# design 1

==> design_1/m2.png <==
Drawn at 3 px/um. Cells faint in the background.
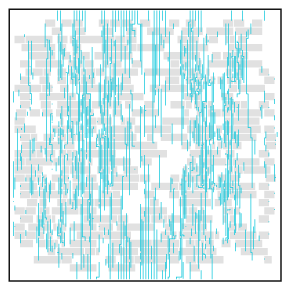

==> src/rtl/hazard_class_pipe.sv <==
// hazard_class_pipe: decodes the D-stage instruction into hazard classes,
// carries class flags and destination registers down E->M->W, and raises
// load-use / branch-operand stalls with a saturating stall-cycle counter.
module hazard_class_pipe #(
    parameter int CNT_W = 32
) (
    input  logic             clk,
    input  logic             rst_n,
    input  logic [31:0]      InstrD,
    output logic [4:0]       RsD,
    output logic [4:0]       RtD,
    output logic [4:0]       RsE,
    output logic [4:0]       RtE,
    output logic [4:0]       RdE,
    output logic [4:0]       WriteRegE,
    output logic [4:0]       WriteRegM,
    output logic [4:0]       WriteRegW,
    output logic             b_typeD,
    output logic             jrD,
    output logic             cal_rE,
    output logic             cal_iE,
    output logic             ldE,
    output logic             stE,
    output logic             cal_rM,
    output logic             cal_iM,
    output logic             ldM,
    output logic             stM,
    output logic             cal_rW,
    output logic             cal_iW,
    output logic             ldW,
    output logic             stW,
    output logic             jalM,
    output logic             jalW,
    output logic             StallF,
    output logic             StallD,
    output logic             FlushE,
    output logic [CNT_W-1:0] stall_cnt
);

    // Per-stage class record; an all-zero value is a bubble.
    typedef struct packed {
        logic       cal_r;
        logic       cal_i;
        logic       ld;
        logic       st;
        logic       jal;
        logic [4:0] wr;
    } cls_t;

    logic [5:0] op, funct;
    logic [4:0] rd_d;
    logic       cal_r_d, cal_i_d, ld_d, st_d, b_type_d, jr_d, jal_d;
    logic       use_rs, use_rt, stall;
    logic       shamt_unused;
    cls_t       dec_d;
    cls_t       e_d, e_q, m_d, m_q, w_d, w_q;
    logic [4:0] rs_e_d, rs_e_q, rt_e_d, rt_e_q, rd_e_d, rd_e_q;
    logic [CNT_W-1:0] cnt_d, cnt_q;

    assign op           = InstrD[31:26];
    assign funct        = InstrD[5:0];
    assign RsD          = InstrD[25:21];
    assign RtD          = InstrD[20:16];
    assign rd_d         = InstrD[15:11];
    // shamt never affects hazard classification
    assign shamt_unused = ^InstrD[10:6];

    // D-stage decode: class flags, destination and operand usage.
    // j (op 02) has no register operands or destination, so it stays class-less.
    always_comb begin
        cal_r_d  = 1'b0;
        jr_d     = 1'b0;
        if (op == 6'h00) begin
            cal_r_d = (funct == 6'h21) || (funct == 6'h23) || (funct == 6'h24) ||
                      (funct == 6'h25) || (funct == 6'h2A);
            jr_d    = (funct == 6'h08);
        end
        cal_i_d  = (op == 6'h09) || (op == 6'h0D) || (op == 6'h0F);
        ld_d     = (op == 6'h23);
        st_d     = (op == 6'h2B);
        b_type_d = (op == 6'h04) || (op == 6'h05);
        jal_d    = (op == 6'h03);
        use_rs   = cal_r_d | cal_i_d | ld_d | st_d | b_type_d | jr_d;
        // store data is forwarded at M, so rt of a store never stalls
        use_rt   = cal_r_d | b_type_d;
        dec_d        = '0;
        dec_d.cal_r  = cal_r_d;
        dec_d.cal_i  = cal_i_d;
        dec_d.ld     = ld_d;
        dec_d.st     = st_d;
        dec_d.jal    = jal_d;
        if (cal_r_d)              dec_d.wr = rd_d;
        else if (cal_i_d || ld_d) dec_d.wr = RtD;
        else if (jal_d)           dec_d.wr = 5'd31;
    end

    // Stall detect: load-use (A), branch on ALU result in E (B), branch on load in M (C).
    always_comb begin
        logic a, b, c, br;
        br = b_type_d | jr_d;
        a  = e_q.ld && (e_q.wr != 5'd0) &&
             ((use_rs && RsD == e_q.wr) || (use_rt && RtD == e_q.wr));
        b  = br && (e_q.cal_r || e_q.cal_i) && (e_q.wr != 5'd0) &&
             ((RsD == e_q.wr) || (b_type_d && RtD == e_q.wr));
        c  = br && m_q.ld && (m_q.wr != 5'd0) &&
             ((RsD == m_q.wr) || (b_type_d && RtD == m_q.wr));
        stall = a | b | c;
    end

    // Next-state: bubble into E on stall, M/W always advance, counter saturates.
    always_comb begin
        e_d    = stall ? '0 : dec_d;
        rs_e_d = stall ? 5'd0 : RsD;
        rt_e_d = stall ? 5'd0 : RtD;
        rd_e_d = stall ? 5'd0 : rd_d;
        m_d    = e_q;
        w_d    = m_q;
        cnt_d  = cnt_q;
        if (stall && (cnt_q != {CNT_W{1'b1}}))
            cnt_d = cnt_q + CNT_W'(1);
    end

    // Pipeline registers and stall counter.
    always_ff @(posedge clk or negedge rst_n) begin
        if (!rst_n) begin
            e_q    <= '0;
            m_q    <= '0;
            w_q    <= '0;
            rs_e_q <= 5'd0;
            rt_e_q <= 5'd0;
            rd_e_q <= 5'd0;
            cnt_q  <= '0;
        end else begin
            e_q    <= e_d;
            m_q    <= m_d;
            w_q    <= w_d;
            rs_e_q <= rs_e_d;
            rt_e_q <= rt_e_d;
            rd_e_q <= rd_e_d;
            cnt_q  <= cnt_d;
        end
    end

    assign b_typeD   = b_type_d;
    assign jrD       = jr_d;
    assign RsE       = rs_e_q;
    assign RtE       = rt_e_q;
    assign RdE       = rd_e_q;
    assign WriteRegE = e_q.wr;
    assign WriteRegM = m_q.wr;
    assign WriteRegW = w_q.wr;
    assign cal_rE    = e_q.cal_r;
    assign cal_iE    = e_q.cal_i;
    assign ldE       = e_q.ld;
    assign stE       = e_q.st;
    assign cal_rM    = m_q.cal_r;
    assign cal_iM    = m_q.cal_i;
    assign ldM       = m_q.ld;
    assign stM       = m_q.st;
    assign jalM      = m_q.jal;
    assign cal_rW    = w_q.cal_r;
    assign cal_iW    = w_q.cal_i;
    assign ldW       = w_q.ld;
    assign stW       = w_q.st;
    assign jalW      = w_q.jal;
    assign StallF    = stall;
    assign StallD    = stall;
    assign FlushE    = stall;
    assign stall_cnt = cnt_q;

endmodule

==> config.mk <==
export PLATFORM = sky130hd
export DESIGN_NAME = hazard_class_pipe
export DESIGN_NICKNAME = d
export VERILOG_FILES = /design/src/rtl/hazard_class_pipe.sv
export SDC_FILE = /design/constraint.sdc
export NUM_CORES = 1
export LEC_CHECK = 0
export ABC_AREA = 0
export CORE_MARGIN = 1
export CORE_UTILIZATION = 45
export CTS_CLUSTER_SIZE = 12
export DETAILED_ROUTE_END_ITERATION = 10
export GPL_TIMING_DRIVEN = 1
export HOLD_SLACK_MARGIN = 0.05
export PLACE_DENSITY_LB_ADDON = 0.1
export SLEW_MARGIN = 20
export SYNTH_ARGS = -nofsm -noshare
export SYNTH_HDL_FRONTEND = slang
export SYNTH_SLANG_ARGS = --single-unit
==> constraint.sdc <==
create_clock -name clk -period 5.5 [get_ports clk]
set_clock_uncertainty 0.15 [all_clocks]
set_input_delay 1.65 -clock clk [delete_from_list [all_inputs] [get_ports clk]]
set_output_delay 1.65 -clock clk [all_outputs]
set_load 0.05 [all_outputs]
# design 2

===== src/rtl/extensor_arbiter.sv =====
// extensor_arbiter: two-requester round-robin arbiter feeding one shared 16->32 sign/zero extender
module extensor_arbiter #(
  parameter logic FIRST = 1'b0
) (
  input  logic        clk,
  input  logic        reset,
  input  logic        req0_valid,
  input  logic [15:0] req0_data,
  input  logic        req0_zext,
  output logic        req0_ready,
  input  logic        req1_valid,
  input  logic [15:0] req1_data,
  input  logic        req1_zext,
  output logic        req1_ready,
  output logic        out_valid,
  input  logic        out_ready,
  output logic [31:0] out_data,
  output logic        out_id,
  output logic [15:0] cnt0,
  output logic [15:0] cnt1
);
  logic        ptr_q, ptr_d;
  logic        out_valid_q, out_valid_d;
  logic [31:0] out_data_q, out_data_d;
  logic        out_id_q, out_id_d;
  logic [15:0] cnt0_q, cnt0_d, cnt1_q, cnt1_d;
  logic        slot_free, gnt0, gnt1, sel_zext;
  logic [15:0] sel_data;
  logic [31:0] ext;
  // grant arbitration, shared extender and next-state selection
  always_comb begin
    slot_free   = ~out_valid_q | out_ready;
    gnt0        = slot_free & req0_valid & (~req1_valid | ~ptr_q);
    gnt1        = slot_free & req1_valid & (~req0_valid | ptr_q);
    sel_data    = gnt1 ? req1_data : req0_data;
    sel_zext    = gnt1 ? req1_zext : req0_zext;
    ext         = sel_zext ? {16'h0000, sel_data} : {{16{sel_data[15]}}, sel_data};
    out_valid_d = (gnt0 | gnt1) ? 1'b1 : slot_free ? 1'b0 : out_valid_q;
    out_data_d  = (gnt0 | gnt1) ? ext : out_data_q;
    out_id_d    = (gnt0 | gnt1) ? gnt1 : out_id_q;
    ptr_d       = gnt0 ? 1'b1 : gnt1 ? 1'b0 : ptr_q;
    cnt0_d      = (gnt0 && cnt0_q != 16'hFFFF) ? cnt0_q + 16'd1 : cnt0_q;
    cnt1_d      = (gnt1 && cnt1_q != 16'hFFFF) ? cnt1_q + 16'd1 : cnt1_q;
  end
  // state registers; reset discards any pending result without waiting for clk
  always_ff @(posedge clk or posedge reset) begin
    if (reset) begin
      ptr_q       <= FIRST;
      out_valid_q <= 1'b0;
      out_data_q  <= 32'h0;
      out_id_q    <= 1'b0;
      cnt0_q      <= 16'h0;
      cnt1_q      <= 16'h0;
    end else begin
      ptr_q       <= ptr_d;
      out_valid_q <= out_valid_d;
      out_data_q  <= out_data_d;
      out_id_q    <= out_id_d;
      cnt0_q      <= cnt0_d;
      cnt1_q      <= cnt1_d;
    end
  end
  assign req0_ready = gnt0 & ~reset;
  assign req1_ready = gnt1 & ~reset;
  assign out_valid  = out_valid_q;
  assign out_data   = out_data_q;
  assign out_id     = out_id_q;
  assign cnt0       = cnt0_q;
  assign cnt1       = cnt1_q;
endmodule


===== config.mk =====
export PLATFORM = sky130hd
export DESIGN_NAME = extensor_arbiter
export DESIGN_NICKNAME = d
export VERILOG_FILES = /design/src/rtl/extensor_arbiter.sv
export SDC_FILE = /design/constraint.sdc
export NUM_CORES = 1
export LEC_CHECK = 0
export CAP_MARGIN = 25
export CORE_AREA = 2 2 84 86
export DETAILED_ROUTE_END_ITERATION = 12
export DIE_AREA = 0 0 86 88
export GPL_ROUTABILITY_DRIVEN = 0
export MAX_ROUTING_LAYER = met4
export PLACE_DENSITY = 0.75
export SLEW_MARGIN = 20
export SYNTH_ARGS = -nofsm -noshare
export SYNTH_HDL_FRONTEND = slang
export SYNTH_SLANG_ARGS = --single-unit
export TNS_END_PERCENT = 100

===== constraint.sdc =====
create_clock -name clk -period 2 [get_ports clk]
set_input_delay 0.2 -clock clk [delete_from_list [all_inputs] [get_ports clk]]
set_output_delay 0.2 -clock clk [all_outputs]
set_load 0.02 [all_outputs]

# design 3

$ cat src/rtl/maf_mul_sequencer.sv
// maf_mul_sequencer: iterative radix-4 multiply-add, PP_PER_PASS partial products per cycle
module maf_mul_sequencer #(
    parameter int WIDTH       = 32,
    parameter int PP_PER_PASS = 4
) (
    input  logic                                              clk,
    input  logic                                              rst_n,
    input  logic                                              in_valid,
    output logic                                              in_ready,
    input  logic [WIDTH-1:0]                                  in_a,
    input  logic [WIDTH-1:0]                                  in_b,
    input  logic [2*WIDTH-1:0]                                in_c,
    output logic                                              out_valid,
    input  logic                                              out_ready,
    output logic [2*WIDTH-1:0]                                out_p,
    output logic                                              busy,
    output logic [$clog2(WIDTH/(2*PP_PER_PASS)+1)-1:0]        pass_cnt
);
    localparam int NPASS = WIDTH / (2 * PP_PER_PASS);
    localparam int CW    = $clog2(NPASS + 1);
    localparam int W2    = 2 * WIDTH;
    localparam int STEP  = 2 * PP_PER_PASS;

    typedef enum logic [1:0] {IDLE, ACCUM, RESOLVE, DONE} state_t;

    state_t            state, state_nxt;
    logic [W2-1:0]     a_sh, a3_sh, acc_s, acc_c, nxt_s, nxt_c, pp, t;
    logic [WIDTH-1:0]  b_sh;
    logic [1:0]        d;
    logic              last;

    assign last = pass_cnt == CW'(NPASS - 1);

    always_ff @(posedge clk or negedge rst_n)
        if (!rst_n) state <= IDLE;
        else        state <= state_nxt;

    always_comb begin
        state_nxt = (state == IDLE && in_valid)    ? ACCUM   :
                    (state == ACCUM && last)       ? RESOLVE :
                    (state == RESOLVE)             ? DONE    :
                    (state == DONE && out_ready)   ? IDLE    : state;
        in_ready  = state == IDLE;
        busy      = state != IDLE;
        out_valid = state == DONE;
    end

    // a_sh/a3_sh carry A and 3A pre-aligned to the current pass; b_sh exposes its digits at the bottom
    always_comb begin
        nxt_s = acc_s;
        nxt_c = acc_c;
        d     = '0;
        pp    = '0;
        t     = '0;
        for (int j = 0; j < PP_PER_PASS; j++) begin
            d     = b_sh[2*j +: 2];
            pp    = (d == 2'd0 ? '0 : d == 2'd1 ? a_sh : d == 2'd2 ? a_sh << 1 : a3_sh) << (2 * j);
            t     = nxt_s ^ nxt_c ^ pp;
            nxt_c = ((nxt_s & nxt_c) | (nxt_s & pp) | (nxt_c & pp)) << 1;
            nxt_s = t;
        end
    end

    always_ff @(posedge clk or negedge rst_n)
        if (!rst_n) begin
            a_sh     <= '0;
            a3_sh    <= '0;
            b_sh     <= '0;
            acc_s    <= '0;
            acc_c    <= '0;
            out_p    <= '0;
            pass_cnt <= '0;
        end else if (state == IDLE && in_valid) begin
            a_sh     <= W2'(in_a);
            a3_sh    <= W2'(in_a) + (W2'(in_a) << 1);
            b_sh     <= in_b;
            acc_s    <= in_c;
            acc_c    <= '0;
            pass_cnt <= '0;
        end else if (state == ACCUM) begin
            a_sh     <= a_sh << STEP;
            a3_sh    <= a3_sh << STEP;
            b_sh     <= b_sh >> STEP;
            acc_s    <= nxt_s;
            acc_c    <= nxt_c;
            pass_cnt <= pass_cnt + 1'b1;
        end else if (state == RESOLVE) begin
            out_p    <= acc_s + acc_c;
        end
endmodule

$ cat config.mk
export PLATFORM = sky130hd
export DESIGN_NAME = maf_mul_sequencer
export DESIGN_NICKNAME = d
export VERILOG_FILES = /design/src/rtl/maf_mul_sequencer.sv
export SDC_FILE = /design/constraint.sdc
export NUM_CORES = 2
export LEC_CHECK = 0
export ABC_AREA = 1
export CELL_PAD_IN_SITES_DETAIL_PLACEMENT = 1
export CELL_PAD_IN_SITES_GLOBAL_PLACEMENT = 2
export CORE_MARGIN = 5
export CORE_UTILIZATION = 23
export CTS_BUF_LIST = sky130_fd_sc_hd__clkbuf_16
export DETAILED_ROUTE_END_ITERATION = 6
export PLACE_DENSITY = 0.61
export SLEW_MARGIN = 20
export SYNTH_ARGS = -nofsm -noshare
export SYNTH_HDL_FRONTEND = slang
export SYNTH_SLANG_ARGS = --single-unit
$ cat constraint.sdc
create_clock -name clk -period 7.2 [get_ports clk]
set_clock_uncertainty 0.15 [all_clocks]
set_input_delay 1.08 -clock clk [delete_from_list [all_inputs] [get_ports clk]]
set_output_delay 1.08 -clock clk [all_outputs]
set_load 0.03 [all_outputs]
# design 4

===== src/rtl/adder_chunked.sv =====
// adder_chunked: multi-cycle N-bit add/subtract, W bits per clock.
// One W-bit adder slice walks the operands LSB chunk first.
//
// Ports:
//   clk      in   rising-edge clock
//   rst      in   asynchronous active-high reset
//   start    in   request, accepted only while ready=1
//   a, b     in   N-bit operands, sampled on the accepting edge
//   c_in     in   carry-in (ignored when sub=1)
//   sub      in   1: a - b, 0: a + b + c_in
//   ready    out  a new start will be accepted
//   done     out  one-cycle pulse, result registers just updated
//   sum      out  N-bit result, held until the next op completes
//   c_out    out  carry out of bit N-1 (sub: 1 = no borrow)
//   overflow out  signed overflow of the result
module adder_chunked #(
   parameter int N = 32,
   parameter int W = 8
) (
   input  logic         clk,
   input  logic         rst,
   input  logic         start,
   input  logic [N-1:0] a,
   input  logic [N-1:0] b,
   input  logic         c_in,
   input  logic         sub,
   output logic         ready,
   output logic         done,
   output logic [N-1:0] sum,
   output logic         c_out,
   output logic         overflow
);

   localparam int K  = N / W;
   localparam int CW = (K > 1) ? $clog2(K) : 1;

   if ((W < 1) || (N % W != 0)) begin : g_bad_width
      $error("adder_chunked: N must be a multiple of W");
   end

   typedef enum logic [1:0] {
      S_IDLE,
      S_BUSY,
      S_DONE
   } state_t;

   state_t          r_state;
   logic [CW-1:0]   r_cnt;
   logic [N-1:0]    r_a;
   logic [N-1:0]    r_b;
   logic [N-1:0]    r_acc;
   logic            r_carry;

   logic [W-1:0]    w_a_chk;
   logic [W-1:0]    w_b_chk;
   logic [W-1:0]    w_s;
   logic            w_c;
   logic            w_ovf;
   logic            w_last;
   logic [N-1:0]    w_acc_nxt;

   always_comb begin
      w_a_chk = r_a[int'(r_cnt) * W +: W];
      w_b_chk = r_b[int'(r_cnt) * W +: W];
      {w_c, w_s} = {1'b0, w_a_chk}
                 + {1'b0, w_b_chk}
                 + {{W{1'b0}}, r_carry};
      // carry into the top bit is recovered from the
      // top-bit inputs and sum, so no second adder
      w_ovf = w_a_chk[W-1] ^ w_b_chk[W-1]
            ^ w_s[W-1] ^ w_c;
      w_last = (r_cnt == CW'(K - 1));
      w_acc_nxt = r_acc;
      w_acc_nxt[int'(r_cnt) * W +: W] = w_s;
   end

   always_ff @(posedge clk or posedge rst) begin
      if (rst) begin
         r_state  <= S_IDLE;
         r_cnt    <= '0;
         r_a      <= '0;
         r_b      <= '0;
         r_acc    <= '0;
         r_carry  <= 1'b0;
         ready    <= 1'b1;
         done     <= 1'b0;
         sum      <= '0;
         c_out    <= 1'b0;
         overflow <= 1'b0;
      end else begin
         done <= 1'b0;
         unique case (r_state)
            S_IDLE, S_DONE: begin
               if (start) begin
                  r_a     <= a;
                  // subtract as a + ~b + 1
                  r_b     <= sub ? ~b : b;
                  r_carry <= sub ? 1'b1 : c_in;
                  r_cnt   <= '0;
                  r_state <= S_BUSY;
                  ready   <= 1'b0;
               end else begin
                  r_state <= S_IDLE;
                  ready   <= 1'b1;
               end
            end
            S_BUSY: begin
               r_acc   <= w_acc_nxt;
               r_carry <= w_c;
               if (w_last) begin
                  r_cnt    <= '0;
                  sum      <= w_acc_nxt;
                  c_out    <= w_c;
                  overflow <= w_ovf;
                  r_state  <= S_DONE;
                  ready    <= 1'b1;
                  done     <= 1'b1;
               end else begin
                  r_cnt <= r_cnt + 1'b1;
               end
            end
            default: begin
               r_state <= S_IDLE;
               ready   <= 1'b1;
            end
         endcase
      end
   end

endmodule


===== config.mk =====
export PLATFORM = sky130hd
export DESIGN_NAME = adder_chunked
export DESIGN_NICKNAME = d
export VERILOG_FILES = /design/src/rtl/adder_chunked.sv
export SDC_FILE = /design/constraint.sdc
export NUM_CORES = 1
export LEC_CHECK = 0
export ABC_AREA = 1
export CORE_UTILIZATION = 35
export DETAILED_ROUTE_END_ITERATION = 16
export PLACE_DENSITY = 0.55
export SYNTH_ARGS = -nofsm -noshare
export SYNTH_HDL_FRONTEND = slang
export SYNTH_SLANG_ARGS = --single-unit

===== constraint.sdc =====
create_clock -name clk -period 4.72 [get_ports clk]
set_clock_uncertainty 0.2 [all_clocks]
set_input_delay 0.472 -clock clk [delete_from_list [all_inputs] [get_ports clk]]
set_output_delay 0.472 -clock clk [all_outputs]
set_load 0.01 [all_outputs]

# design 5

**config.mk**
```make
export PLATFORM = sky130hd
export DESIGN_NAME = ex_mem_stage
export DESIGN_NICKNAME = d
export VERILOG_FILES = /design/src/rtl/ex_mem_stage.sv
export SDC_FILE = /design/constraint.sdc
export NUM_CORES = 1
export LEC_CHECK = 0
export CORE_ASPECT_RATIO = 0.75
export CORE_UTILIZATION = 39
export DETAILED_ROUTE_END_ITERATION = 8
export GPL_TIMING_DRIVEN = 0
export PLACE_DENSITY = 0.89
export SYNTH_ARGS = -nofsm -noshare
export SYNTH_HDL_FRONTEND = slang
export SYNTH_SLANG_ARGS = --single-unit
export TNS_END_PERCENT = 50
```
**constraint.sdc**
```tcl
create_clock -name i_clk -period 2.2 [get_ports i_clk]
set_input_delay 0.44 -clock i_clk [delete_from_list [all_inputs] [get_ports i_clk]]
set_output_delay 0.44 -clock i_clk [all_outputs]
set_load 0.005 [all_outputs]
```
**src/rtl/ex_mem_stage.sv**
```systemverilog
// EX->MEM pipeline register with branch resolution and a one-cycle fetch redirect.
// Latency: one cycle from EX inputs to MEM outputs; redirect is registered.
// Backpressure: i_stall holds all state; i_flush inserts a bubble and wins over stall.
// Optional feature macro: EX_BRANCH_STATS_EN adds o_branch_cnt / o_taken_cnt counters.
module ex_mem_stage #(
  parameter int XLEN   = 32,
  parameter int REG_AW = 5
) (
  input  logic              i_clk,
  input  logic              i_rst_n,
  input  logic              i_valid,
  input  logic [XLEN-1:0]   i_alu_result,
  input  logic [3:0]        i_alu_flags,
  input  logic              i_is_branch,
  input  logic              i_is_jump,
  input  logic [2:0]        i_funct3,
  input  logic [XLEN-1:0]   i_target,
  input  logic [XLEN-1:0]   i_pc_plus4,
  input  logic [REG_AW-1:0] i_rd,
  input  logic              i_reg_we,
  input  logic              i_mem_we,
  input  logic              i_mem_re,
  input  logic [XLEN-1:0]   i_store_data,
  input  logic              i_stall,
  input  logic              i_flush,
`ifdef EX_BRANCH_STATS_EN
  output logic [31:0]       o_branch_cnt,
  output logic [31:0]       o_taken_cnt,
`endif
  output logic              o_valid,
  output logic [XLEN-1:0]   o_alu_result,
  output logic [REG_AW-1:0] o_rd,
  output logic              o_reg_we,
  output logic              o_mem_we,
  output logic              o_mem_re,
  output logic [XLEN-1:0]   o_store_data,
  output logic              o_redirect,
  output logic [XLEN-1:0]   o_redirect_pc
);

  logic              flag_z, flag_n, flag_c, flag_v;
  logic              cond_d;
  logic              taken_d;
  logic              accept_d;
  logic              reg_we_d;
  logic [XLEN-1:0]   alu_result_d;
  logic [XLEN-1:0]   redirect_pc_d;

  // Set for the single cycle after a taken redirect: the EX instruction then is wrong-path.
  logic              squash_q;

  assign flag_z = i_alu_flags[0];
  assign flag_n = i_alu_flags[1];
  assign flag_c = i_alu_flags[2];
  assign flag_v = i_alu_flags[3];

  // Branch condition from the subtract flags; reserved funct3 codes resolve not-taken.
  always_comb begin
    cond_d = 1'b0;
    case (i_funct3)
      3'b000:  cond_d = flag_z;
      3'b001:  cond_d = ~flag_z;
      3'b100:  cond_d = flag_n ^ flag_v;
      3'b101:  cond_d = ~(flag_n ^ flag_v);
      3'b110:  cond_d = flag_c;
      3'b111:  cond_d = ~flag_c;
      default: cond_d = 1'b0;
    endcase
  end

  assign taken_d       = i_is_jump | (i_is_branch & cond_d);
  assign accept_d      = i_valid & ~squash_q & ~i_stall & ~i_flush;
  // Branches and writes to x0 never update the register file.
  assign reg_we_d      = i_reg_we & ~i_is_branch & (i_rd != '0);
  // Jumps write the link address instead of the ALU output.
  assign alu_result_d  = i_is_jump ? i_pc_plus4 : i_alu_result;
  assign redirect_pc_d = {i_target[XLEN-1:1], 1'b0};

  // Pipeline register: reset, then flush, stall, squash, accept, bubble in priority order.
  always_ff @(posedge i_clk) begin
    if (!i_rst_n) begin
      o_valid       <= 1'b0;
      o_alu_result  <= '0;
      o_rd          <= '0;
      o_reg_we      <= 1'b0;
      o_mem_we      <= 1'b0;
      o_mem_re      <= 1'b0;
      o_store_data  <= '0;
      o_redirect    <= 1'b0;
      o_redirect_pc <= '0;
      squash_q      <= 1'b0;
    end else if (i_flush) begin
      o_valid    <= 1'b0;
      o_reg_we   <= 1'b0;
      o_mem_we   <= 1'b0;
      o_mem_re   <= 1'b0;
      o_redirect <= 1'b0;
      squash_q   <= 1'b0;
    end else if (i_stall) begin
      // Everything holds except the redirect pulse, which must never repeat.
      o_redirect <= 1'b0;
    end else if (squash_q) begin
      o_valid    <= 1'b0;
      o_reg_we   <= 1'b0;
      o_mem_we   <= 1'b0;
      o_mem_re   <= 1'b0;
      o_redirect <= 1'b0;
      squash_q   <= 1'b0;
    end else if (i_valid) begin
      o_valid      <= 1'b1;
      o_alu_result <= alu_result_d;
      o_rd         <= i_rd;
      o_reg_we     <= reg_we_d;
      o_mem_we     <= i_mem_we;
      o_mem_re     <= i_mem_re;
      o_store_data <= i_store_data;
      o_redirect   <= taken_d;
      squash_q     <= taken_d;
      if (taken_d) begin
        o_redirect_pc <= redirect_pc_d;
      end
    end else begin
      o_valid    <= 1'b0;
      o_reg_we   <= 1'b0;
      o_mem_we   <= 1'b0;
      o_mem_re   <= 1'b0;
      o_redirect <= 1'b0;
    end
  end

`ifdef EX_BRANCH_STATS_EN
  logic [31:0] branch_cnt_q;
  logic [31:0] taken_cnt_q;

  // Count only committed-path (accepted) branches and taken control transfers.
  always_ff @(posedge i_clk) begin
    if (!i_rst_n) begin
      branch_cnt_q <= '0;
      taken_cnt_q  <= '0;
    end else if (accept_d) begin
      branch_cnt_q <= branch_cnt_q + {31'd0, i_is_branch};
      taken_cnt_q  <= taken_cnt_q + {31'd0, taken_d};
    end
  end

  assign o_branch_cnt = branch_cnt_q;
  assign o_taken_cnt  = taken_cnt_q;
`else
  // Accept only feeds the statistics counters.
  logic unused_accept;
  assign unused_accept = accept_d;
`endif

endmodule
```
==> design_3/m2.png <==
Drawn at 1 px/um. Cells faint in the background.
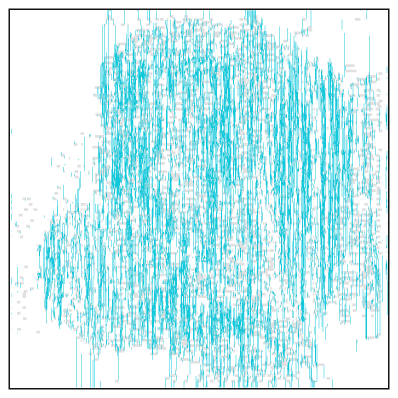
3912 nets have wire on it. The longest straight run is 120 um. The layer holds 44% of the routed length. The layer carries 64.6 mm of wire. The wires run mostly vertical.
Total Wirelength: 146400 um
DR vias: 29760

==> impl_metrics.csv, design 3 <==
group,metric,value,unit
status,status,"finished, violations left",
status,violations,"design-rule violations",
cts,cts_sinks,352,
synthesis,ys_cells,4109,
drt,drc,1,
synthesis,ys_seq_share,28.30,%
drt,drtAntennaViolNets,0,
synthesis,aoi_share,18.97,%
worst_setup_path,worstSetupPathType,"reg2reg",
final_timing,finalClockPeriodUsage,69.38,%
cts,cts_root_buf,"clkbuf_16",
synthesis,edf_count,0,
worst_setup_path,worstPathCellList,"inv_1 > buf_4 > nand2_1 > nand2_2 > inv_1 > a221oi_1 > fa_1 > inv_1 > fa_1 > inv_1 > fa_1 > fa_1 > nand2_1 > nand3_1",
synthesis,syn_area,31130,um2
final_timing,rsz0062_at_grt,"no",
drt,wire_per_inst,24.29,um
finish,nNetsFinal,4678,
place,gp_congestion,0.8888,
final_timing,period_needed,4.995,ns
finish,drive_gt1_share,4.360,%
worst_setup_path,end_kind,"flop",
global_routing,top_usage_layer,"met2",
drt,dr.max_layer_used,"met5",
global_routing,grtUsageMet2,31.97,%
worst_setup_path,cpMaxStageDelayCell,"nand2_2",
power_and_ir_drop,peakVddDrop,0.2725,mV
worst_setup_path,setup.worst_path.end,"acc_s[56]",
worst_setup_path,max_stage_delay,0.70,ns
cts,clockBufferDepth,3,
-- design 3: area by class of cell --
type	instances	area [um2]	area share, %
clock inverters	41	402.9	1.105
inverters	767	2889	7.920
flip-flops and latches	352	8813	24.16
diodes	2	5.005	0.01372
clock buffers	47	1176	3.224
multi-input cells	2801	18650	51.13
well taps	1781	2228	6.109
repair buffers	235	2310	6.332
-- design 3: metrics by stage --
step	area, um2	total power [mW]	hold slack [ns]
after floorplan	31130	12.18	0.2994
after global placement	34890	16.59	0.3142
after detailed placement	34890	16.82	0.3185
after CTS	36470	19.41	0.2739
after global routing	36470	21.11	0.3035
final	36480	19.19	0.2832
-- design 3: sequential cells by signal, indices dropped and copies added (netlist names) --
signal    flops
b_sh         32
acc_s        64
a3_sh        63
state         2
acc_c        60
out_p        64
a_sh         64
pass_cnt      3
-- design 3: logic make-up after synthesis --
group	count (synthesis)
adders and majority gates	342
and+or+nand+nor	1535
AOI/OAI and AO/OA	892
buffers and inverters	956
DFF	352
xor gates and xnor gates	32
-- design 3: report_power, final --
part | total (mW) | internal, mW | switching [mW]
combinational | 12.9 | 4.50 | 8.40
clock | 2.47 | 1.42 | 1.05
sequential | 3.82 | 2.82 | 0.998
total | 19.2 | 8.74 | 10.4
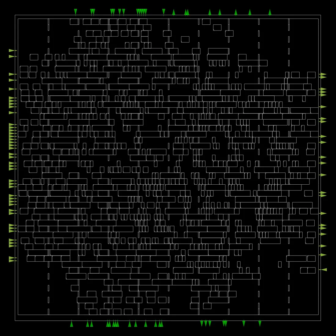
(design_4/placed.png)
fin util: 45.67%
fillers: 1883
core area: 18770 um2

==> impl_metrics.csv, design 4 <==
group,metric,value,unit
floorplanning,io_pins,105,
synthesis,ys_ff,137,
flow_run,maxCapViolCount,0,
worst_setup_path,path_depth,14,
global_routing,grt_max_degree,77,
status,status,"completed",
power_and_ir_drop,p_comb_share,48.7,%
global_routing,grt_pass1_vias,5345,
power_and_ir_drop,intPower,3.838,mW
finish,seq_share,40.01,%
place,post-place-ws,1.553,ns
drt,via_per_inst,4.795,
finish,biggestCellCategory,"sequential cells",
worst_setup_path,crit_fanout,39,
drt,num_vias,5337,
finish,num-clock-buffers,20,
worst_setup_path,max_stage_delay,0.45,ns
floorplanning,rows,50,
[design 4: cell usage in the layout, fill, tap and decap left out, types with 2 or more instances in the layout]
master,instances
xnor2_1,32
clkdlybuf4s50_1,103
mux2_2,31
o21ai_1,5
clkinv_1,2
clkbuf_16,17
nor2_1,39
nand3_1,18
o21ai_0,85
a21oi_1,7
fa_1,2
inv_1,48
nor2_2,3
clkbuf_8,2
buf_4,6
clkinv_2,3
o22ai_1,26
nand4_1,5
ha_1,13
inv_2,6
dfrtp_1,136
a32oi_1,2
nand2_1,260
bufinv_16,5
clkinvlp_4,3
xor2_1,2
nand2_2,5
[design 4: per-layer routing]
metal	vias up	global-route usage, %	part of all wire [%]
met2	126	29.26	47
met4	0	6.073	1.5
met3	17	4.615	4.4
met5	-	0	0
li1	2680	-	-
met1	2514	24.64	47
[design 4: worst register-to-register path, stage by stage, from the launching register on]
cell and delay [ns]:
dfrtp_1 0.38, inv_2 0.45, o21ai_0 0.17, o22ai_1 0.20
fa_1 0.26, inv_1 0.06, fa_1 0.40, inv_1 0.10
nand3_1 0.09, nand2_2 0.11, xor2_2 0.17, nand2_2 0.07
o22ai_1 0.24, nand2_1 0.10, nand2_1 0.08
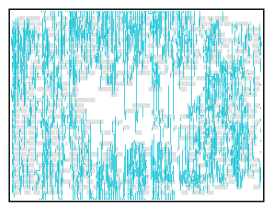
(design_5/m2.png)
Drawn at 2 px/um. Cells faint in the background.
The layer carries 8040 um of wire. 821 nets have wire on it.
DR vias: 5047
met2 Track Usage GR: 47.38%

==> design_5/m4.png <==
Drawn at 3 px/um. Supply wires on this layer in gray.
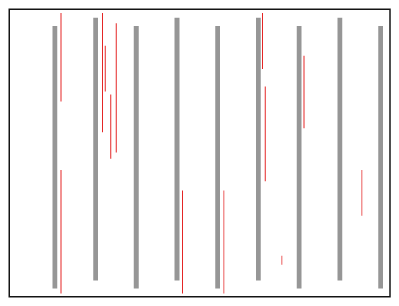
12 nets have wire on it. The layer carries 348 um of wire.
Total Wirelength: 15860 um

==> impl_metrics.csv, design 5 <==
group,metric,value,unit
worst_setup_path,cp.arrival,2.34,ns
finish,logic_gates,366,
flow_run,maxCapViolCount,0,
finish,flop_area,2122,um2
power_and_ir_drop,peakVddDrop,0.4416,mV
final_timing,finalClockPeriodUsage,97.76,%
final_timing,tns,0,ns
min_path,hold_path_class,"reg2reg",
worst_setup_path,reg2reg_to,"o_redirect_pc[30]",
finish,biggestCellCategory,"non-clock buffers",
cts,clockBufferDepth,2,
final_timing,worst_slack,0.04934,ns
drt,first_pass_iters,6,
synthesis,ys_seq_share,46.85,%
cts,postCtsResizedCells,1,
worst_setup_path,cpMaxStageDelayCell,"clkdlybuf4s50_1",
worst_setup_path,setup.worst_path.end,"o_redirect_pc[18]",
drt,drtAntennaViolNets,0,
cts,cts_buffers,9,
floorplanning,dieArea,12050,um2
cts,cts_setup_buffers,2,
synthesis,ys_types,30,
worst_setup_path,crit_buf_inv,2,
floorplanning,initCoreUtil,40.78,%
worst_setup_path,cp.required,2.39,ns
drt,dr_wl_met2,8044,um
global_routing,antenna_found_initial,0,
status,status,"completed",
floorplanning,rows,33,
-- design 5: worst reg2reg max path, cell delays in order (launching register included) --
cell and delay, ns:
dfxtp_1 0.35, nor3b_4 0.29, nand2b_2 0.12, a41o_1 0.30, buf_6 0.18, a22oi_1 0.23
o221ai_1 0.18
-- design 5: cell usage after synthesis --
master     instances  share of area [%]
a211oi_1          32                5.3
nor2_1            39                3.2
nand3b_1           1               0.17
nand2b_2           1               0.19
o221ai_1          31                6.0
o2111ai_1          1               0.19
a221oi_1           1               0.19
a21oi_1           41                4.5
mux2i_1           32                7.1
buf_4              2               0.33
o21ai_0            2               0.22
buf_2             23                2.5
nor2b_1            2               0.28
nand2_1          106                8.8
conb_1             1              0.083
a41o_1             1               0.22
nor3_1             1               0.11
buf_6              3               0.75
nand3_1           33                3.6
xnor2_1            2               0.39
clkbuf_1          21                1.7
inv_1              5               0.41
or4_1              1               0.17
a22oi_1           33                5.5
nand2b_1           1               0.14
dfxtp_1          106                 47
nor3b_4            1               0.41
a31oi_2            1               0.28
and2b_1            1               0.17
a31oi_1            1               0.14
-- design 5: power breakdown --
part           internal, mW  switching (mW)
clock network          1.02           0.776
registers              2.00          0.0549
logic                 0.507           0.340
==> design_2/pinout.png <==
Drawn at 4 px/um. Pins as bars across the die edge, other pins in gray.
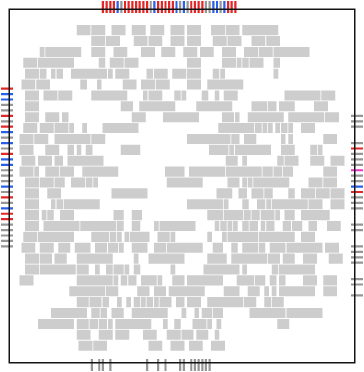
Key: req0_data = blue [pins 16, direction input, edge 8 west, 7 north, 1 east]; out_data = red [pins 32, direction output, edge 23 north, 7 west, 2 east]; out_valid = magenta [pins 1, direction output, edge east]
die width: 86 um
port bufs: 106
Die Span Y: 88 um

==> design_2/placed.png <==
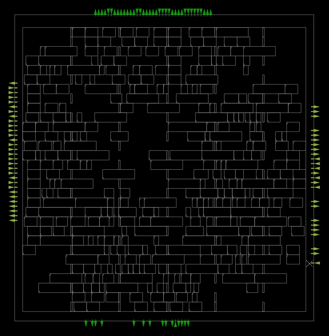
TAP cells: 80
fin util: 57.48%
post-route insts no fill: 439
Seq area share: 34.08%

==> impl_metrics.csv, design 2 <==
group,metric,value,unit
status,status,"finished, violations left",
status,violations,"design-rule violations",
synthesis,yosys_warnings,0,
cts,cts_sinks,52,
drt,via_per_inst,4.918,
floorplanning,initCoreUtil,39.11,%
synthesis,floorplan.nets,297,
cts,tritoncts,"built",
place,post-place-ws,-0.05159,ns
global_routing,gr-usage-met1,20.36,%
cts,cts_setup_buffers,0,
flow_run,warnings,26,
synthesis,top_cells_by_area,"dfrtp_1, mux2i_1, xor2_1, nor2_1, buf_4",
cts,h-tree-depth,2,
finish,fillers,573,
final_timing,period_needed,1.874,ns
synthesis,ys_types,34,
place,placed_cell_area,3710,um2
worst_setup_path,worstPathCellList,"ha_1 > nand3_1 > nor3_1 > or4b_4 > nor2_1 > xor2_1",
floorplanning,dieArea,7568,um2
worst_setup_path,crit_fanout,5,
synthesis,ys_cells,256,
power_and_ir_drop,intPower,2.214,mW
worst_setup_path,cp.required,2.22,ns
drt,wl,5919,um
global_routing,grt.total_usage,16.17,%
synthesis,ys_sh_simple,19.50,%
global_routing,grtUsageMet2,25.93,%
finish,layout.cells.most_common,"clkdlybuf4s50_1",
final_timing,worst_pin_slew,0.4592,ns
synthesis,synth_xor_xnor_area_share,8.426,%
synthesis,edf_count,0,
drt,dr_wl_met2,2928,um
final_timing,relSlewSlack,69.39,%
drt,num_vias,2159,
drt,dr.max_layer_used,"met3",
worst_setup_path,cp-start-kind,"flop",
final_timing,hold_viol,0,
power_and_ir_drop,p_leak,1.695,nW
power_and_ir_drop,switching_share,33.82,%
drt,drc,1,
[design 2: final cells by class]
class                   instances  area share, %
flip-flops and latches         52          34.08
repair buffers                117          30.21
multi-input cells             177          29.69
well taps                      80          2.621
clock buffers                   6          1.900
clock inverters                 2          1.016
inverters                       5         0.4915
[design 2: cells by family (layout without fill, tap and decap cells)]
family                     count (synthesis)  count (layout)
AOI/OAI and AO/OA                         26              26
xor gates and xnor gates                  25              25
adders and majority gates                  2               2
buffers and inverters                     27             130
DFF                                       52              52
muxes                                     22              22
and+or+nand+nor                          102             102
[design 2: final timing paths]
| kind | slack, ns | startpoint | to | cells after the start |
|---|---|---|---|---|
| max | 0.13 | cnt0[1] | cnt0[11] | 6 |
| max in group asynchronous | 1.42 | reset | out_data[3] | 3 |
| min in group clk | 0.50 | cnt1[15] | cnt1[15] | 1 |
| min reg2reg | 0.50 | cnt1[15] | cnt1[15] | 1 |
| max reg2reg | 0.13 | cnt0[1] | cnt0[11] | 6 |
| min | 0.32 | reset | out_id | 3 |
[design 2: worst max-delay path: cells and delay by family (launching register included)]
kind | cells | cell delay, ns
flops | 1 | 0.44
simple gates | 4 | 0.93
fa+ha+maj | 1 | 0.26
xor+xnor | 1 | 0.16
==> design_1/pinout.png <==
Drawn at 4 px/um. Pins as bars across the die edge, other pins in gray.
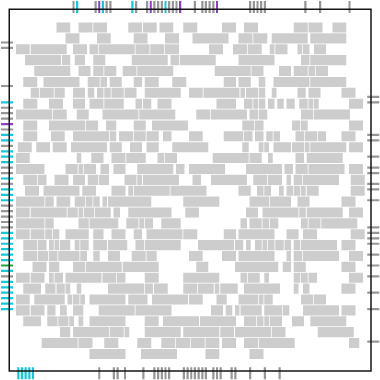
Key: RsE = purple [pins 5, direction output, edge 4 north, 1 west]; ldE = green [pins 1, direction output, edge west]; InstrD = cyan [pins 32, direction input, edge 23 west, 5 south, 4 north]
Die Span Y: 90.06 um
port bufs: 119
die width: 90.06 um

About design_1/m2.png:
The layer carries 4150 um of wire. The longest straight run is 38.2 um.

==> impl_metrics.csv, design 1 <==
group,metric,value,unit
status,status,"completed",
global_routing,gr-usage-met1,25.32,%
synthesis,floorplan.nets,347,
cts,clk_pin_slew,0.07,ns
worst_setup_path,worstSetupPathType,"in2out",
finish,layout.cells.non_filler,532,
flow_run,warnings,32,
final_timing,worst_pin_slew,1.083,ns
finish,antenna_cells,0,
floorplanning,rows,31,
synthesis,yosys_most_used_dff,"dfrtp_1",
worst_setup_path,setup.worst_path.end,"StallF",
synthesis,ys_ff,77,
power_and_ir_drop,p_comb_share,12.1,%
synthesis,most_common_cell,"dfrtp_1",
power_and_ir_drop,peakVddDrop,0.1492,mV
power_and_ir_drop,p_comb,150,uW
drt,first_pass_iters,4,
drt,drtAntennaViolNets,0,
power_and_ir_drop,p_leak,2.314,nW
power_and_ir_drop,switching_share,24.48,%
synthesis,ys_seq_share,55.22,%
power_and_ir_drop,sequentialPowerShare,47.3,%
synthesis,mux_area_share,0.3227,%
drt,drc,0,
global_routing,grt_max_degree,78,
finish,flops,77,
final_timing,relSlewSlack,27.38,%
synthesis,synth_area_per_cell,11.18,um2
worst_setup_path,cp.arrival,3.62,ns
global_routing,grt.met3_usage,5.838,%
worst_setup_path,cpMaxStageDelayCell,"clkdlybuf4s50_1",
finish,buffers,130,
drt,dr_wl_met2,4152,um
final_timing,finalClockPeriodUsage,98.53,%
cts,cts_sinks,77,
worst_setup_path,cp-start-kind,"input pin",
power_and_ir_drop,power.group.top,"registers",
finish,post-route-util,67.89,%
synthesis,async_flop_share,100.0,%
worst_setup_path,crit_fanout,4,
min_path,hold_depth,0,
power_and_ir_drop,power_frac_clock,40.6,%
place,gp_congestion,0.7783,
cts,h-tree-depth,3,
global_routing,grt_pass1_wl,13320,um
worst_setup_path,path_depth,9,
synthesis,top_area_cell,"dfrtp_1",
synthesis,ys_sh_simple,22.45,%
synthesis,synth_top_area_share,55.22,%
design 1: cells in the final DEF (no fill, tap or decap), types with 4 or more instances in the layout:
cell type | synthesis | final
nor3_1 | 22 | 22
buf_4 | 17 | 13
nand2b_1 | 4 | 4
clkdlybuf4s50_1 | 0 | 111
a221oi_1 | 5 | 5
xor2_1 | 41 | 41
xnor2_1 | 10 | 10
and2_1 | 18 | 18
inv_1 | 7 | 6
nand2_1 | 15 | 15
nor2_1 | 19 | 19
buf_12 | 0 | 4
nand3_1 | 15 | 15
dfrtp_1 | 77 | 77
and3_1 | 7 | 7
clkbuf_8 | 0 | 9
nand4_1 | 9 | 9
a21oi_1 | 5 | 5
design 1: cells by family (layout without fill, tap and decap cells):
group                      Yosys count  in the layout
and+or+nand+nor                    134            134
DFF                                 77             77
xor gates and xnor gates            51             51
buffers and inverters               31            152
AOI/OAI and AO/OA                   17             17
adders and majority gates            1              1
muxes                                1              1
design 1: flip-flops by register name, summed over array words and instances (netlist names), 5 cells and up:
signal and flops:
WriteRegE 5, RtE 5, WriteRegW 5, RdE 5
WriteRegM 5, stall_cnt 32, RsE 5

# design 6

==> design_6/m1.png <==
Drawn at 2 px/um. Supply wires on this layer in gray.
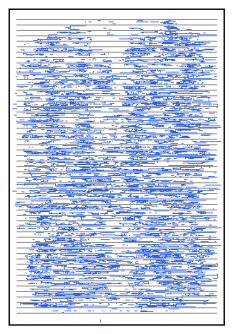

--- src/rtl/timer_pkg.sv ---
// Shared definitions for the programmable timer: channel state encoding,
// mode constants, default parameter values and the per-channel control bundle.
package timer_pkg;

  // Default parameter values for timer_prog_m
  localparam int NCH_DEF     = 4;
  localparam int PRE_DIV_DEF = 50;
  localparam int CNT_W_DEF   = 16;

  // Channel mode encoding as seen on ch_oneshot_i
  localparam logic MODE_PERIODIC = 1'b0;
  localparam logic MODE_ONESHOT  = 1'b1;

  typedef enum logic {
    ST_IDLE = 1'b0,
    ST_RUN  = 1'b1
  } ch_state_e;

  // Per-channel control inputs, grouped so the top can fan them out per lane
  typedef struct packed {
    logic en;
    logic oneshot;
    logic start;
  } ch_ctrl_t;

endpackage

--- src/rtl/timer_ch_m.sv ---
// One timer channel: IDLE/RUN FSM, base-tick counter, shadow period,
// registered expiry pulse and square output. Counts base ticks from the
// shared prescaler only.
module timer_ch_m
  import timer_pkg::*;
#(
  parameter int CNT_W = CNT_W_DEF
) (
  input  logic             clk_i,
  input  logic             rst_i,
  input  logic             base_tick_i,
  input  ch_ctrl_t         ctrl_i,
  input  logic [CNT_W-1:0] period_i,
  output logic             tick_o,
  output logic             sq_o,
  output logic             busy_o
);

  ch_state_e        state_q, state_d;
  logic [CNT_W-1:0] cnt_q, cnt_d;
  logic [CNT_W-1:0] shadow_q, shadow_d;
  logic             mode_q, mode_d;
  logic             tick_q, tick_d;
  logic             sq_q, sq_d;

  logic period_ok;
  logic expire;
  logic retrig;

  assign period_ok = (period_i != '0);
  // Shadow is never zero while in RUN, so shadow-1 cannot underflow there.
  assign expire    = base_tick_i && (cnt_q == shadow_q - CNT_W'(1));
  // Retrigger is judged on the latched mode; a zero period makes it a no-op.
  assign retrig    = (mode_q == MODE_ONESHOT) && ctrl_i.start && period_ok;

  // Next-state and datapath: IDLE arms on enable/start, RUN counts and wraps.
  always_comb begin
    state_d  = state_q;
    cnt_d    = cnt_q;
    shadow_d = shadow_q;
    mode_d   = mode_q;
    tick_d   = 1'b0;
    sq_d     = sq_q;
    unique case (state_q)
      ST_IDLE: begin
        cnt_d = '0;
        sq_d  = 1'b0;
        if (ctrl_i.en && period_ok &&
            (ctrl_i.oneshot == MODE_PERIODIC || ctrl_i.start)) begin
          state_d  = ST_RUN;
          shadow_d = period_i;
          mode_d   = ctrl_i.oneshot;
        end
      end
      ST_RUN: begin
        if (!ctrl_i.en) begin
          state_d = ST_IDLE;
          cnt_d   = '0;
          sq_d    = 1'b0;
        end else if (retrig) begin
          // Start beats a coincident expiry: no tick, period restarts.
          cnt_d    = '0;
          shadow_d = period_i;
        end else if (expire) begin
          tick_d   = 1'b1;
          cnt_d    = '0;
          shadow_d = period_i;
          mode_d   = ctrl_i.oneshot;
          if (mode_q == MODE_ONESHOT || !period_ok) begin
            state_d = ST_IDLE;
            sq_d    = 1'b0;
          end else begin
            sq_d = ~sq_q;
          end
        end else if (base_tick_i) begin
          cnt_d = cnt_q + CNT_W'(1);
        end
      end
      default: state_d = ST_IDLE;
    endcase
  end

  // Channel registers with synchronous reset.
  always_ff @(posedge clk_i) begin
    if (rst_i) begin
      state_q  <= ST_IDLE;
      cnt_q    <= '0;
      shadow_q <= '0;
      mode_q   <= MODE_PERIODIC;
      tick_q   <= 1'b0;
      sq_q     <= 1'b0;
    end else begin
      state_q  <= state_d;
      cnt_q    <= cnt_d;
      shadow_q <= shadow_d;
      mode_q   <= mode_d;
      tick_q   <= tick_d;
      sq_q     <= sq_d;
    end
  end

  assign tick_o = tick_q;
  assign sq_o   = sq_q;
  assign busy_o = (state_q == ST_RUN);

endmodule

--- src/rtl/timer_prog_m.sv ---
// Programmable multi-channel timer: one shared prescaler producing a base
// tick every PRE_DIV clocks, and NCH independent channels counting it.
module timer_prog_m
  import timer_pkg::*;
#(
  parameter int NCH     = NCH_DEF,
  parameter int PRE_DIV = PRE_DIV_DEF,
  parameter int CNT_W   = CNT_W_DEF
) (
  input  logic                 clk_i,
  input  logic                 rst_i,
  input  logic [NCH-1:0]       ch_en_i,
  input  logic [NCH-1:0]       ch_oneshot_i,
  input  logic [NCH-1:0]       ch_start_i,
  input  logic [NCH*CNT_W-1:0] ch_period_i,
  output logic                 base_tick_o,
  output logic [NCH-1:0]       ch_tick_o,
  output logic [NCH-1:0]       ch_sq_o,
  output logic [NCH-1:0]       ch_busy_o
);

  localparam int PW = $clog2(PRE_DIV);

  logic [PW-1:0] pre_cnt_q;
  logic          base_q;
  logic          pre_last;

  assign pre_last = (pre_cnt_q == PW'(PRE_DIV - 1));

  // Prescaler: 0..PRE_DIV-1, registered strobe the cycle after the top count.
  always_ff @(posedge clk_i) begin
    if (rst_i) begin
      pre_cnt_q <= '0;
      base_q    <= 1'b0;
    end else begin
      pre_cnt_q <= pre_last ? '0 : pre_cnt_q + PW'(1);
      base_q    <= pre_last;
    end
  end

  assign base_tick_o = base_q;

  for (genvar k = 0; k < NCH; k++) begin : g_ch
    ch_ctrl_t ctrl;
    assign ctrl = '{en: ch_en_i[k], oneshot: ch_oneshot_i[k], start: ch_start_i[k]};

    timer_ch_m #(.CNT_W(CNT_W)) u_ch (
      .clk_i       (clk_i),
      .rst_i       (rst_i),
      .base_tick_i (base_q),
      .ctrl_i      (ctrl),
      .period_i    (ch_period_i[k*CNT_W +: CNT_W]),
      .tick_o      (ch_tick_o[k]),
      .sq_o        (ch_sq_o[k]),
      .busy_o      (ch_busy_o[k])
    );
  end

endmodule

--- config.mk ---
export PLATFORM = sky130hd
export DESIGN_NAME = timer_prog_m
export DESIGN_NICKNAME = d
export VERILOG_FILES = /design/src/rtl/timer_pkg.sv /design/src/rtl/timer_ch_m.sv /design/src/rtl/timer_prog_m.sv
export SDC_FILE = /design/constraint.sdc
export NUM_CORES = 1
export LEC_CHECK = 0
export CAP_MARGIN = 30
export CORE_ASPECT_RATIO = 1.5
export CORE_MARGIN = 3
export CORE_UTILIZATION = 63
export CTS_CLUSTER_DIAMETER = 50
export DETAILED_ROUTE_END_ITERATION = 10
export GPL_TIMING_DRIVEN = 0
export PLACE_DENSITY = 0.87
export SYNTH_ARGS = -nofsm -noshare
export SYNTH_HDL_FRONTEND = slang
export SYNTH_SLANG_ARGS = --single-unit
--- constraint.sdc ---
create_clock -name clk_i -period 5.64 [get_ports clk_i]
set_input_delay 1.692 -clock clk_i [delete_from_list [all_inputs] [get_ports clk_i]]
set_output_delay 1.692 -clock clk_i [all_outputs]
set_load 0.02 [all_outputs]
# design 7

## config.mk

```make
export PLATFORM = sky130hd
export DESIGN_NAME = reg_file_sb_flat
export DESIGN_NICKNAME = d
export VERILOG_FILES = /design/src/rtl/reg_file_sb_if.sv /design/src/rtl/reg_file_sb.sv /design/src/flat_wrapper.sv
export SDC_FILE = /design/constraint.sdc
export NUM_CORES = 2
export LEC_CHECK = 0
export CORE_UTILIZATION = 60
export CTS_CLUSTER_DIAMETER = 120
export DETAILED_ROUTE_END_ITERATION = 16
export GPL_ROUTABILITY_DRIVEN = 0
export GPL_TIMING_DRIVEN = 1
export PLACE_DENSITY = 0.83
export SETUP_SLACK_MARGIN = 0.4
export SLEW_MARGIN = 15
export SYNTH_ARGS = -nofsm -noshare
export SYNTH_HDL_FRONTEND = slang
export SYNTH_SLANG_ARGS = --single-unit
```

## constraint.sdc

```tcl
create_clock -name clk -period 3.57 [get_ports clk]
set_clock_uncertainty 0.2 [all_clocks]
set_input_delay 0.714 -clock clk [delete_from_list [all_inputs] [get_ports clk]]
set_output_delay 0.714 -clock clk [all_outputs]
set_load 0.02 [all_outputs]
```

## src/rtl/reg_file_sb_if.sv

```systemverilog
// Bus between decode/writeback and the scoreboarded register file.
// Carries the read, write and issue channels plus the busy status.
interface reg_file_sb_if #(
  parameter int DW = 32,
  parameter int AW = 5
);
  logic [AW-1:0] ard1;
  logic [AW-1:0] ard2;
  logic [DW-1:0] dout1;
  logic [DW-1:0] dout2;
  logic [AW-1:0] awr;
  logic [DW-1:0] din;
  logic          wren;
  logic          issen;
  logic [AW-1:0] issadr;
  logic          busy1;
  logic          busy2;
  logic [AW:0]   busycnt;

  modport master (
    output ard1, ard2, awr, din, wren, issen, issadr,
    input  dout1, dout2, busy1, busy2, busycnt
  );

  modport slave (
    input  ard1, ard2, awr, din, wren, issen, issadr,
    output dout1, dout2, busy1, busy2, busycnt
  );
endinterface

```

## src/rtl/reg_file_sb.sv

```systemverilog
// MIPS general-purpose register file: two combinational read ports, one write
// port, optional r0 hardwiring and write bypass, and a per-register busy scoreboard.
module reg_file_sb #(
  parameter int DW       = 32,
  parameter int AW       = 5,
  parameter int ZERO_REG = 1,
  parameter int BYPASS   = 1
) (
  input  logic          clk,
  input  logic          rst_n,
  reg_file_sb_if.slave  bus
);
  localparam int DEPTH = 1 << AW;

  logic [DW-1:0]    mem [DEPTH];
  logic [DEPTH-1:0] busy;
  logic [AW:0]      cnt;

  logic wr_ok, iss_ok, inc, dec;
  logic hit1, hit2;

  // r0 is neither written nor tracked when it is hardwired.
  assign wr_ok  = bus.wren  && !(ZERO_REG != 0 && bus.awr    == '0);
  assign iss_ok = bus.issen && !(ZERO_REG != 0 && bus.issadr == '0);

  // Count moves only when a bit actually changes state.
  assign inc = iss_ok && !busy[bus.issadr];
  assign dec = wr_ok && busy[bus.awr] && !(iss_ok && bus.issadr == bus.awr);

  // NOTE: the array is reset element by element because reads must return 0
  // right after reset; that forces flops rather than a RAM macro.
  always_ff @(posedge clk or negedge rst_n) begin
    if (!rst_n) begin
      for (int i = 0; i < DEPTH; i++) mem[i] <= '0;
    end else if (wr_ok) begin
      mem[bus.awr] <= bus.din;
    end
  end

  always_ff @(posedge clk or negedge rst_n) begin
    if (!rst_n) begin
      busy <= '0;
      cnt  <= '0;
    end else begin
      // NOTE: non-blocking assignments take effect in order, so the issue
      // (set) below overrides a writeback (clear) to the same register.
      if (wr_ok)  busy[bus.awr]    <= 1'b0;
      if (iss_ok) busy[bus.issadr] <= 1'b1;
      case ({inc, dec})
        2'b10:   cnt <= cnt + (AW+1)'(1);
        2'b01:   cnt <= cnt - (AW+1)'(1);
        default: cnt <= cnt;
      endcase
    end
  end

  // Bypass hits exclude a hardwired r0 and are suppressed while in reset.
  assign hit1 = (BYPASS != 0) && rst_n && wr_ok && (bus.awr == bus.ard1);
  assign hit2 = (BYPASS != 0) && rst_n && wr_ok && (bus.awr == bus.ard2);

  // NOTE: every output gets a default first so no path leaves a latch.
  always_comb begin
    bus.dout1 = mem[bus.ard1];
    bus.busy1 = busy[bus.ard1];
    if (!rst_n || (ZERO_REG != 0 && bus.ard1 == '0)) begin
      bus.dout1 = '0;
      bus.busy1 = 1'b0;
    end else if (hit1) begin
      bus.dout1 = bus.din;
      bus.busy1 = 1'b0;
    end
  end

  always_comb begin
    bus.dout2 = mem[bus.ard2];
    bus.busy2 = busy[bus.ard2];
    if (!rst_n || (ZERO_REG != 0 && bus.ard2 == '0)) begin
      bus.dout2 = '0;
      bus.busy2 = 1'b0;
    end else if (hit2) begin
      bus.dout2 = bus.din;
      bus.busy2 = 1'b0;
    end
  end

  assign bus.busycnt = cnt;
endmodule

```

## src/flat_wrapper.sv

```systemverilog
// flat-port wrapper written by rule: the top's interface ports become plain ports
module reg_file_sb_flat 
#(
  parameter int DW       = 32,
  parameter int AW       = 5,
  parameter int ZERO_REG = 1,
  parameter int BYPASS   = 1
)
  (clk, rst_n, bus_ard1, bus_ard2, bus_awr, bus_din, bus_wren, bus_issen, bus_issadr, bus_dout1, bus_dout2, bus_busy1, bus_busy2, bus_busycnt);
  reg_file_sb_if #(.DW(DW), .AW(AW)) bus_i ();
  input  logic clk;
  input  logic rst_n;
  input wire logic [$bits(bus_i.ard1)-1:0] bus_ard1;
  input wire logic [$bits(bus_i.ard2)-1:0] bus_ard2;
  input wire logic [$bits(bus_i.awr)-1:0] bus_awr;
  input wire logic [$bits(bus_i.din)-1:0] bus_din;
  input wire logic [$bits(bus_i.wren)-1:0] bus_wren;
  input wire logic [$bits(bus_i.issen)-1:0] bus_issen;
  input wire logic [$bits(bus_i.issadr)-1:0] bus_issadr;
  output wire logic [$bits(bus_i.dout1)-1:0] bus_dout1;
  output wire logic [$bits(bus_i.dout2)-1:0] bus_dout2;
  output wire logic [$bits(bus_i.busy1)-1:0] bus_busy1;
  output wire logic [$bits(bus_i.busy2)-1:0] bus_busy2;
  output wire logic [$bits(bus_i.busycnt)-1:0] bus_busycnt;
  assign bus_i.ard1 = bus_ard1;
  assign bus_i.ard2 = bus_ard2;
  assign bus_i.awr = bus_awr;
  assign bus_i.din = bus_din;
  assign bus_i.wren = bus_wren;
  assign bus_i.issen = bus_issen;
  assign bus_i.issadr = bus_issadr;
  assign bus_dout1 = bus_i.dout1;
  assign bus_dout2 = bus_i.dout2;
  assign bus_busy1 = bus_i.busy1;
  assign bus_busy2 = bus_i.busy2;
  assign bus_busycnt = bus_i.busycnt;
  reg_file_sb #(.DW(DW), .AW(AW), .ZERO_REG(ZERO_REG), .BYPASS(BYPASS)) u_core (.clk(clk), .rst_n(rst_n), .bus(bus_i));
endmodule
```

# design 8

### src/rtl/pc_gen.sv
// Fetch-address generator for the IF stage: sequential advance, branch redirect,
// stall with a deferred branch, exception flush, misalign flag and fetch counter.
//
//   state  | meaning
//   S_OFF  | in or just out of reset, ce_o=0, pc_o parked at RESET_VECTOR
//   S_RUN  | fetching, pc_o advances or redirects every cycle
//   S_HOLD | fetching but IF stalled, pc_o held, branches deferred
module pc_gen #(
    parameter logic [31:0] RESET_VECTOR = 32'h0000_0000,
    parameter int          STALL_W      = 6
) (
    input  logic               clk,
    input  logic               rst,
    input  logic [STALL_W-1:0] stall,
    input  logic               flush,
    input  logic [31:0]        new_pc,
    input  logic               branch_flag_i,
    input  logic [31:0]        branch_target_i,
    output logic [31:0]        pc_o,
    output logic               ce_o,
    output logic               fetch_misalign_o,
    output logic [31:0]        fetch_cnt_o
);

    typedef enum logic [1:0] {
        S_OFF  = 2'd0,
        S_RUN  = 2'd1,
        S_HOLD = 2'd2
    } state_t;

    state_t      r_state;
    logic [31:0] r_pc;
    logic        r_ce;
    logic [31:0] r_fetch_cnt;
    logic        r_pending_valid;
    logic [31:0] r_pending_pc;

    logic        w_stall_if;
    logic        w_unused_stall;

    assign w_stall_if     = stall[0];
    // Upper stall bits belong to later pipeline stages.
    assign w_unused_stall = &{1'b0, stall[STALL_W-1:1]};

    always_ff @(posedge clk) begin
        if (!rst) begin
            r_state         <= S_OFF;
            r_pc            <= RESET_VECTOR;
            r_ce            <= 1'b0;
            r_fetch_cnt     <= 32'd0;
            r_pending_valid <= 1'b0;
            r_pending_pc    <= 32'd0;
        end else begin
            case (r_state)
                S_OFF: begin
                    r_state <= S_RUN;
                    r_ce    <= 1'b1;
                end
                default: begin
                    if (flush) begin
                        r_pc            <= new_pc;
                        r_pending_valid <= 1'b0;
                        r_state         <= S_RUN;
                    end else if (w_stall_if) begin
                        // Latest branch seen during the stall wins.
                        if (branch_flag_i) begin
                            r_pending_pc    <= branch_target_i;
                            r_pending_valid <= 1'b1;
                        end
                        r_state <= S_HOLD;
                    end else if (branch_flag_i) begin
                        r_pc            <= branch_target_i;
                        r_pending_valid <= 1'b0;
                        r_state         <= S_RUN;
                    end else if (r_pending_valid) begin
                        r_pc            <= r_pending_pc;
                        r_pending_valid <= 1'b0;
                        r_state         <= S_RUN;
                    end else begin
                        r_pc    <= r_pc + 32'd4;
                        r_state <= S_RUN;
                    end

                    if (!w_stall_if && !flush) begin
                        r_fetch_cnt <= r_fetch_cnt + 32'd1;
                    end
                end
            endcase
        end
    end

    assign pc_o             = r_pc;
    assign ce_o             = r_ce;
    assign fetch_cnt_o      = r_fetch_cnt;
    assign fetch_misalign_o = r_ce & (r_pc[1:0] != 2'b00);

endmodule

### config.mk
export PLATFORM = sky130hd
export DESIGN_NAME = pc_gen
export DESIGN_NICKNAME = d
export VERILOG_FILES = /design/src/rtl/pc_gen.sv
export SDC_FILE = /design/constraint.sdc
export NUM_CORES = 1
export LEC_CHECK = 0
export CAP_MARGIN = 20
export CORE_ASPECT_RATIO = 1.25
export CORE_MARGIN = 10
export CORE_UTILIZATION = 54
export DETAILED_ROUTE_END_ITERATION = 7
export GPL_TIMING_DRIVEN = 0
export PLACE_DENSITY = 0.95
export SYNTH_ARGS = -nofsm -noshare
export SYNTH_HDL_FRONTEND = slang
export SYNTH_SLANG_ARGS = --single-unit
### constraint.sdc
create_clock -name clk -period 4.1 [get_ports clk]
set_input_delay 0.615 -clock clk [delete_from_list [all_inputs] [get_ports clk]]
set_output_delay 0.615 -clock clk [all_outputs]
set_load 0.03 [all_outputs]

==> layout pictures side by side <==
Metal 2.
Plate I
Drawn at 2 px/um. Cells faint in the background.
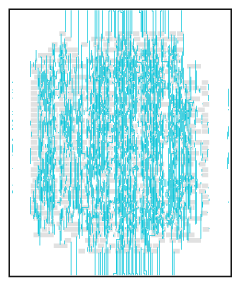
Plate II
Drawn at 2 px/um. Cells faint in the background.
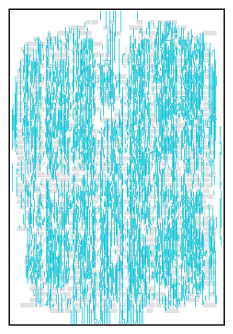
Plate III
Drawn at 1 px/um. Cells faint in the background.
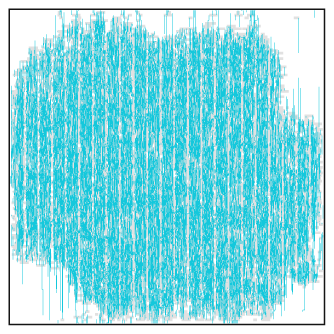
Design 8 is Plate I.
Design 7 is Plate III.
Design 6 is Plate II.
- largest die: Plate III

Key to Plate I:
The wires run mostly vertical. The layer holds 47% of the routed length.

==> design_6/placed.png <==
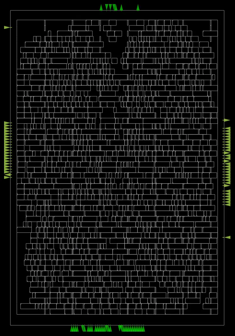
Seq area share: 26.51%
post-route insts no fill: 1495
core area: 14730 um2

## Picture notes: design_6/m1.png
1295 nets have wire on it. The wires run mostly horizontal. The layer holds 37% of the routed length. The longest straight run is 31.7 um.

==> impl_metrics.csv, design 6 <==
group,metric,value,unit
status,status,"completed",
global_routing,grt_pass1_wl,43430,um
finish,syn_to_final_growth,18.91,%
synthesis,ys_cells,1180,
cts,cts_buffers,17,
global_routing,top_usage_layer,"met2",
global_routing,grt-ovfl-total,0,
finish,flops,151,
synthesis,ys_seq_share,31.53,%
worst_setup_path,max_stage_delay,0.56,ns
drt,wl,27090,um
place,placed_cell_area,10720,um2
final_timing,finalClockSkew,0.006434,ns
power_and_ir_drop,power_density,265.0,nW/um2
power_and_ir_drop,p_comb_share,18.2,%
synthesis,synthCells,1180,
worst_setup_path,cp.arrival,4.67,ns
power_and_ir_drop,peakVddDrop,0.1826,mV
final_timing,worst_slack,1.323,ns
synthesis,ys_ff,151,
finish,drive_gt1_share,7.313,%
finish,layout.cells.most_common,"dfxtp_1",
drt,drt_iter0_markers,642,
power_and_ir_drop,switching_share,26.46,%
worst_setup_path,r2r-start,"g_ch[0].u_ch.shadow_q[0]",
finish,logic_gates,921,
final_timing,finalSetupViolations,0,
finish,biggestCellCategory,"logic gates",
global_routing,grtUsageMet2,59.79,%
power_and_ir_drop,intPower,2.221,mW
final_timing,hold_viol,0,
worst_setup_path,cp-startpoint,"ch_period_i[29]",
worst_setup_path,r2r_slack,2.12,ns
drt,drc,0,
synthesis,synth_area_per_cell,8.125,um2
drt,dr.max_layer_used,"met4",
synthesis,aoi_share,15.12,%
synthesis,mux_area_share,9.709,%
min_path,min_to,"pre_cnt_q[0]",
synthesis,yosys_warnings,0,
min_path,hold_depth,1,
cts,cts_sinks,151,
final_timing,fmax,0.2316,GHz
floorplanning,dieArea,16770,um2
finish,buffer_area_share,11.17,%
==> design 6: synthesized netlist by cell type (5+ instances only) <==
cell | n | area [um2]
a22oi_1 | 5 | 37.54
buf_2 | 9 | 45.04
nor4b_1 | 7 | 61.31
o21ai_0 | 41 | 205.2
nand3_1 | 60 | 300.3
and2_1 | 5 | 31.28
o211a_1 | 5 | 50.05
xnor2_1 | 54 | 473.0
or3_1 | 9 | 56.30
clkbuf_1 | 48 | 180.2
xor2_1 | 32 | 280.3
dfxtp_1 | 151 | 3023
nor2_1 | 137 | 514.2
nand4b_1 | 7 | 61.31
and3_1 | 32 | 200.2
nor2b_1 | 13 | 81.33
buf_4 | 15 | 112.6
nand3b_1 | 10 | 75.07
inv_1 | 29 | 108.9
a22o_1 | 5 | 43.79
o31ai_1 | 8 | 60.06
or2_2 | 12 | 75.07
a21oi_1 | 36 | 180.2
nor3_1 | 41 | 205.2
nor4_1 | 36 | 225.2
ha_1 | 10 | 125.1
and4_1 | 6 | 52.55
o211ai_1 | 8 | 60.06
nor3b_1 | 8 | 60.06
mux2i_1 | 93 | 930.9
a31oi_1 | 25 | 156.4
o21a_1 | 7 | 52.55
nand2_1 | 101 | 379.1
nand4_1 | 18 | 112.6
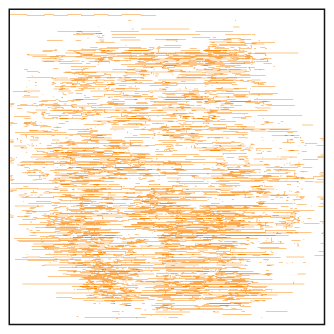
(design_7/m3.png)
Drawn at 1 px/um.
The wires run mostly horizontal. The layer holds 15% of the routed length. The longest straight run is 169 um.

==> impl_metrics.csv, design 7 <==
group,metric,value,unit
status,status,"finished, violations left",
status,violations,"design-rule violations, negative setup slack",
synthesis,ys_types,66,
finish,mostFrequentLayoutCells,"dfrtp_1, mux2_2, mux2_1",
drt,drc,2,
drt,dr.max_layer_used,"met5",
power_and_ir_drop,p_switching,12.12,mW
final_timing,worst_slack,-0.5542,ns
power_and_ir_drop,power,39.29,mW
synthesis,yosys_warnings,0,
cts,h-tree-depth,3,
power_and_ir_drop,p_comb_share,23.7,%
global_routing,grt.total_usage,43.66,%
synthesis,yosys_most_used_dff,"dfrtp_1",
cts,cts_root_buf,"clkbuf_16",
cts,cts_buffers,112,
flow_run,maxCapViolCount,0,
cts,cts_sinks,1062,
final_timing,finalSetupViolations,66,
synthesis,most_common_cell,"dfrtp_1",
synthesis,top_area_cell,"dfrtp_1",
synthesis,aoi_share,9.048,%
worst_setup_path,cp.arrival,3.21,ns
synthesis,synthCells,4179,
global_routing,gr-usage-met1,52.38,%
place,placed_cell_area,64840,um2
final_timing,whs,0.09393,ns
worst_setup_path,cp-start-kind,"input pin",
global_routing,grt_pass1_wl,315100,um
floorplanning,rows,114,
final_timing,period_needed,4.124,ns
cts,tritoncts,"built",
drt,via_per_inst,7.908,
worst_setup_path,cp.required,2.66,ns
synthesis,ys_cells,4179,
design 7: tightest hold or removal path, stage by stage:
cell	delay (ns)
buf_8	0.16
buf_4	0.19
buf_12	0.46
design 7: cell type report:
cell class,count,area [um2]
antenna,10,25.02
clock buffer,151,3213
clock inverter,61,952.2
fill,5012,23850
inverter,25,101.3
multi-input combinational,2607,31040
sequential,1062,26580
tap,1276,1597
timing repair buffer,748,9208
design 7: final timing paths:
path                       slack [ns]                     to  cells past startpoint        startpoint
max                             -0.55           bus_dout1[3]                     13       bus_ard1[2]
min                              0.09        u_core.mem[528]                      3             rst_n
max reg2reg                      0.14  u_core.bus.busycnt[5]                     12    u_core.busy[7]
min reg2reg                      0.21       u_core.mem[1008]                      0  u_core.mem[1008]
max in group asynchronous        1.32        u_core.mem[150]                      4             rst_n
min in group clk                 0.21       u_core.mem[1008]                      0  u_core.mem[1008]
design 7: state kept, by name, summed over array words and instances, names as in the netlist:
| name | cells |
|---|---|
| u_core.busy | 32 |
| u_core.mem | 1024 |
| u_core.bus.busycnt | 6 |
==> design_8/m4.png <==
Drawn at 3 px/um. Supply wires on this layer in gray.
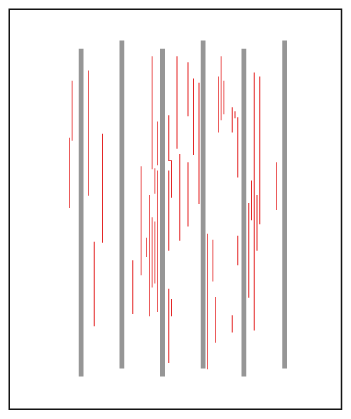
The wires run mostly vertical. 34 nets have wire on it. The longest straight run is 85.7 um. The layer holds 5.0% of the routed length.
DR vias: 6349
Total Wirelength: 20540 um

==> impl_metrics.csv, design 8 <==
group,metric,value,unit
status,status,"completed",
synthesis,synth_top_area_share,36.40,%
global_routing,grt_pass1_vias,6163,
drt,wire_per_inst,20.42,um
worst_setup_path,worstPathCellList,"clkdlybuf4s50_1 > clkbuf_1 > nand2b_1 > nand2_1 > clkbuf_1 > clkbuf_1 > a22oi_1 > o32ai_1",
flow_run,warnings,31,
worst_setup_path,path_depth,8,
drt,dr_wl_met2,9686,um
power_and_ir_drop,p_switching,688.2,uW
floorplanning,dieArea,14650,um2
finish,fillers,782,
floorplanning,die_width,110.3,um
worst_setup_path,critPathTopFamily,"buffers and inverters",
min_path,hold_path_class,"reg2reg",
flow_run,maxCapViolCount,0,
synthesis,ys_chip_area,5500,um2
finish,logic_gates,565,
finish,logic_area,3241,um2
finish,layout.cells.most_common,"clkdlybuf4s50_1",
synthesis,most_common_cell,"nand2_1",
final_timing,finalClockSkew,0.005904,ns
power_and_ir_drop,p_comb_share,18.4,%
cts,cts_buffers,9,
cts,tritoncts,"built",
drt,drt_iter0_markers,749,
synthesis,synthTopCellsByCount,"nand2_1, dfxtp_1, a21oi_1",
cts,h-tree-depth,3,
finish,nNetsFinal,948,
drt,via_per_inst,6.311,
drt,wl_met3,2859,um
power_and_ir_drop,sequentialPowerShare,43.9,%
floorplanning,nWellTaps,129,
final_timing,fmax,0.3381,GHz
==> design 8: through the flow <==
| stage | setup WS (ns) | util (%) | hold slack [ns] | power, mW | cells |
|---|---|---|---|---|---|
| CTS | 1.236 | 73.15 | 0.4529 | 2.384 | 1006 |
| floorplan | 1.918 | - | 0.4312 | 1.292 | 727 |
| global route | 1.049 | 73.15 | 0.4716 | 2.458 | 1006 |
| detailed placement | 0.9046 | 70.01 | 0.4440 | 1.503 | 990 |
| global placement | 0.9342 | 70.01 | 0.4362 | 1.498 | 990 |
| finish | 1.142 | 73.15 | 0.4522 | 2.402 | 1006 |
==> design 8: state kept, by name (all words and copies together) (netlist names) <==
| signal | count |
|---|---|
| fetch_cnt_o | 32 |
| pc_o | 32 |
| r_pending_pc | 32 |
| r_state | 2 |
| ce_o | 1 |
| r_pending_valid | 1 |
==> design 8: cell families after synthesis <==
kind of cell / share of synthesized area, %
fa+ha+maj: 0.4549
flops: 36.40
mux: 1.274
simple gates: 31.55
buf+inv: 4.686
xor+xnor: 6.369
compound gates: 19.27

# design 9

File: src/rtl/sseg_pkg.sv
// Shared types and constants for the seven-segment display arbiter.
package sseg_pkg;

    // Width of the value shown on the 4-digit display.
    localparam int unsigned DISP_VAL_W = 16;

    // Display driver mode encoding.
    localparam logic MODE_HEX = 1'b0;
    localparam logic MODE_DEC = 1'b1;

    // Arbiter FSM: IDLE has no grant, SHOW has exactly one grant.
    typedef enum logic {
        IDLE = 1'b0,
        SHOW = 1'b1
    } disp_state_t;

endpackage

File: src/rtl/sseg_disp_arbiter_if.sv
// Request/display bus between the datapath sources and the display arbiter.
interface sseg_disp_arbiter_if
    import sseg_pkg::*;
#(
    parameter int unsigned NUM_REQ = 4,
    parameter int unsigned VAL_W   = DISP_VAL_W
);

    logic [NUM_REQ-1:0]       REQ;
    logic [NUM_REQ*VAL_W-1:0] VALS;
    logic [NUM_REQ-1:0]       MODES;
    logic [NUM_REQ-1:0]       GNT;
    logic [VAL_W-1:0]         DISP_VAL;
    logic                     DISP_MODE;
    logic                     HOLD_DONE;

    // Requester side: presents requests and values, observes the grant.
    modport master (
        output REQ, VALS, MODES,
        input  GNT, DISP_VAL, DISP_MODE, HOLD_DONE
    );

    // Arbiter side.
    modport slave (
        input  REQ, VALS, MODES,
        output GNT, DISP_VAL, DISP_MODE, HOLD_DONE
    );

endinterface

File: src/rtl/rr_arbiter.sv
// Combinational round-robin pick: first set request at or after ptr, wrapping.
module rr_arbiter #(
    parameter int unsigned NUM_REQ = 4,
    localparam int unsigned IDX_W  = (NUM_REQ > 1) ? $clog2(NUM_REQ) : 1
) (
    input  logic [NUM_REQ-1:0] req,
    input  logic [IDX_W-1:0]   ptr,
    output logic [NUM_REQ-1:0] win_oh,
    output logic [IDX_W-1:0]   win_idx
);

    // Scan NUM_REQ positions starting at ptr; the first hit wins.
    always_comb begin
        logic        found;
        int unsigned cand;
        found   = 1'b0;
        cand    = 0;
        win_oh  = '0;
        win_idx = '0;
        for (int unsigned i = 0; i < NUM_REQ; i++) begin
            cand = (int'(ptr) + i) % NUM_REQ;
            if (!found && req[cand]) begin
                found        = 1'b1;
                win_oh[cand] = 1'b1;
                win_idx      = IDX_W'(cand);
            end
        end
    end

endmodule

File: src/rtl/sseg_disp_arbiter.sv
// Round-robin sharing of the 4-digit seven-segment display with a minimum hold
// time per grant. DISP_VAL/DISP_MODE feed the display driver's ALU_VAL/MODE.
module sseg_disp_arbiter
    import sseg_pkg::*;
#(
    parameter int unsigned NUM_REQ     = 4,
    parameter int unsigned HOLD_CYCLES = 100_000_000,
    parameter int unsigned VAL_W       = DISP_VAL_W
) (
    input logic                CLK,
    input logic                RST,
    sseg_disp_arbiter_if.slave bus
);

    localparam int unsigned IDX_W = (NUM_REQ > 1) ? $clog2(NUM_REQ) : 1;
    // HOLD_CYCLES=1 still needs a 1-bit counter that sits at zero.
    localparam int unsigned CNT_W = (HOLD_CYCLES > 1) ? $clog2(HOLD_CYCLES) : 1;
    localparam logic [CNT_W-1:0] CNT_MAX = CNT_W'(HOLD_CYCLES - 1);

    disp_state_t        state_q, state_d;
    logic [NUM_REQ-1:0] gnt_q, gnt_d;
    logic [IDX_W-1:0]   gnt_idx_q, gnt_idx_d;
    logic [IDX_W-1:0]   ptr_q, ptr_d;
    logic [CNT_W-1:0]   cnt_q, cnt_d;
    logic [VAL_W-1:0]   val_q, val_d;
    logic               mode_q, mode_d;

    logic [NUM_REQ-1:0] win_oh;
    logic [IDX_W-1:0]   win_idx;
    logic               hold_done;

    function automatic logic [IDX_W-1:0] idx_inc(input logic [IDX_W-1:0] idx);
        return (int'(idx) == int'(NUM_REQ) - 1) ? '0 : idx + 1'b1;
    endfunction

    // While showing, ptr_q is always granted index + 1, so the same arbiter
    // serves both the IDLE pick and the "next after current" rotation pick.
    rr_arbiter #(
        .NUM_REQ (NUM_REQ)
    ) u_rr_arbiter (
        .req     (bus.REQ),
        .ptr     (ptr_q),
        .win_oh  (win_oh),
        .win_idx (win_idx)
    );

    assign hold_done = (state_q == SHOW) && (cnt_q == CNT_MAX);

    // Next-state: grant, rotation, release and live value tracking.
    always_comb begin
        state_d   = state_q;
        gnt_d     = gnt_q;
        gnt_idx_d = gnt_idx_q;
        ptr_d     = ptr_q;
        cnt_d     = cnt_q;
        val_d     = val_q;
        mode_d    = mode_q;
        unique case (state_q)
            IDLE: begin
                if (|bus.REQ) begin
                    state_d   = SHOW;
                    gnt_d     = win_oh;
                    gnt_idx_d = win_idx;
                    ptr_d     = idx_inc(win_idx);
                    cnt_d     = '0;
                    val_d     = bus.VALS[int'(win_idx)*VAL_W +: VAL_W];
                    mode_d    = bus.MODES[win_idx];
                end
            end
            SHOW: begin
                if (!bus.REQ[gnt_idx_q]) begin
                    // Release beats rotation; display keeps its last value.
                    state_d = IDLE;
                    gnt_d   = '0;
                    ptr_d   = idx_inc(gnt_idx_q);
                    cnt_d   = '0;
                end else if (hold_done && (win_idx != gnt_idx_q)) begin
                    gnt_d     = win_oh;
                    gnt_idx_d = win_idx;
                    ptr_d     = idx_inc(win_idx);
                    cnt_d     = '0;
                    val_d     = bus.VALS[int'(win_idx)*VAL_W +: VAL_W];
                    mode_d    = bus.MODES[win_idx];
                end else begin
                    cnt_d  = (cnt_q == CNT_MAX) ? cnt_q : cnt_q + 1'b1;
                    val_d  = bus.VALS[int'(gnt_idx_q)*VAL_W +: VAL_W];
                    mode_d = bus.MODES[gnt_idx_q];
                end
            end
            default: begin
                state_d = IDLE;
                gnt_d   = '0;
            end
        endcase
    end

    // State registers with asynchronous clear.
    always_ff @(posedge CLK or posedge RST) begin
        if (RST) begin
            state_q   <= IDLE;
            gnt_q     <= '0;
            gnt_idx_q <= '0;
            ptr_q     <= '0;
            cnt_q     <= '0;
            val_q     <= '0;
            mode_q    <= MODE_HEX;
        end else begin
            state_q   <= state_d;
            gnt_q     <= gnt_d;
            gnt_idx_q <= gnt_idx_d;
            ptr_q     <= ptr_d;
            cnt_q     <= cnt_d;
            val_q     <= val_d;
            mode_q    <= mode_d;
        end
    end

    assign bus.GNT       = gnt_q;
    assign bus.DISP_VAL  = val_q;
    assign bus.DISP_MODE = mode_q;
    assign bus.HOLD_DONE = hold_done;

endmodule

File: src/flat_wrapper.sv
// flat-port wrapper written by rule: the top's interface ports become plain ports
module sseg_disp_arbiter_flat import sseg_pkg::*;
#(
    parameter int unsigned NUM_REQ     = 4,
    parameter int unsigned HOLD_CYCLES = 100_000_000,
    parameter int unsigned VAL_W       = DISP_VAL_W
)
  (CLK, RST, bus_REQ, bus_VALS, bus_MODES, bus_GNT, bus_DISP_VAL, bus_DISP_MODE, bus_HOLD_DONE);
  sseg_disp_arbiter_if #(.NUM_REQ(NUM_REQ), .VAL_W(VAL_W)) bus_i ();
  input logic CLK;
  input logic RST;
  input wire logic [$bits(bus_i.REQ)-1:0] bus_REQ;
  input wire logic [$bits(bus_i.VALS)-1:0] bus_VALS;
  input wire logic [$bits(bus_i.MODES)-1:0] bus_MODES;
  output wire logic [$bits(bus_i.GNT)-1:0] bus_GNT;
  output wire logic [$bits(bus_i.DISP_VAL)-1:0] bus_DISP_VAL;
  output wire logic [$bits(bus_i.DISP_MODE)-1:0] bus_DISP_MODE;
  output wire logic [$bits(bus_i.HOLD_DONE)-1:0] bus_HOLD_DONE;
  assign bus_i.REQ = bus_REQ;
  assign bus_i.VALS = bus_VALS;
  assign bus_i.MODES = bus_MODES;
  assign bus_GNT = bus_i.GNT;
  assign bus_DISP_VAL = bus_i.DISP_VAL;
  assign bus_DISP_MODE = bus_i.DISP_MODE;
  assign bus_HOLD_DONE = bus_i.HOLD_DONE;
  sseg_disp_arbiter #(.NUM_REQ(NUM_REQ), .HOLD_CYCLES(HOLD_CYCLES), .VAL_W(VAL_W)) u_core (.CLK(CLK), .RST(RST), .bus(bus_i));
endmodule
File: config.mk
export PLATFORM = sky130hd
export DESIGN_NAME = sseg_disp_arbiter_flat
export DESIGN_NICKNAME = d
export VERILOG_FILES = /design/src/rtl/sseg_pkg.sv /design/src/rtl/sseg_disp_arbiter_if.sv /design/src/rtl/rr_arbiter.sv /design/src/rtl/sseg_disp_arbiter.sv /design/src/flat_wrapper.sv
export SDC_FILE = /design/constraint.sdc
export NUM_CORES = 1
export LEC_CHECK = 0
export ABC_AREA = 1
export CAP_MARGIN = 40
export CORE_AREA = 5 5 109 90
export DETAILED_ROUTE_END_ITERATION = 8
export DIE_AREA = 0 0 114 95
export GPL_ROUTABILITY_DRIVEN = 0
export PLACE_DENSITY = 0.87
export SLEW_MARGIN = 40
export SYNTH_ARGS = -nofsm -noshare
export SYNTH_HDL_FRONTEND = slang
export SYNTH_SLANG_ARGS = --single-unit
File: constraint.sdc
create_clock -name CLK -period 5.8 [get_ports CLK]
set_clock_uncertainty 0.15 [all_clocks]
set_input_delay 0.87 -clock CLK [delete_from_list [all_inputs] [get_ports CLK]]
set_output_delay 0.87 -clock CLK [all_outputs]
set_load 0.02 [all_outputs]
# design 10

### config.mk
export PLATFORM = sky130hd
export DESIGN_NAME = enc_dec_mux
export DESIGN_NICKNAME = d
export VERILOG_FILES = /design/src/rtl/enc_dec_mux_pkg.sv /design/src/rtl/enc_dec_mux_prio_enc.sv /design/src/rtl/enc_dec_mux.sv
export SDC_FILE = /design/constraint.sdc
export NUM_CORES = 1
export LEC_CHECK = 0
export CORE_AREA = 2 2 39 41
export CTS_CLUSTER_DIAMETER = 120
export CTS_CLUSTER_SIZE = 8
export DETAILED_ROUTE_END_ITERATION = 16
export DIE_AREA = 0 0 41 43
export PLACE_DENSITY = 0.66
export SKIP_LAST_GASP = 1
export SLEW_MARGIN = 40
export SYNTH_ARGS = -nofsm -noshare
export SYNTH_HDL_FRONTEND = slang
export SYNTH_SLANG_ARGS = --single-unit
### constraint.sdc
create_clock -name clk -period 0.8 [get_ports clk]
set_input_delay 0.16 -clock clk [delete_from_list [all_inputs] [get_ports clk]]
set_output_delay 0.16 -clock clk [all_outputs]
set_load 0.01 [all_outputs]
### src/rtl/enc_dec_mux_pkg.sv
// Shared constants and helpers for the enc_dec_mux utility block.
// Sizes, default width and output reset values live here so the top and the encoder agree.
package enc_dec_mux_pkg;

    localparam int unsigned DefaultW = 2;
    localparam int unsigned MaxW     = 5;

    // Reset values are wide enough for the largest legal W and are sliced at the use site.
    localparam logic [MaxW-1:0]       Out1RstVal    = '0;
    localparam logic                  Out1VldRstVal = 1'b0;
    localparam logic [(1<<MaxW)-1:0]  Out2RstVal    = '0;
    localparam logic                  Out3RstVal    = 1'b0;
    localparam logic                  OnehotRstVal  = 1'b0;

    function automatic int unsigned width_to_n(input int unsigned w);
        return 32'd1 << w;
    endfunction

endpackage

### src/rtl/enc_dec_mux_prio_enc.sv
// Combinational N-to-W MSB-priority encoder with a valid flag.
// With ENC_DEC_MUX_ONEHOT_CHK_EN defined it also flags requests with two or more bits set.
module enc_dec_mux_prio_enc
    import enc_dec_mux_pkg::*;
#(
    parameter int unsigned W = DefaultW,
    localparam int unsigned N = width_to_n(W)
) (
    input  logic [N-1:0] req,
    output logic [W-1:0] idx,
    output logic         vld
`ifdef ENC_DEC_MUX_ONEHOT_CHK_EN
    ,
    output logic         multi
`endif
);

    // Ascending scan: the last set bit seen wins, which gives MSB priority.
    always_comb begin
        idx = '0;
        vld = 1'b0;
        for (int unsigned i = 0; i < N; i++) begin
            if (req[i]) begin
                idx = i[W-1:0];
                vld = 1'b1;
            end
        end
    end

`ifdef ENC_DEC_MUX_ONEHOT_CHK_EN
    // A set bit arriving after an earlier one means popcount > 1.
    always_comb begin
        logic seen;
        seen  = 1'b0;
        multi = 1'b0;
        for (int unsigned i = 0; i < N; i++) begin
            if (req[i]) begin
                multi = multi | seen;
                seen  = 1'b1;
            end
        end
    end
`endif

endmodule

### src/rtl/enc_dec_mux.sv
// Registered priority encoder, one-hot decoder and 2^W:1 mux sharing clk/rst/en, 1-cycle latency.
// Optional one-hot violation flag on in1 enabled by defining ENC_DEC_MUX_ONEHOT_CHK_EN.
module enc_dec_mux
    import enc_dec_mux_pkg::*;
#(
    parameter int unsigned W = DefaultW,
    localparam int unsigned N = width_to_n(W)
) (
    input  logic         clk,
    input  logic         rst,
    input  logic         en,
    input  logic [N-1:0] in1,
    input  logic [W-1:0] in2,
    input  logic [N-1:0] in3,
    input  logic [W-1:0] select_lines,
    output logic [W-1:0] out1,
    output logic         out1_vld,
    output logic [N-1:0] out2,
    output logic         out3
`ifdef ENC_DEC_MUX_ONEHOT_CHK_EN
    ,
    output logic         onehot_err
`endif
);

    if (W < 1 || W > MaxW) begin : g_bad_width
        $error("enc_dec_mux: W must be in 1..5");
    end

    logic [W-1:0] enc_idx;
    logic         enc_vld;
    logic [N-1:0] dec_d;
    logic         mux_d;

    logic [W-1:0] out1_q;
    logic         out1_vld_q;
    logic [N-1:0] out2_q;
    logic         out3_q;

`ifdef ENC_DEC_MUX_ONEHOT_CHK_EN
    logic enc_multi;
    logic onehot_err_q;
`endif

    enc_dec_mux_prio_enc #(
        .W (W)
    ) u_prio_enc (
        .req   (in1),
        .idx   (enc_idx),
        .vld   (enc_vld)
`ifdef ENC_DEC_MUX_ONEHOT_CHK_EN
        ,
        .multi (enc_multi)
`endif
    );

    // Every code value maps to a real output bit, so the decode is never all-zero.
    always_comb begin
        dec_d        = '0;
        dec_d[in2]   = 1'b1;
    end

    assign mux_d = in3[select_lines];

    always_ff @(posedge clk or posedge rst) begin
        if (rst) begin
            out1_q     <= Out1RstVal[W-1:0];
            out1_vld_q <= Out1VldRstVal;
            out2_q     <= Out2RstVal[N-1:0];
            out3_q     <= Out3RstVal;
        end else if (en) begin
            out1_q     <= enc_idx;
            out1_vld_q <= enc_vld;
            out2_q     <= dec_d;
            out3_q     <= mux_d;
        end
    end

`ifdef ENC_DEC_MUX_ONEHOT_CHK_EN
    always_ff @(posedge clk or posedge rst) begin
        if (rst) begin
            onehot_err_q <= OnehotRstVal;
        end else if (en) begin
            onehot_err_q <= enc_multi;
        end
    end

    assign onehot_err = onehot_err_q;
`endif

    assign out1     = out1_q;
    assign out1_vld = out1_vld_q;
    assign out2     = out2_q;
    assign out3     = out3_q;

endmodule

# design 11

`config.mk`:
```
export PLATFORM = sky130hd
export DESIGN_NAME = sync_fifo_flex_flat
export DESIGN_NICKNAME = d
export VERILOG_FILES = /design/src/rtl/sync_fifo_flex_if.sv /design/src/rtl/sync_fifo_flex.sv /design/src/flat_wrapper.sv
export SDC_FILE = /design/constraint.sdc
export NUM_CORES = 1
export LEC_CHECK = 0
export CAP_MARGIN = 30
export CORE_MARGIN = 3
export CORE_UTILIZATION = 29
export DETAILED_ROUTE_END_ITERATION = 16
export GPL_ROUTABILITY_DRIVEN = 0
export PLACE_DENSITY = 0.57
export RECOVER_POWER = 50
export SLEW_MARGIN = 40
export SYNTH_ARGS = -nofsm -noshare
export SYNTH_HDL_FRONTEND = slang
export SYNTH_SLANG_ARGS = --single-unit
export TNS_END_PERCENT = 1
```
`constraint.sdc`:
```
create_clock -name clk -period 3.24 [get_ports clk]
set_input_delay 0.648 -clock clk [delete_from_list [all_inputs] [get_ports clk]]
set_output_delay 0.648 -clock clk [all_outputs]
set_load 0.005 [all_outputs]
```
`src/rtl/sync_fifo_flex_if.sv`:
```
// Handshake/status bundle for sync_fifo_flex: the master side pushes/pops,
// the slave side is the FIFO itself.
interface sync_fifo_flex_if #(
  parameter int DATA_WIDTH = 8,
  parameter int ADDR_WIDTH = 3
);
  logic                  flush;
  logic                  clr_err;
  logic                  w_inc;
  logic [DATA_WIDTH-1:0] wr_data;
  logic                  r_inc;
  logic [DATA_WIDTH-1:0] rd_data;
  logic                  full;
  logic                  empty;
  logic                  almost_full;
  logic                  almost_empty;
  logic [ADDR_WIDTH:0]   count;
  logic                  overflow;
  logic                  underflow;

  modport master (
    output flush, clr_err, w_inc, wr_data, r_inc,
    input  rd_data, full, empty, almost_full, almost_empty, count, overflow, underflow
  );

  modport slave (
    input  flush, clr_err, w_inc, wr_data, r_inc,
    output rd_data, full, empty, almost_full, almost_empty, count, overflow, underflow
  );
endinterface

```
`src/rtl/sync_fifo_flex.sv`:
```
// Single-clock FIFO with registered or first-word-fall-through read, fill count,
// almost-full/empty thresholds, synchronous flush and sticky overflow/underflow flags.
module sync_fifo_flex #(
  parameter int DATA_WIDTH = 8,
  parameter int ADDR_WIDTH = 3,
  parameter int AF_LEVEL   = 6,
  parameter int AE_LEVEL   = 1,
  parameter int FWFT       = 0
) (
  input logic            clk,
  input logic            rst,
  sync_fifo_flex_if.slave bus
);
  localparam int                  DEPTH   = 1 << ADDR_WIDTH;
  localparam logic [ADDR_WIDTH:0] PTR_ONE = {{ADDR_WIDTH{1'b0}}, 1'b1};
  localparam logic [ADDR_WIDTH:0] PTR_ZERO = {(ADDR_WIDTH+1){1'b0}};
  localparam logic [ADDR_WIDTH:0] AF_CNT  = AF_LEVEL[ADDR_WIDTH:0];
  localparam logic [ADDR_WIDTH:0] AE_CNT  = AE_LEVEL[ADDR_WIDTH:0];

  logic [DATA_WIDTH-1:0] mem [DEPTH];

  logic [ADDR_WIDTH:0] wr_ptr, rd_ptr, cnt;
  logic [ADDR_WIDTH:0] wr_ptr_nxt, rd_ptr_nxt, cnt_nxt;
  logic full_q, empty_q, af_q, ae_q, ov_q, un_q;
  logic full_nxt, empty_nxt, af_nxt, ae_nxt, ov_nxt, un_nxt;
  logic do_push, do_pop;

  logic [ADDR_WIDTH-1:0] wr_addr, rd_addr;
  assign wr_addr = wr_ptr[ADDR_WIDTH-1:0];
  assign rd_addr = rd_ptr[ADDR_WIDTH-1:0];

  // A push into a full FIFO is still accepted when a pop frees a slot in the same cycle.
  assign do_pop  = bus.r_inc && !empty_q;
  assign do_push = bus.w_inc && (!full_q || do_pop);

  // Next-state pointers, count, flags and sticky errors.
  always_comb begin
    wr_ptr_nxt = wr_ptr;
    rd_ptr_nxt = rd_ptr;
    cnt_nxt    = cnt;
    ov_nxt     = ov_q;
    un_nxt     = un_q;
    if (bus.flush) begin
      wr_ptr_nxt = PTR_ZERO;
      rd_ptr_nxt = PTR_ZERO;
      cnt_nxt    = PTR_ZERO;
    end else begin
      if (do_push) begin
        wr_ptr_nxt = wr_ptr + PTR_ONE;
      end else begin
        wr_ptr_nxt = wr_ptr;
      end
      if (do_pop) begin
        rd_ptr_nxt = rd_ptr + PTR_ONE;
      end else begin
        rd_ptr_nxt = rd_ptr;
      end
      case ({do_push, do_pop})
        2'b10:   cnt_nxt = cnt + PTR_ONE;
        2'b01:   cnt_nxt = cnt - PTR_ONE;
        default: cnt_nxt = cnt;
      endcase
      // A new error event outranks a same-cycle clear.
      if (bus.w_inc && !do_push) begin
        ov_nxt = 1'b1;
      end else if (bus.clr_err) begin
        ov_nxt = 1'b0;
      end else begin
        ov_nxt = ov_q;
      end
      if (bus.r_inc && !do_pop) begin
        un_nxt = 1'b1;
      end else if (bus.clr_err) begin
        un_nxt = 1'b0;
      end else begin
        un_nxt = un_q;
      end
    end
    full_nxt  = (wr_ptr_nxt[ADDR_WIDTH] != rd_ptr_nxt[ADDR_WIDTH]) &&
                (wr_ptr_nxt[ADDR_WIDTH-1:0] == rd_ptr_nxt[ADDR_WIDTH-1:0]);
    empty_nxt = (wr_ptr_nxt == rd_ptr_nxt);
    af_nxt    = (cnt_nxt >= AF_CNT);
    ae_nxt    = (cnt_nxt <= AE_CNT);
  end

  // Control state register.
  always_ff @(posedge clk) begin
    if (!rst) begin
      wr_ptr  <= PTR_ZERO;
      rd_ptr  <= PTR_ZERO;
      cnt     <= PTR_ZERO;
      full_q  <= 1'b0;
      empty_q <= 1'b1;
      af_q    <= 1'b0;
      ae_q    <= 1'b1;
      ov_q    <= 1'b0;
      un_q    <= 1'b0;
    end else begin
      wr_ptr  <= wr_ptr_nxt;
      rd_ptr  <= rd_ptr_nxt;
      cnt     <= cnt_nxt;
      full_q  <= full_nxt;
      empty_q <= empty_nxt;
      af_q    <= af_nxt;
      ae_q    <= ae_nxt;
      ov_q    <= ov_nxt;
      un_q    <= un_nxt;
    end
  end

  // Storage write; contents survive reset and flush.
  always_ff @(posedge clk) begin
    if (rst && !bus.flush && do_push) begin
      mem[wr_addr] <= bus.wr_data;
    end
  end

  generate
    if (FWFT == 0) begin : g_reg_read
      logic [DATA_WIDTH-1:0] rd_q;
      // Registered read port: loads only on an accepted pop, holds otherwise.
      always_ff @(posedge clk) begin
        if (!rst) begin
          rd_q <= {DATA_WIDTH{1'b0}};
        end else if (!bus.flush && do_pop) begin
          rd_q <= mem[rd_addr];
        end else begin
          rd_q <= rd_q;
        end
      end
      assign bus.rd_data = rd_q;
    end else begin : g_fwft_read
      assign bus.rd_data = mem[rd_addr];
    end
  endgenerate

  assign bus.full         = full_q;
  assign bus.empty        = empty_q;
  assign bus.almost_full  = af_q;
  assign bus.almost_empty = ae_q;
  assign bus.count        = cnt;
  assign bus.overflow     = ov_q;
  assign bus.underflow    = un_q;
endmodule
```
`src/flat_wrapper.sv`:
```
// flat-port wrapper written by rule: the top's interface ports become plain ports
module sync_fifo_flex_flat 
#(
  parameter int DATA_WIDTH = 8,
  parameter int ADDR_WIDTH = 3,
  parameter int AF_LEVEL   = 6,
  parameter int AE_LEVEL   = 1,
  parameter int FWFT       = 0
)
  (clk, rst, bus_flush, bus_clr_err, bus_w_inc, bus_wr_data, bus_r_inc, bus_rd_data, bus_full, bus_empty, bus_almost_full, bus_almost_empty, bus_count, bus_overflow, bus_underflow);
  sync_fifo_flex_if #(.DATA_WIDTH(DATA_WIDTH), .ADDR_WIDTH(ADDR_WIDTH)) bus_i ();
  input logic clk;
  input logic rst;
  input wire logic [$bits(bus_i.flush)-1:0] bus_flush;
  input wire logic [$bits(bus_i.clr_err)-1:0] bus_clr_err;
  input wire logic [$bits(bus_i.w_inc)-1:0] bus_w_inc;
  input wire logic [$bits(bus_i.wr_data)-1:0] bus_wr_data;
  input wire logic [$bits(bus_i.r_inc)-1:0] bus_r_inc;
  output wire logic [$bits(bus_i.rd_data)-1:0] bus_rd_data;
  output wire logic [$bits(bus_i.full)-1:0] bus_full;
  output wire logic [$bits(bus_i.empty)-1:0] bus_empty;
  output wire logic [$bits(bus_i.almost_full)-1:0] bus_almost_full;
  output wire logic [$bits(bus_i.almost_empty)-1:0] bus_almost_empty;
  output wire logic [$bits(bus_i.count)-1:0] bus_count;
  output wire logic [$bits(bus_i.overflow)-1:0] bus_overflow;
  output wire logic [$bits(bus_i.underflow)-1:0] bus_underflow;
  assign bus_i.flush = bus_flush;
  assign bus_i.clr_err = bus_clr_err;
  assign bus_i.w_inc = bus_w_inc;
  assign bus_i.wr_data = bus_wr_data;
  assign bus_i.r_inc = bus_r_inc;
  assign bus_rd_data = bus_i.rd_data;
  assign bus_full = bus_i.full;
  assign bus_empty = bus_i.empty;
  assign bus_almost_full = bus_i.almost_full;
  assign bus_almost_empty = bus_i.almost_empty;
  assign bus_count = bus_i.count;
  assign bus_overflow = bus_i.overflow;
  assign bus_underflow = bus_i.underflow;
  sync_fifo_flex #(.DATA_WIDTH(DATA_WIDTH), .ADDR_WIDTH(ADDR_WIDTH), .AF_LEVEL(AF_LEVEL), .AE_LEVEL(AE_LEVEL), .FWFT(FWFT)) u_core (.clk(clk), .rst(rst), .bus(bus_i));
endmodule
```
# design 12

==> config.mk <==
export PLATFORM = sky130hd
export DESIGN_NAME = memoryout_tx_flat
export DESIGN_NICKNAME = d
export VERILOG_FILES = /design/src/rtl/memoryout_tx_if.sv /design/src/rtl/memoryout_tx.sv /design/src/flat_wrapper.sv
export SDC_FILE = /design/constraint.sdc
export NUM_CORES = 1
export LEC_CHECK = 0
export CAP_MARGIN = 25
export CORE_ASPECT_RATIO = 1.1
export CORE_MARGIN = 1.5
export CORE_UTILIZATION = 40
export CTS_CLUSTER_SIZE = 28
export DETAILED_ROUTE_END_ITERATION = 16
export PLACE_DENSITY = 0.7
export SYNTH_ARGS = -nofsm -noshare
export SYNTH_HDL_FRONTEND = slang
export SYNTH_SLANG_ARGS = --single-unit
export TNS_END_PERCENT = 100
==> constraint.sdc <==
create_clock -name clk -period 1.8 [get_ports clk]
set_input_delay 0.27 -clock clk [delete_from_list [all_inputs] [get_ports clk]]
set_output_delay 0.27 -clock clk [all_outputs]
set_load 0.005 [all_outputs]
==> src/rtl/memoryout_tx_if.sv <==
`default_nettype none
// +----------------------------------------------------------------------------+
// | Module   : memoryout_tx_if                                                 |
// | Brief    : Request, memory-read and UART-TX bundle of the read-out path.   |
// | Revision : 1.0                                                             |
// +----------------------------------------------------------------------------+
interface memoryout_tx_if #(
    parameter int ADDR_W = 4
);
    logic              start;
    logic [3:0]        controll;
    logic [ADDR_W-1:0] base_addr;
    logic [ADDR_W:0]   dump_len;
    logic              mem_rd_en;
    logic [ADDR_W-1:0] mem_addr;
    logic [15:0]       mem_dout;
    logic [7:0]        tx_data;
    logic              tx_valid;
    logic              tx_ready;
    logic              busy;
    logic              done;

    modport master (
        input  start, controll, base_addr, dump_len, mem_dout, tx_ready,
        output mem_rd_en, mem_addr, tx_data, tx_valid, busy, done
    );

    modport slave (
        output start, controll, base_addr, dump_len, mem_dout, tx_ready,
        input  mem_rd_en, mem_addr, tx_data, tx_valid, busy, done
    );
endinterface
`default_nettype wire

==> src/rtl/memoryout_tx.sv <==
`default_nettype none
// +----------------------------------------------------------------------------+
// | Module   : memoryout_tx                                                    |
// | Brief    : Reads 16-bit words from data memory and streams their bytes to  |
// |            the UART TX. Define MEMOUT_CRLF_EN to append 0x0D 0x0A.          |
// | Revision : 1.0                                                             |
// +----------------------------------------------------------------------------+
module memoryout_tx #(
    parameter int ADDR_W = 4,
    parameter int RD_LAT = 1
) (
    input wire             clk,
    input wire             rst_n,
    memoryout_tx_if.master bus
);
    typedef logic [3:0] state_t;

    localparam state_t c_st_idle    = 4'd0;
    localparam state_t c_st_rd      = 4'd1;
    localparam state_t c_st_wait    = 4'd2;
    localparam state_t c_st_send_hi = 4'd3;
    localparam state_t c_st_send_lo = 4'd4;
    localparam state_t c_st_next    = 4'd5;
    localparam state_t c_st_done    = 4'd6;
`ifdef MEMOUT_CRLF_EN
    localparam state_t c_st_send_cr = 4'd7;
    localparam state_t c_st_send_lf = 4'd8;
`endif

    localparam logic [3:0] c_op_showmove = 4'b0100;
    localparam logic [3:0] c_op_showadd  = 4'b0110;
    localparam logic [3:0] c_op_showsub  = 4'b1000;
    localparam logic [3:0] c_op_showmul  = 4'b1010;
    localparam logic [3:0] c_op_show     = 4'b1011;

    localparam logic [ADDR_W:0]   c_len_one   = (ADDR_W+1)'(1);
    localparam logic [ADDR_W-1:0] c_addr_one  = ADDR_W'(1);
    localparam logic [1:0]        c_wait_init = 2'(RD_LAT - 1);
    localparam logic [1:0]        c_wait_one  = 2'd1;

    state_t            r_state;
    logic              r_rd_en;
    logic [ADDR_W-1:0] r_addr;
    logic [7:0]        r_tx_data;
    logic              r_tx_valid;
    logic              r_busy;
    logic              r_done;
    logic [7:0]        r_lo_byte;
    logic [ADDR_W:0]   r_remain;
    logic              r_lo_only;
    logic [1:0]        r_wait;

    logic              w_accept;
    logic              w_lo_only;
    logic [ADDR_W:0]   w_len;

    // Operation decode; only the show* codes produce UART traffic.
    always_comb begin
        w_accept  = 1'b1;
        w_lo_only = 1'b0;
        w_len     = c_len_one;
        case (bus.controll)
            c_op_showmove, c_op_showadd, c_op_showsub: w_lo_only = 1'b1;
            c_op_showmul:                              w_lo_only = 1'b0;
            c_op_show:                                 w_len     = bus.dump_len;
            default:                                   w_accept  = 1'b0;
        endcase
    end

    always_ff @(posedge clk) begin
        if (!rst_n) begin
            r_state    <= c_st_idle;
            r_rd_en    <= 1'b0;
            r_addr     <= '0;
            r_tx_data  <= '0;
            r_tx_valid <= 1'b0;
            r_busy     <= 1'b0;
            r_done     <= 1'b0;
            r_lo_byte  <= '0;
            r_remain   <= '0;
            r_lo_only  <= 1'b0;
            r_wait     <= '0;
        end else begin
            r_done <= 1'b0;
            case (r_state)
                c_st_idle: begin
                    if (bus.start && w_accept) begin
                        r_addr    <= bus.base_addr;
                        r_lo_only <= w_lo_only;
                        r_remain  <= w_len;
                        r_busy    <= 1'b1;
                        if (w_len == '0) begin
                            r_state <= c_st_next;
                        end else begin
                            r_rd_en <= 1'b1;
                            r_state <= c_st_rd;
                        end
                    end
                end
                c_st_rd: begin
                    r_rd_en <= 1'b0;
                    r_wait  <= c_wait_init;
                    r_state <= c_st_wait;
                end
                c_st_wait: begin
                    if (r_wait == '0) begin
                        // Only the low byte has to outlive this cycle; the high byte goes straight out.
                        r_lo_byte  <= bus.mem_dout[7:0];
                        r_tx_valid <= 1'b1;
                        if (r_lo_only) begin
                            r_tx_data <= bus.mem_dout[7:0];
                            r_state   <= c_st_send_lo;
                        end else begin
                            r_tx_data <= bus.mem_dout[15:8];
                            r_state   <= c_st_send_hi;
                        end
                    end else begin
                        r_wait <= r_wait - c_wait_one;
                    end
                end
                c_st_send_hi: begin
                    if (bus.tx_ready) begin
                        r_tx_valid <= 1'b0;
                        r_tx_data  <= r_lo_byte;
                        r_state    <= c_st_send_lo;
                    end
                end
                c_st_send_lo: begin
                    // Entered with valid low after a high byte: one idle cycle before re-presenting.
                    if (!r_tx_valid) begin
                        r_tx_valid <= 1'b1;
                    end else if (bus.tx_ready) begin
                        r_tx_valid <= 1'b0;
                        r_state    <= c_st_next;
                    end
                end
                c_st_next: begin
                    r_addr <= r_addr + c_addr_one;
                    if (r_remain > c_len_one) begin
                        r_remain <= r_remain - c_len_one;
                        r_rd_en  <= 1'b1;
                        r_state  <= c_st_rd;
                    end else begin
                        r_remain <= '0;
`ifdef MEMOUT_CRLF_EN
                        r_tx_data  <= 8'h0D;
                        r_tx_valid <= 1'b1;
                        r_state    <= c_st_send_cr;
`else
                        r_done  <= 1'b1;
                        r_busy  <= 1'b0;
                        r_state <= c_st_done;
`endif
                    end
                end
`ifdef MEMOUT_CRLF_EN
                c_st_send_cr: begin
                    if (bus.tx_ready) begin
                        r_tx_valid <= 1'b0;
                        r_tx_data  <= 8'h0A;
                        r_state    <= c_st_send_lf;
                    end
                end
                c_st_send_lf: begin
                    if (!r_tx_valid) begin
                        r_tx_valid <= 1'b1;
                    end else if (bus.tx_ready) begin
                        r_tx_valid <= 1'b0;
                        r_done     <= 1'b1;
                        r_busy     <= 1'b0;
                        r_state    <= c_st_done;
                    end
                end
`endif
                c_st_done: r_state <= c_st_idle;
                default:   r_state <= c_st_idle;
            endcase
        end
    end

    assign bus.mem_rd_en = r_rd_en;
    assign bus.mem_addr  = r_addr;
    assign bus.tx_data   = r_tx_data;
    assign bus.tx_valid  = r_tx_valid;
    assign bus.busy      = r_busy;
    assign bus.done      = r_done;
endmodule
`default_nettype wire

==> src/flat_wrapper.sv <==
// flat-port wrapper written by rule: the top's interface ports become plain ports
module memoryout_tx_flat 
#(
    parameter int ADDR_W = 4,
    parameter int RD_LAT = 1
)
  (clk, rst_n, bus_start, bus_controll, bus_base_addr, bus_dump_len, bus_mem_dout, bus_tx_ready, bus_mem_rd_en, bus_mem_addr, bus_tx_data, bus_tx_valid, bus_busy, bus_done);
  memoryout_tx_if #(.ADDR_W(ADDR_W)) bus_i ();
  input wire clk;
  input wire rst_n;
  input wire logic [$bits(bus_i.start)-1:0] bus_start;
  input wire logic [$bits(bus_i.controll)-1:0] bus_controll;
  input wire logic [$bits(bus_i.base_addr)-1:0] bus_base_addr;
  input wire logic [$bits(bus_i.dump_len)-1:0] bus_dump_len;
  input wire logic [$bits(bus_i.mem_dout)-1:0] bus_mem_dout;
  input wire logic [$bits(bus_i.tx_ready)-1:0] bus_tx_ready;
  output wire logic [$bits(bus_i.mem_rd_en)-1:0] bus_mem_rd_en;
  output wire logic [$bits(bus_i.mem_addr)-1:0] bus_mem_addr;
  output wire logic [$bits(bus_i.tx_data)-1:0] bus_tx_data;
  output wire logic [$bits(bus_i.tx_valid)-1:0] bus_tx_valid;
  output wire logic [$bits(bus_i.busy)-1:0] bus_busy;
  output wire logic [$bits(bus_i.done)-1:0] bus_done;
  assign bus_i.start = bus_start;
  assign bus_i.controll = bus_controll;
  assign bus_i.base_addr = bus_base_addr;
  assign bus_i.dump_len = bus_dump_len;
  assign bus_i.mem_dout = bus_mem_dout;
  assign bus_i.tx_ready = bus_tx_ready;
  assign bus_mem_rd_en = bus_i.mem_rd_en;
  assign bus_mem_addr = bus_i.mem_addr;
  assign bus_tx_data = bus_i.tx_data;
  assign bus_tx_valid = bus_i.tx_valid;
  assign bus_busy = bus_i.busy;
  assign bus_done = bus_i.done;
  memoryout_tx #(.ADDR_W(ADDR_W), .RD_LAT(RD_LAT)) u_core (.clk(clk), .rst_n(rst_n), .bus(bus_i));
endmodule
==> design_9/m3.png <==
Drawn at 3 px/um.
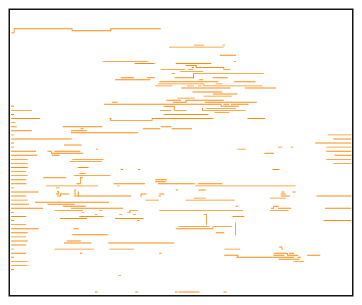
The layer carries 1420 um of wire. The longest straight run is 38.9 um. The layer holds 9.7% of the routed length. 155 nets have wire on it.

==> design_9/placed.png <==
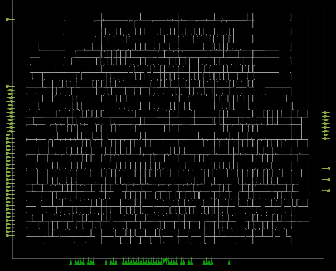
Seq area share: 23.01%
row count: 31

==> impl_metrics.csv, design 9 <==
group,metric,value,unit
status,status,"completed",
power_and_ir_drop,power_frac_clock,7.3,%
synthesis,floorplan.nets,879,
floorplanning,nWellTaps,115,
synthesis,aoi_share,9.833,%
place,placedCellCount,971,
global_routing,grtUsageMet2,45.32,%
synthesis,synthTopCellsByCount,"nand2_1, nor2_1, nand3_1",
finish,num-clock-buffers,6,
synthesis,most_common_cell,"nand2_1",
synthesis,yosys_most_used_dff,"dfrtp_1",
flow_run,warnings,32,
synthesis,syn_area,4785,um2
cts,clockBufferDepth,2,
worst_setup_path,crit_buf_inv,4,
final_timing,tns,0,ns
global_routing,grt_pass1_vias,5350,
cts,cts_setup_buffers,0,
power_and_ir_drop,sequentialPowerShare,19.8,%
power_and_ir_drop,power,3.027,mW
synthesis,synthCells,796,
finish,logic_gates,651,
finish,syn_to_final_growth,20.61,%
drt,dr.max_layer_used,"met4",
synthesis,top_area_cell,"nand2_1",
cts,cts_buffers,5,
finish,antenna_cells,0,
synthesis,mux_area_share,0,%
global_routing,antenna_found_initial,0,
final_timing,whs,0.3333,ns
drt,wl,14690,um
global_routing,grt_max_degree,54,
global_routing,grt.met3_usage,3.780,%
power_and_ir_drop,peakVddDrop,0.3796,mV
final_timing,worst_pin_slew,0.7298,ns
cts,postCtsResizedCells,0,
power_and_ir_drop,pg_clk,222,uW
final_timing,rsz0062_at_grt,"no",
worst_setup_path,end_kind,"flop",
finish,nNetsFinal,946,
finish,largest_register_ffs,27,
drt,wl_met3,1424,um
finish,drive_gt1_share,4.977,%
design 9: worst paths after layout:
check	startpoint	depth (start not counted)	endpoint	slack [ns]
hold / removal	u_core.bus.GNT[2]	2	u_core.bus.GNT[2]	0.33
max in group asynchronous	RST	2	u_core.state_q	4.18
setup reg to reg	u_core.gnt_idx_q[1]	12	u_core.gnt_idx_q[0]	1.96
min in group asynchronous	RST	2	u_core.bus.DISP_VAL[6]	0.85
hold reg to reg	u_core.bus.GNT[2]	2	u_core.bus.GNT[2]	0.33
setup / recovery	u_core.gnt_idx_q[1]	12	u_core.gnt_idx_q[0]	1.96
design 9: placed cells by master, fill, tap and decap left out, types with 3 or more instances in the layout:
cell and instances:
nand2_2 7, o21ai_2 8, nor2_1 59, nor4_1 9, nand2_1 373, clkbuf_8 6, nand4_1 15, inv_2 6
ha_1 9, dfrtp_1 52, xnor2_1 4, nor2_4 3, nand3_1 55, nor3_1 10, xor2_1 16, nand2_4 3
clkdlybuf4s50_1 95, inv_1 48, o21ai_0 47, o22ai_1 15, nand3_2 3, a21oi_1 7
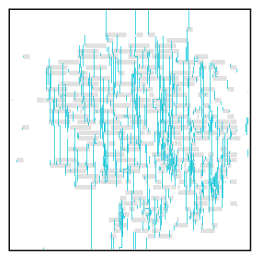
(design_11/m2.png)
Drawn at 2 px/um. Cells faint in the background.
The wires run mostly vertical. The layer holds 46% of the routed length. 252 nets have wire on it.

==> design_11/m3.png <==
Drawn at 3 px/um.
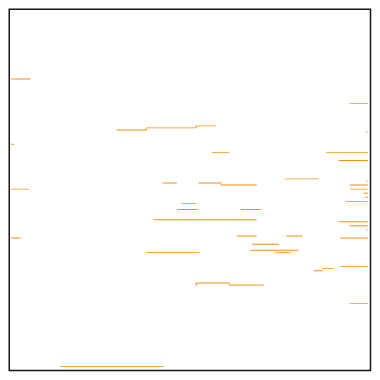
33 nets have wire on it. The layer carries 354 um of wire.

==> impl_metrics.csv, design 11 <==
group,metric,value,unit
synthesis,yosys_most_used_dff,"edfxtp_1",
cts,clockBufferDepth,2,
power_and_ir_drop,p_leak,1.695,nW
worst_setup_path,cp.arrival,3.24,ns
finish,largest_register_ffs,64,
place,portBuffers,31,
synthesis,floorplan.nets,255,
place,post-place-ws,0.06969,ns
cts,clk_pin_slew,0.06,ns
floorplanning,nWellTaps,168,
flow_run,maxCapViolCount,0,
cts,cts_root_buf,"clkbuf_16",
synthesis,synthTopCellsByCount,"edfxtp_1, dfxtp_1, nor2_1",
floorplanning,die_width,119.9,um
place,placedCellCount,444,
finish,buffers,51,
global_routing,antenna_found_initial,0,
final_timing,worst_pin_slew,0.7042,ns
synthesis,synth_top_area_share,51.10,%
drt,drt_iter0_markers,143,
synthesis,synthCells,236,
finish,layout.cells.non_filler,460,
status,status,"completed",
global_routing,grt_max_degree,17,
final_timing,finalSetupViolations,0,
drt,num_vias,2102,
synthesis,top_area_cell,"edfxtp_1",
drt,wl_met1,3395,um
cts,postCtsHoldBufs,0,
finish,nNonClkInverters,3,
synthesis,ys_types,40,
finish,flops,90,
flow_run,warnings,27,
cts,cts_buffers,9,
floorplanning,io_pins,32,
final_timing,period_needed,2.981,ns
power_and_ir_drop,power_density,516.8,nW/um2
synthesis,top_cells_by_area,"edfxtp_1, dfxtp_1, mux4_1, mux2i_1, o211a_1",
drt,drtAntennaViolNets,0,
drt,dr_wl_met2,3337,um
finish,layout.cells.most_common,"edfxtp_1",
worst_setup_path,cpMaxStageDelayCell,"or4b_1",
finish,buffer_area_share,9.651,%
floorplanning,rows,40,
synthesis,ys_chip_area,3761,um2
synthesis,synth-adder-area-share,1.663,%
finish,seq_share,52.47,%
[design 11: per-stage QoR]
stage	power [mW]	hold slack [ns]	instance area, um2
5_1_grt	2.494	0.4916	4654
6_report	2.406	0.4605	4654
4_1_cts	2.446	0.4746	4666
3_3_place_gp	1.388	0.4568	4360
2_1_floorplan	1.330	0.4576	3761
3_5_place_dp	1.390	0.4661	4360
[design 11: worst paths after layout]
check,cells past startpoint,slack (ns),endpoint,startpoint
max reg2reg,11,0.58,u_core.bus.almost_empty,u_core.bus.empty
max,12,0.26,u_core.bus.almost_empty,bus_r_inc
min,2,0.46,u_core.bus.overflow,u_core.bus.overflow
min reg2reg,2,0.46,u_core.bus.overflow,u_core.bus.overflow
[design 11: power breakdown]
group	internal (mW)	total, mW	switching (mW)
Sequential	1.24	1.25	0.00821
Clock	0.624	1.05	0.424
Combinational	0.0529	0.106	0.0532
[design 11: per-layer routing]
layer	GRT usage [%]	up-vias
met5	0	-
met4	3.651	0
met3	3.063	6
met2	16.21	58
met1	14.18	1029
li1	-	1009
[design 11: critical path: cells and delay by family]
family,cells,cell delay [ns]
compound gates,2,0.27
xor+xnor,2,0.41
fa+ha+maj,2,0.42
buf+inv,3,0.83
simple gates,3,0.66
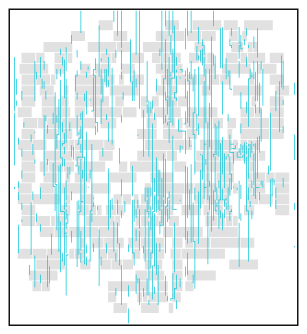
(design_12/m2.png)
Drawn at 4 px/um. Cells faint in the background.
The layer holds 47% of the routed length. The layer carries 2370 um of wire.

==> design_12/m3.png <==
Drawn at 4 px/um.
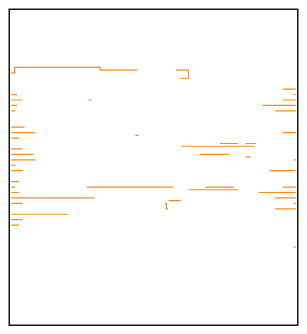
The longest straight run is 21.4 um. The wires run mostly horizontal. The layer holds 4.9% of the routed length. The layer carries 246 um of wire.
DR vias: 1954
met3 GRT Util: 3.851%
Total Wirelength: 5030 um

==> impl_metrics.csv, design 12 <==
group,metric,value,unit
global_routing,grt_max_degree,37,
finish,syn_to_final_growth,37.87,%
power_and_ir_drop,power_density,758.7,nW/um2
global_routing,grt_pass1_vias,1851,
finish,buffer_area_share,24.28,%
power_and_ir_drop,power_frac_clock,34.0,%
cts,postCtsResizedCells,0,
synthesis,edf_count,0,
status,status,"completed",
power_and_ir_drop,power.group.top,"registers",
cts,h-tree-depth,2,
finish,layout.cells.most_common,"clkdlybuf4s50_1",
finish,layout.cells.non_filler,363,
global_routing,antenna_found_initial,0,
finish,comb_share,43.84,%
floorplanning,nWellTaps,58,
floorplanning,die_width,71.73,um
synthesis,ys_cells,237,
drt,wire_per_inst,13.86,um
finish,buffers,75,
synthesis,most_common_cell,"dfxtp_1",
synthesis,top_area_cell,"dfxtp_1",
drt,via_per_inst,5.383,
cts,cts_buffers,5,
power_and_ir_drop,p_comb,574,uW
finish,biggestCellCategory,"logic gates",
global_routing,grt-ovfl-total,0,
power_and_ir_drop,switching_share,27.06,%
finish,flops,35,
place,post-place-ws,-0.07011,ns
finish,post-route-util,57.31,%
cts,cts_setup_buffers,0,
worst_setup_path,crit_fanout,4,
final_timing,finalClockPeriodUsage,90.76,%
synthesis,yosys_most_used_dff,"dfxtp_1",
floorplanning,io_pins,49,
place,placed_cell_area,2745,um2
place,gp_congestion,0.8174,
flow_run,maxCapViolCount,0,
finish,logic_area,1256,um2
finish,finalInstanceArea,2865,um2
global_routing,grt.total_usage,18.53,%
synthesis,ys_chip_area,2078,um2
cts,clk_latency,0.28,ns
power_and_ir_drop,peakVddDrop,0.4171,mV
==> design 12: routing by layer <==
layer  GRT usage, %  vias up  part of all wire, %  wire, um
met4          5.283        0                 0.76        38
met5              0        -                    0         0
li1               -      997                    -         -
met2          30.93       61                   47      2372
met3          3.851        4                  4.9       246
met1          23.96      892                   47      2373
==> design 12: worst paths after layout <==
path                                             from                     to  slack [ns]  depth (start not counted)
worst max-delay path               u_core.r_remain[1]      u_core.r_state[1]        0.17                          7
worst min-delay path            u_core.bus.tx_data[1]  u_core.bus.tx_data[1]        0.45                          2
worst max register to register     u_core.r_remain[1]      u_core.r_state[1]        0.17                          7
worst min register to register  u_core.bus.tx_data[1]  u_core.bus.tx_data[1]        0.45                          2
==> design 12: cell families after synthesis <==
group / synth area share (%)
AND/OR/NAND/NOR: 23.66
AND-OR/OR-AND: 25.23
flip-flops: 33.71
buffers and inverters: 5.960
multiplexers: 8.188
adder cells (fa/ha/maj): 2.408
XOR/XNOR: 0.8430
==> design 12: critical path: stages (launching register included) <==
cell,delay (ns)
dfxtp_1,0.37
inv_1,0.08
ha_1,0.19
o21ai_1,0.34
buf_4,0.19
o22a_1,0.15
o21ai_1,0.06
and2_1,0.15
==> design_10/pinout.png <==
Drawn at 8 px/um. Pins as bars across the die edge, other pins in gray.
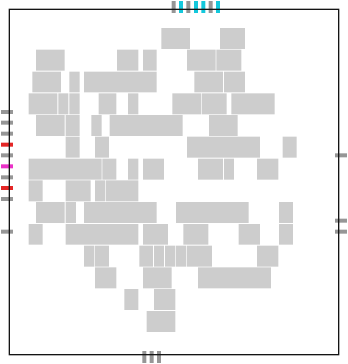
Key: en = magenta [pins 1, direction input, edge west]; out1 = red [pins 2, direction output, edge west]; in3 = cyan [pins 4, direction input, edge north]
die width: 41 um
port bufs: 22
Die Span Y: 43 um

==> impl_metrics.csv, design 10 <==
group,metric,value,unit
final_timing,rsz0062_at_grt,"yes",
final_timing,worst_pin_slew,0.3061,ns
status,status,"finished, violations left",
drt,drc,0,
synthesis,ys_chip_area,355.3,um2
final_timing,relSlewSlack,79.57,%
power_and_ir_drop,peakVddDrop,0.7059,mV
synthesis,ys_types,15,
final_timing,finalMaxSlewViolations,0,
synthesis,top_cells_by_area,"dfrtp_1, nor2_1, inv_1, a22o_1, a21oi_1",
floorplanning,dieArea,1763,um2
finish,syn_to_final_growth,73.59,%
cts,cts_sinks,8,
finish,post-route-util,44.57,%
status,violations,"negative setup slack",
drt,wl_met1,366,um
final_timing,finalSetupViolations,8,
finish,layout.cells.most_common,"clkdlybuf4s50_1",
final_timing,worst_slack,-0.1350,ns
## design 10: flip-flops by register name, indices dropped and copies added (netlist names)
name and flops:
out1 2, out1_vld 1, out2 4, out3 1
## design 10: stage by stage
stage	cell area, um2	worst slack [ns]	hold slack, ns	cells
2_1_floorplan	355.3	0.06349	-0.02434	35
3_3_place_gp	628.1	-0.4508	0.4244	77
3_5_place_dp	628.1	-0.4634	0.4305	77
4_1_cts	609.3	-0.1513	0.1463	80
5_1_grt	616.8	-0.1663	0.1970	81
6_report	616.8	-0.1350	0.1448	81
## design 10: power by group
group | leakage (nW) | switching [mW] | total [mW] | internal (mW)
combinational | 0.197 | 0.0899 | 0.225 | 0.135
sequential | 0.0943 | 0.0156 | 0.453 | 0.438
clock | 0.0138 | 0.142 | 0.314 | 0.172
## design 10: worst paths after layout
check / start / endpoint / slack, ns
worst max-delay path: out1[0] / out1[0] / -0.14
worst min-delay path: rst / out1[1] / 0.14
worst max register to register: out2[2] / out2[2] / 0.01
worst min register to register: out2[1] / out2[1] / 0.49
max in group asynchronous: rst / out2[0] / 0.42
min in group clk: en / out2[1] / 0.40


## Gallery

Metal 2.
image #1
Drawn at 3 px/um. Cells faint in the background.
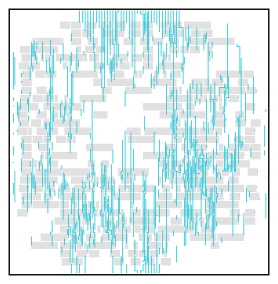
image #2
Drawn at 2 px/um. Cells faint in the background.
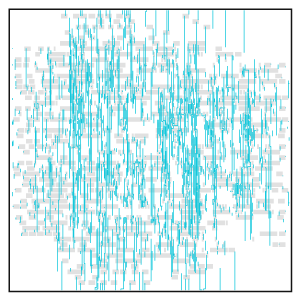
image #3
Drawn at 2 px/um. Cells faint in the background.
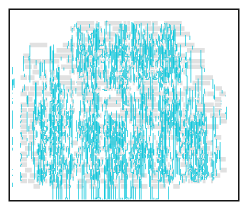
image #4
Drawn at 6 px/um. Cells faint in the background.
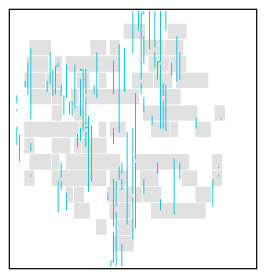
image #3 -> design 9
image #4 -> design 10
image #2 -> design 4
image #1 -> design 2
The one with the largest die is image #2.
The one with the smallest die is image #4.

Key to image #1:
352 nets have wire on it. The longest straight run is 30.6 um. The layer carries 2930 um of wire. The wires run mostly vertical.


==> notes/layouts.md <==
Pictures saved along the way, in no particular order.

Placement view.
(a)
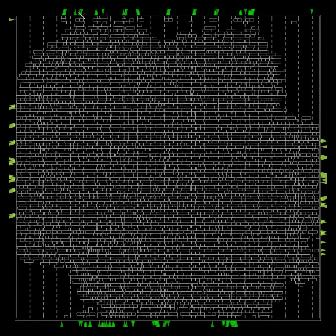
(b)
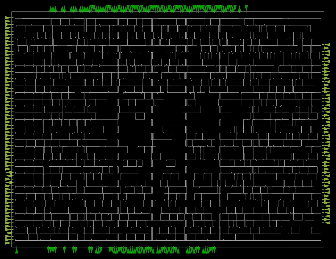
(c)
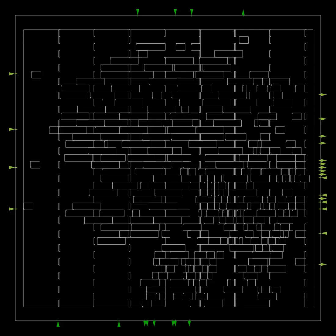
(d)
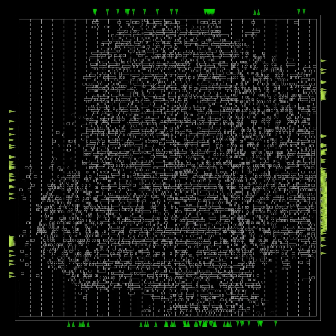
(e)
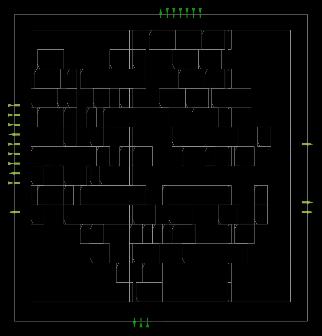
(f)
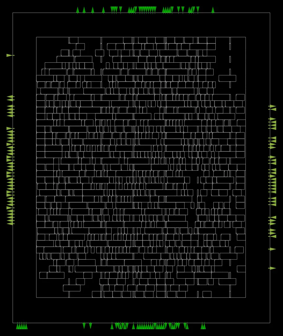
Design 10 is (e).
Design 7 is (a).
Design 5 is (b).
Design 8 is (f).
Design 3 is (d).
Design 11 is (c).

Power and IR drop assume default switching activity.
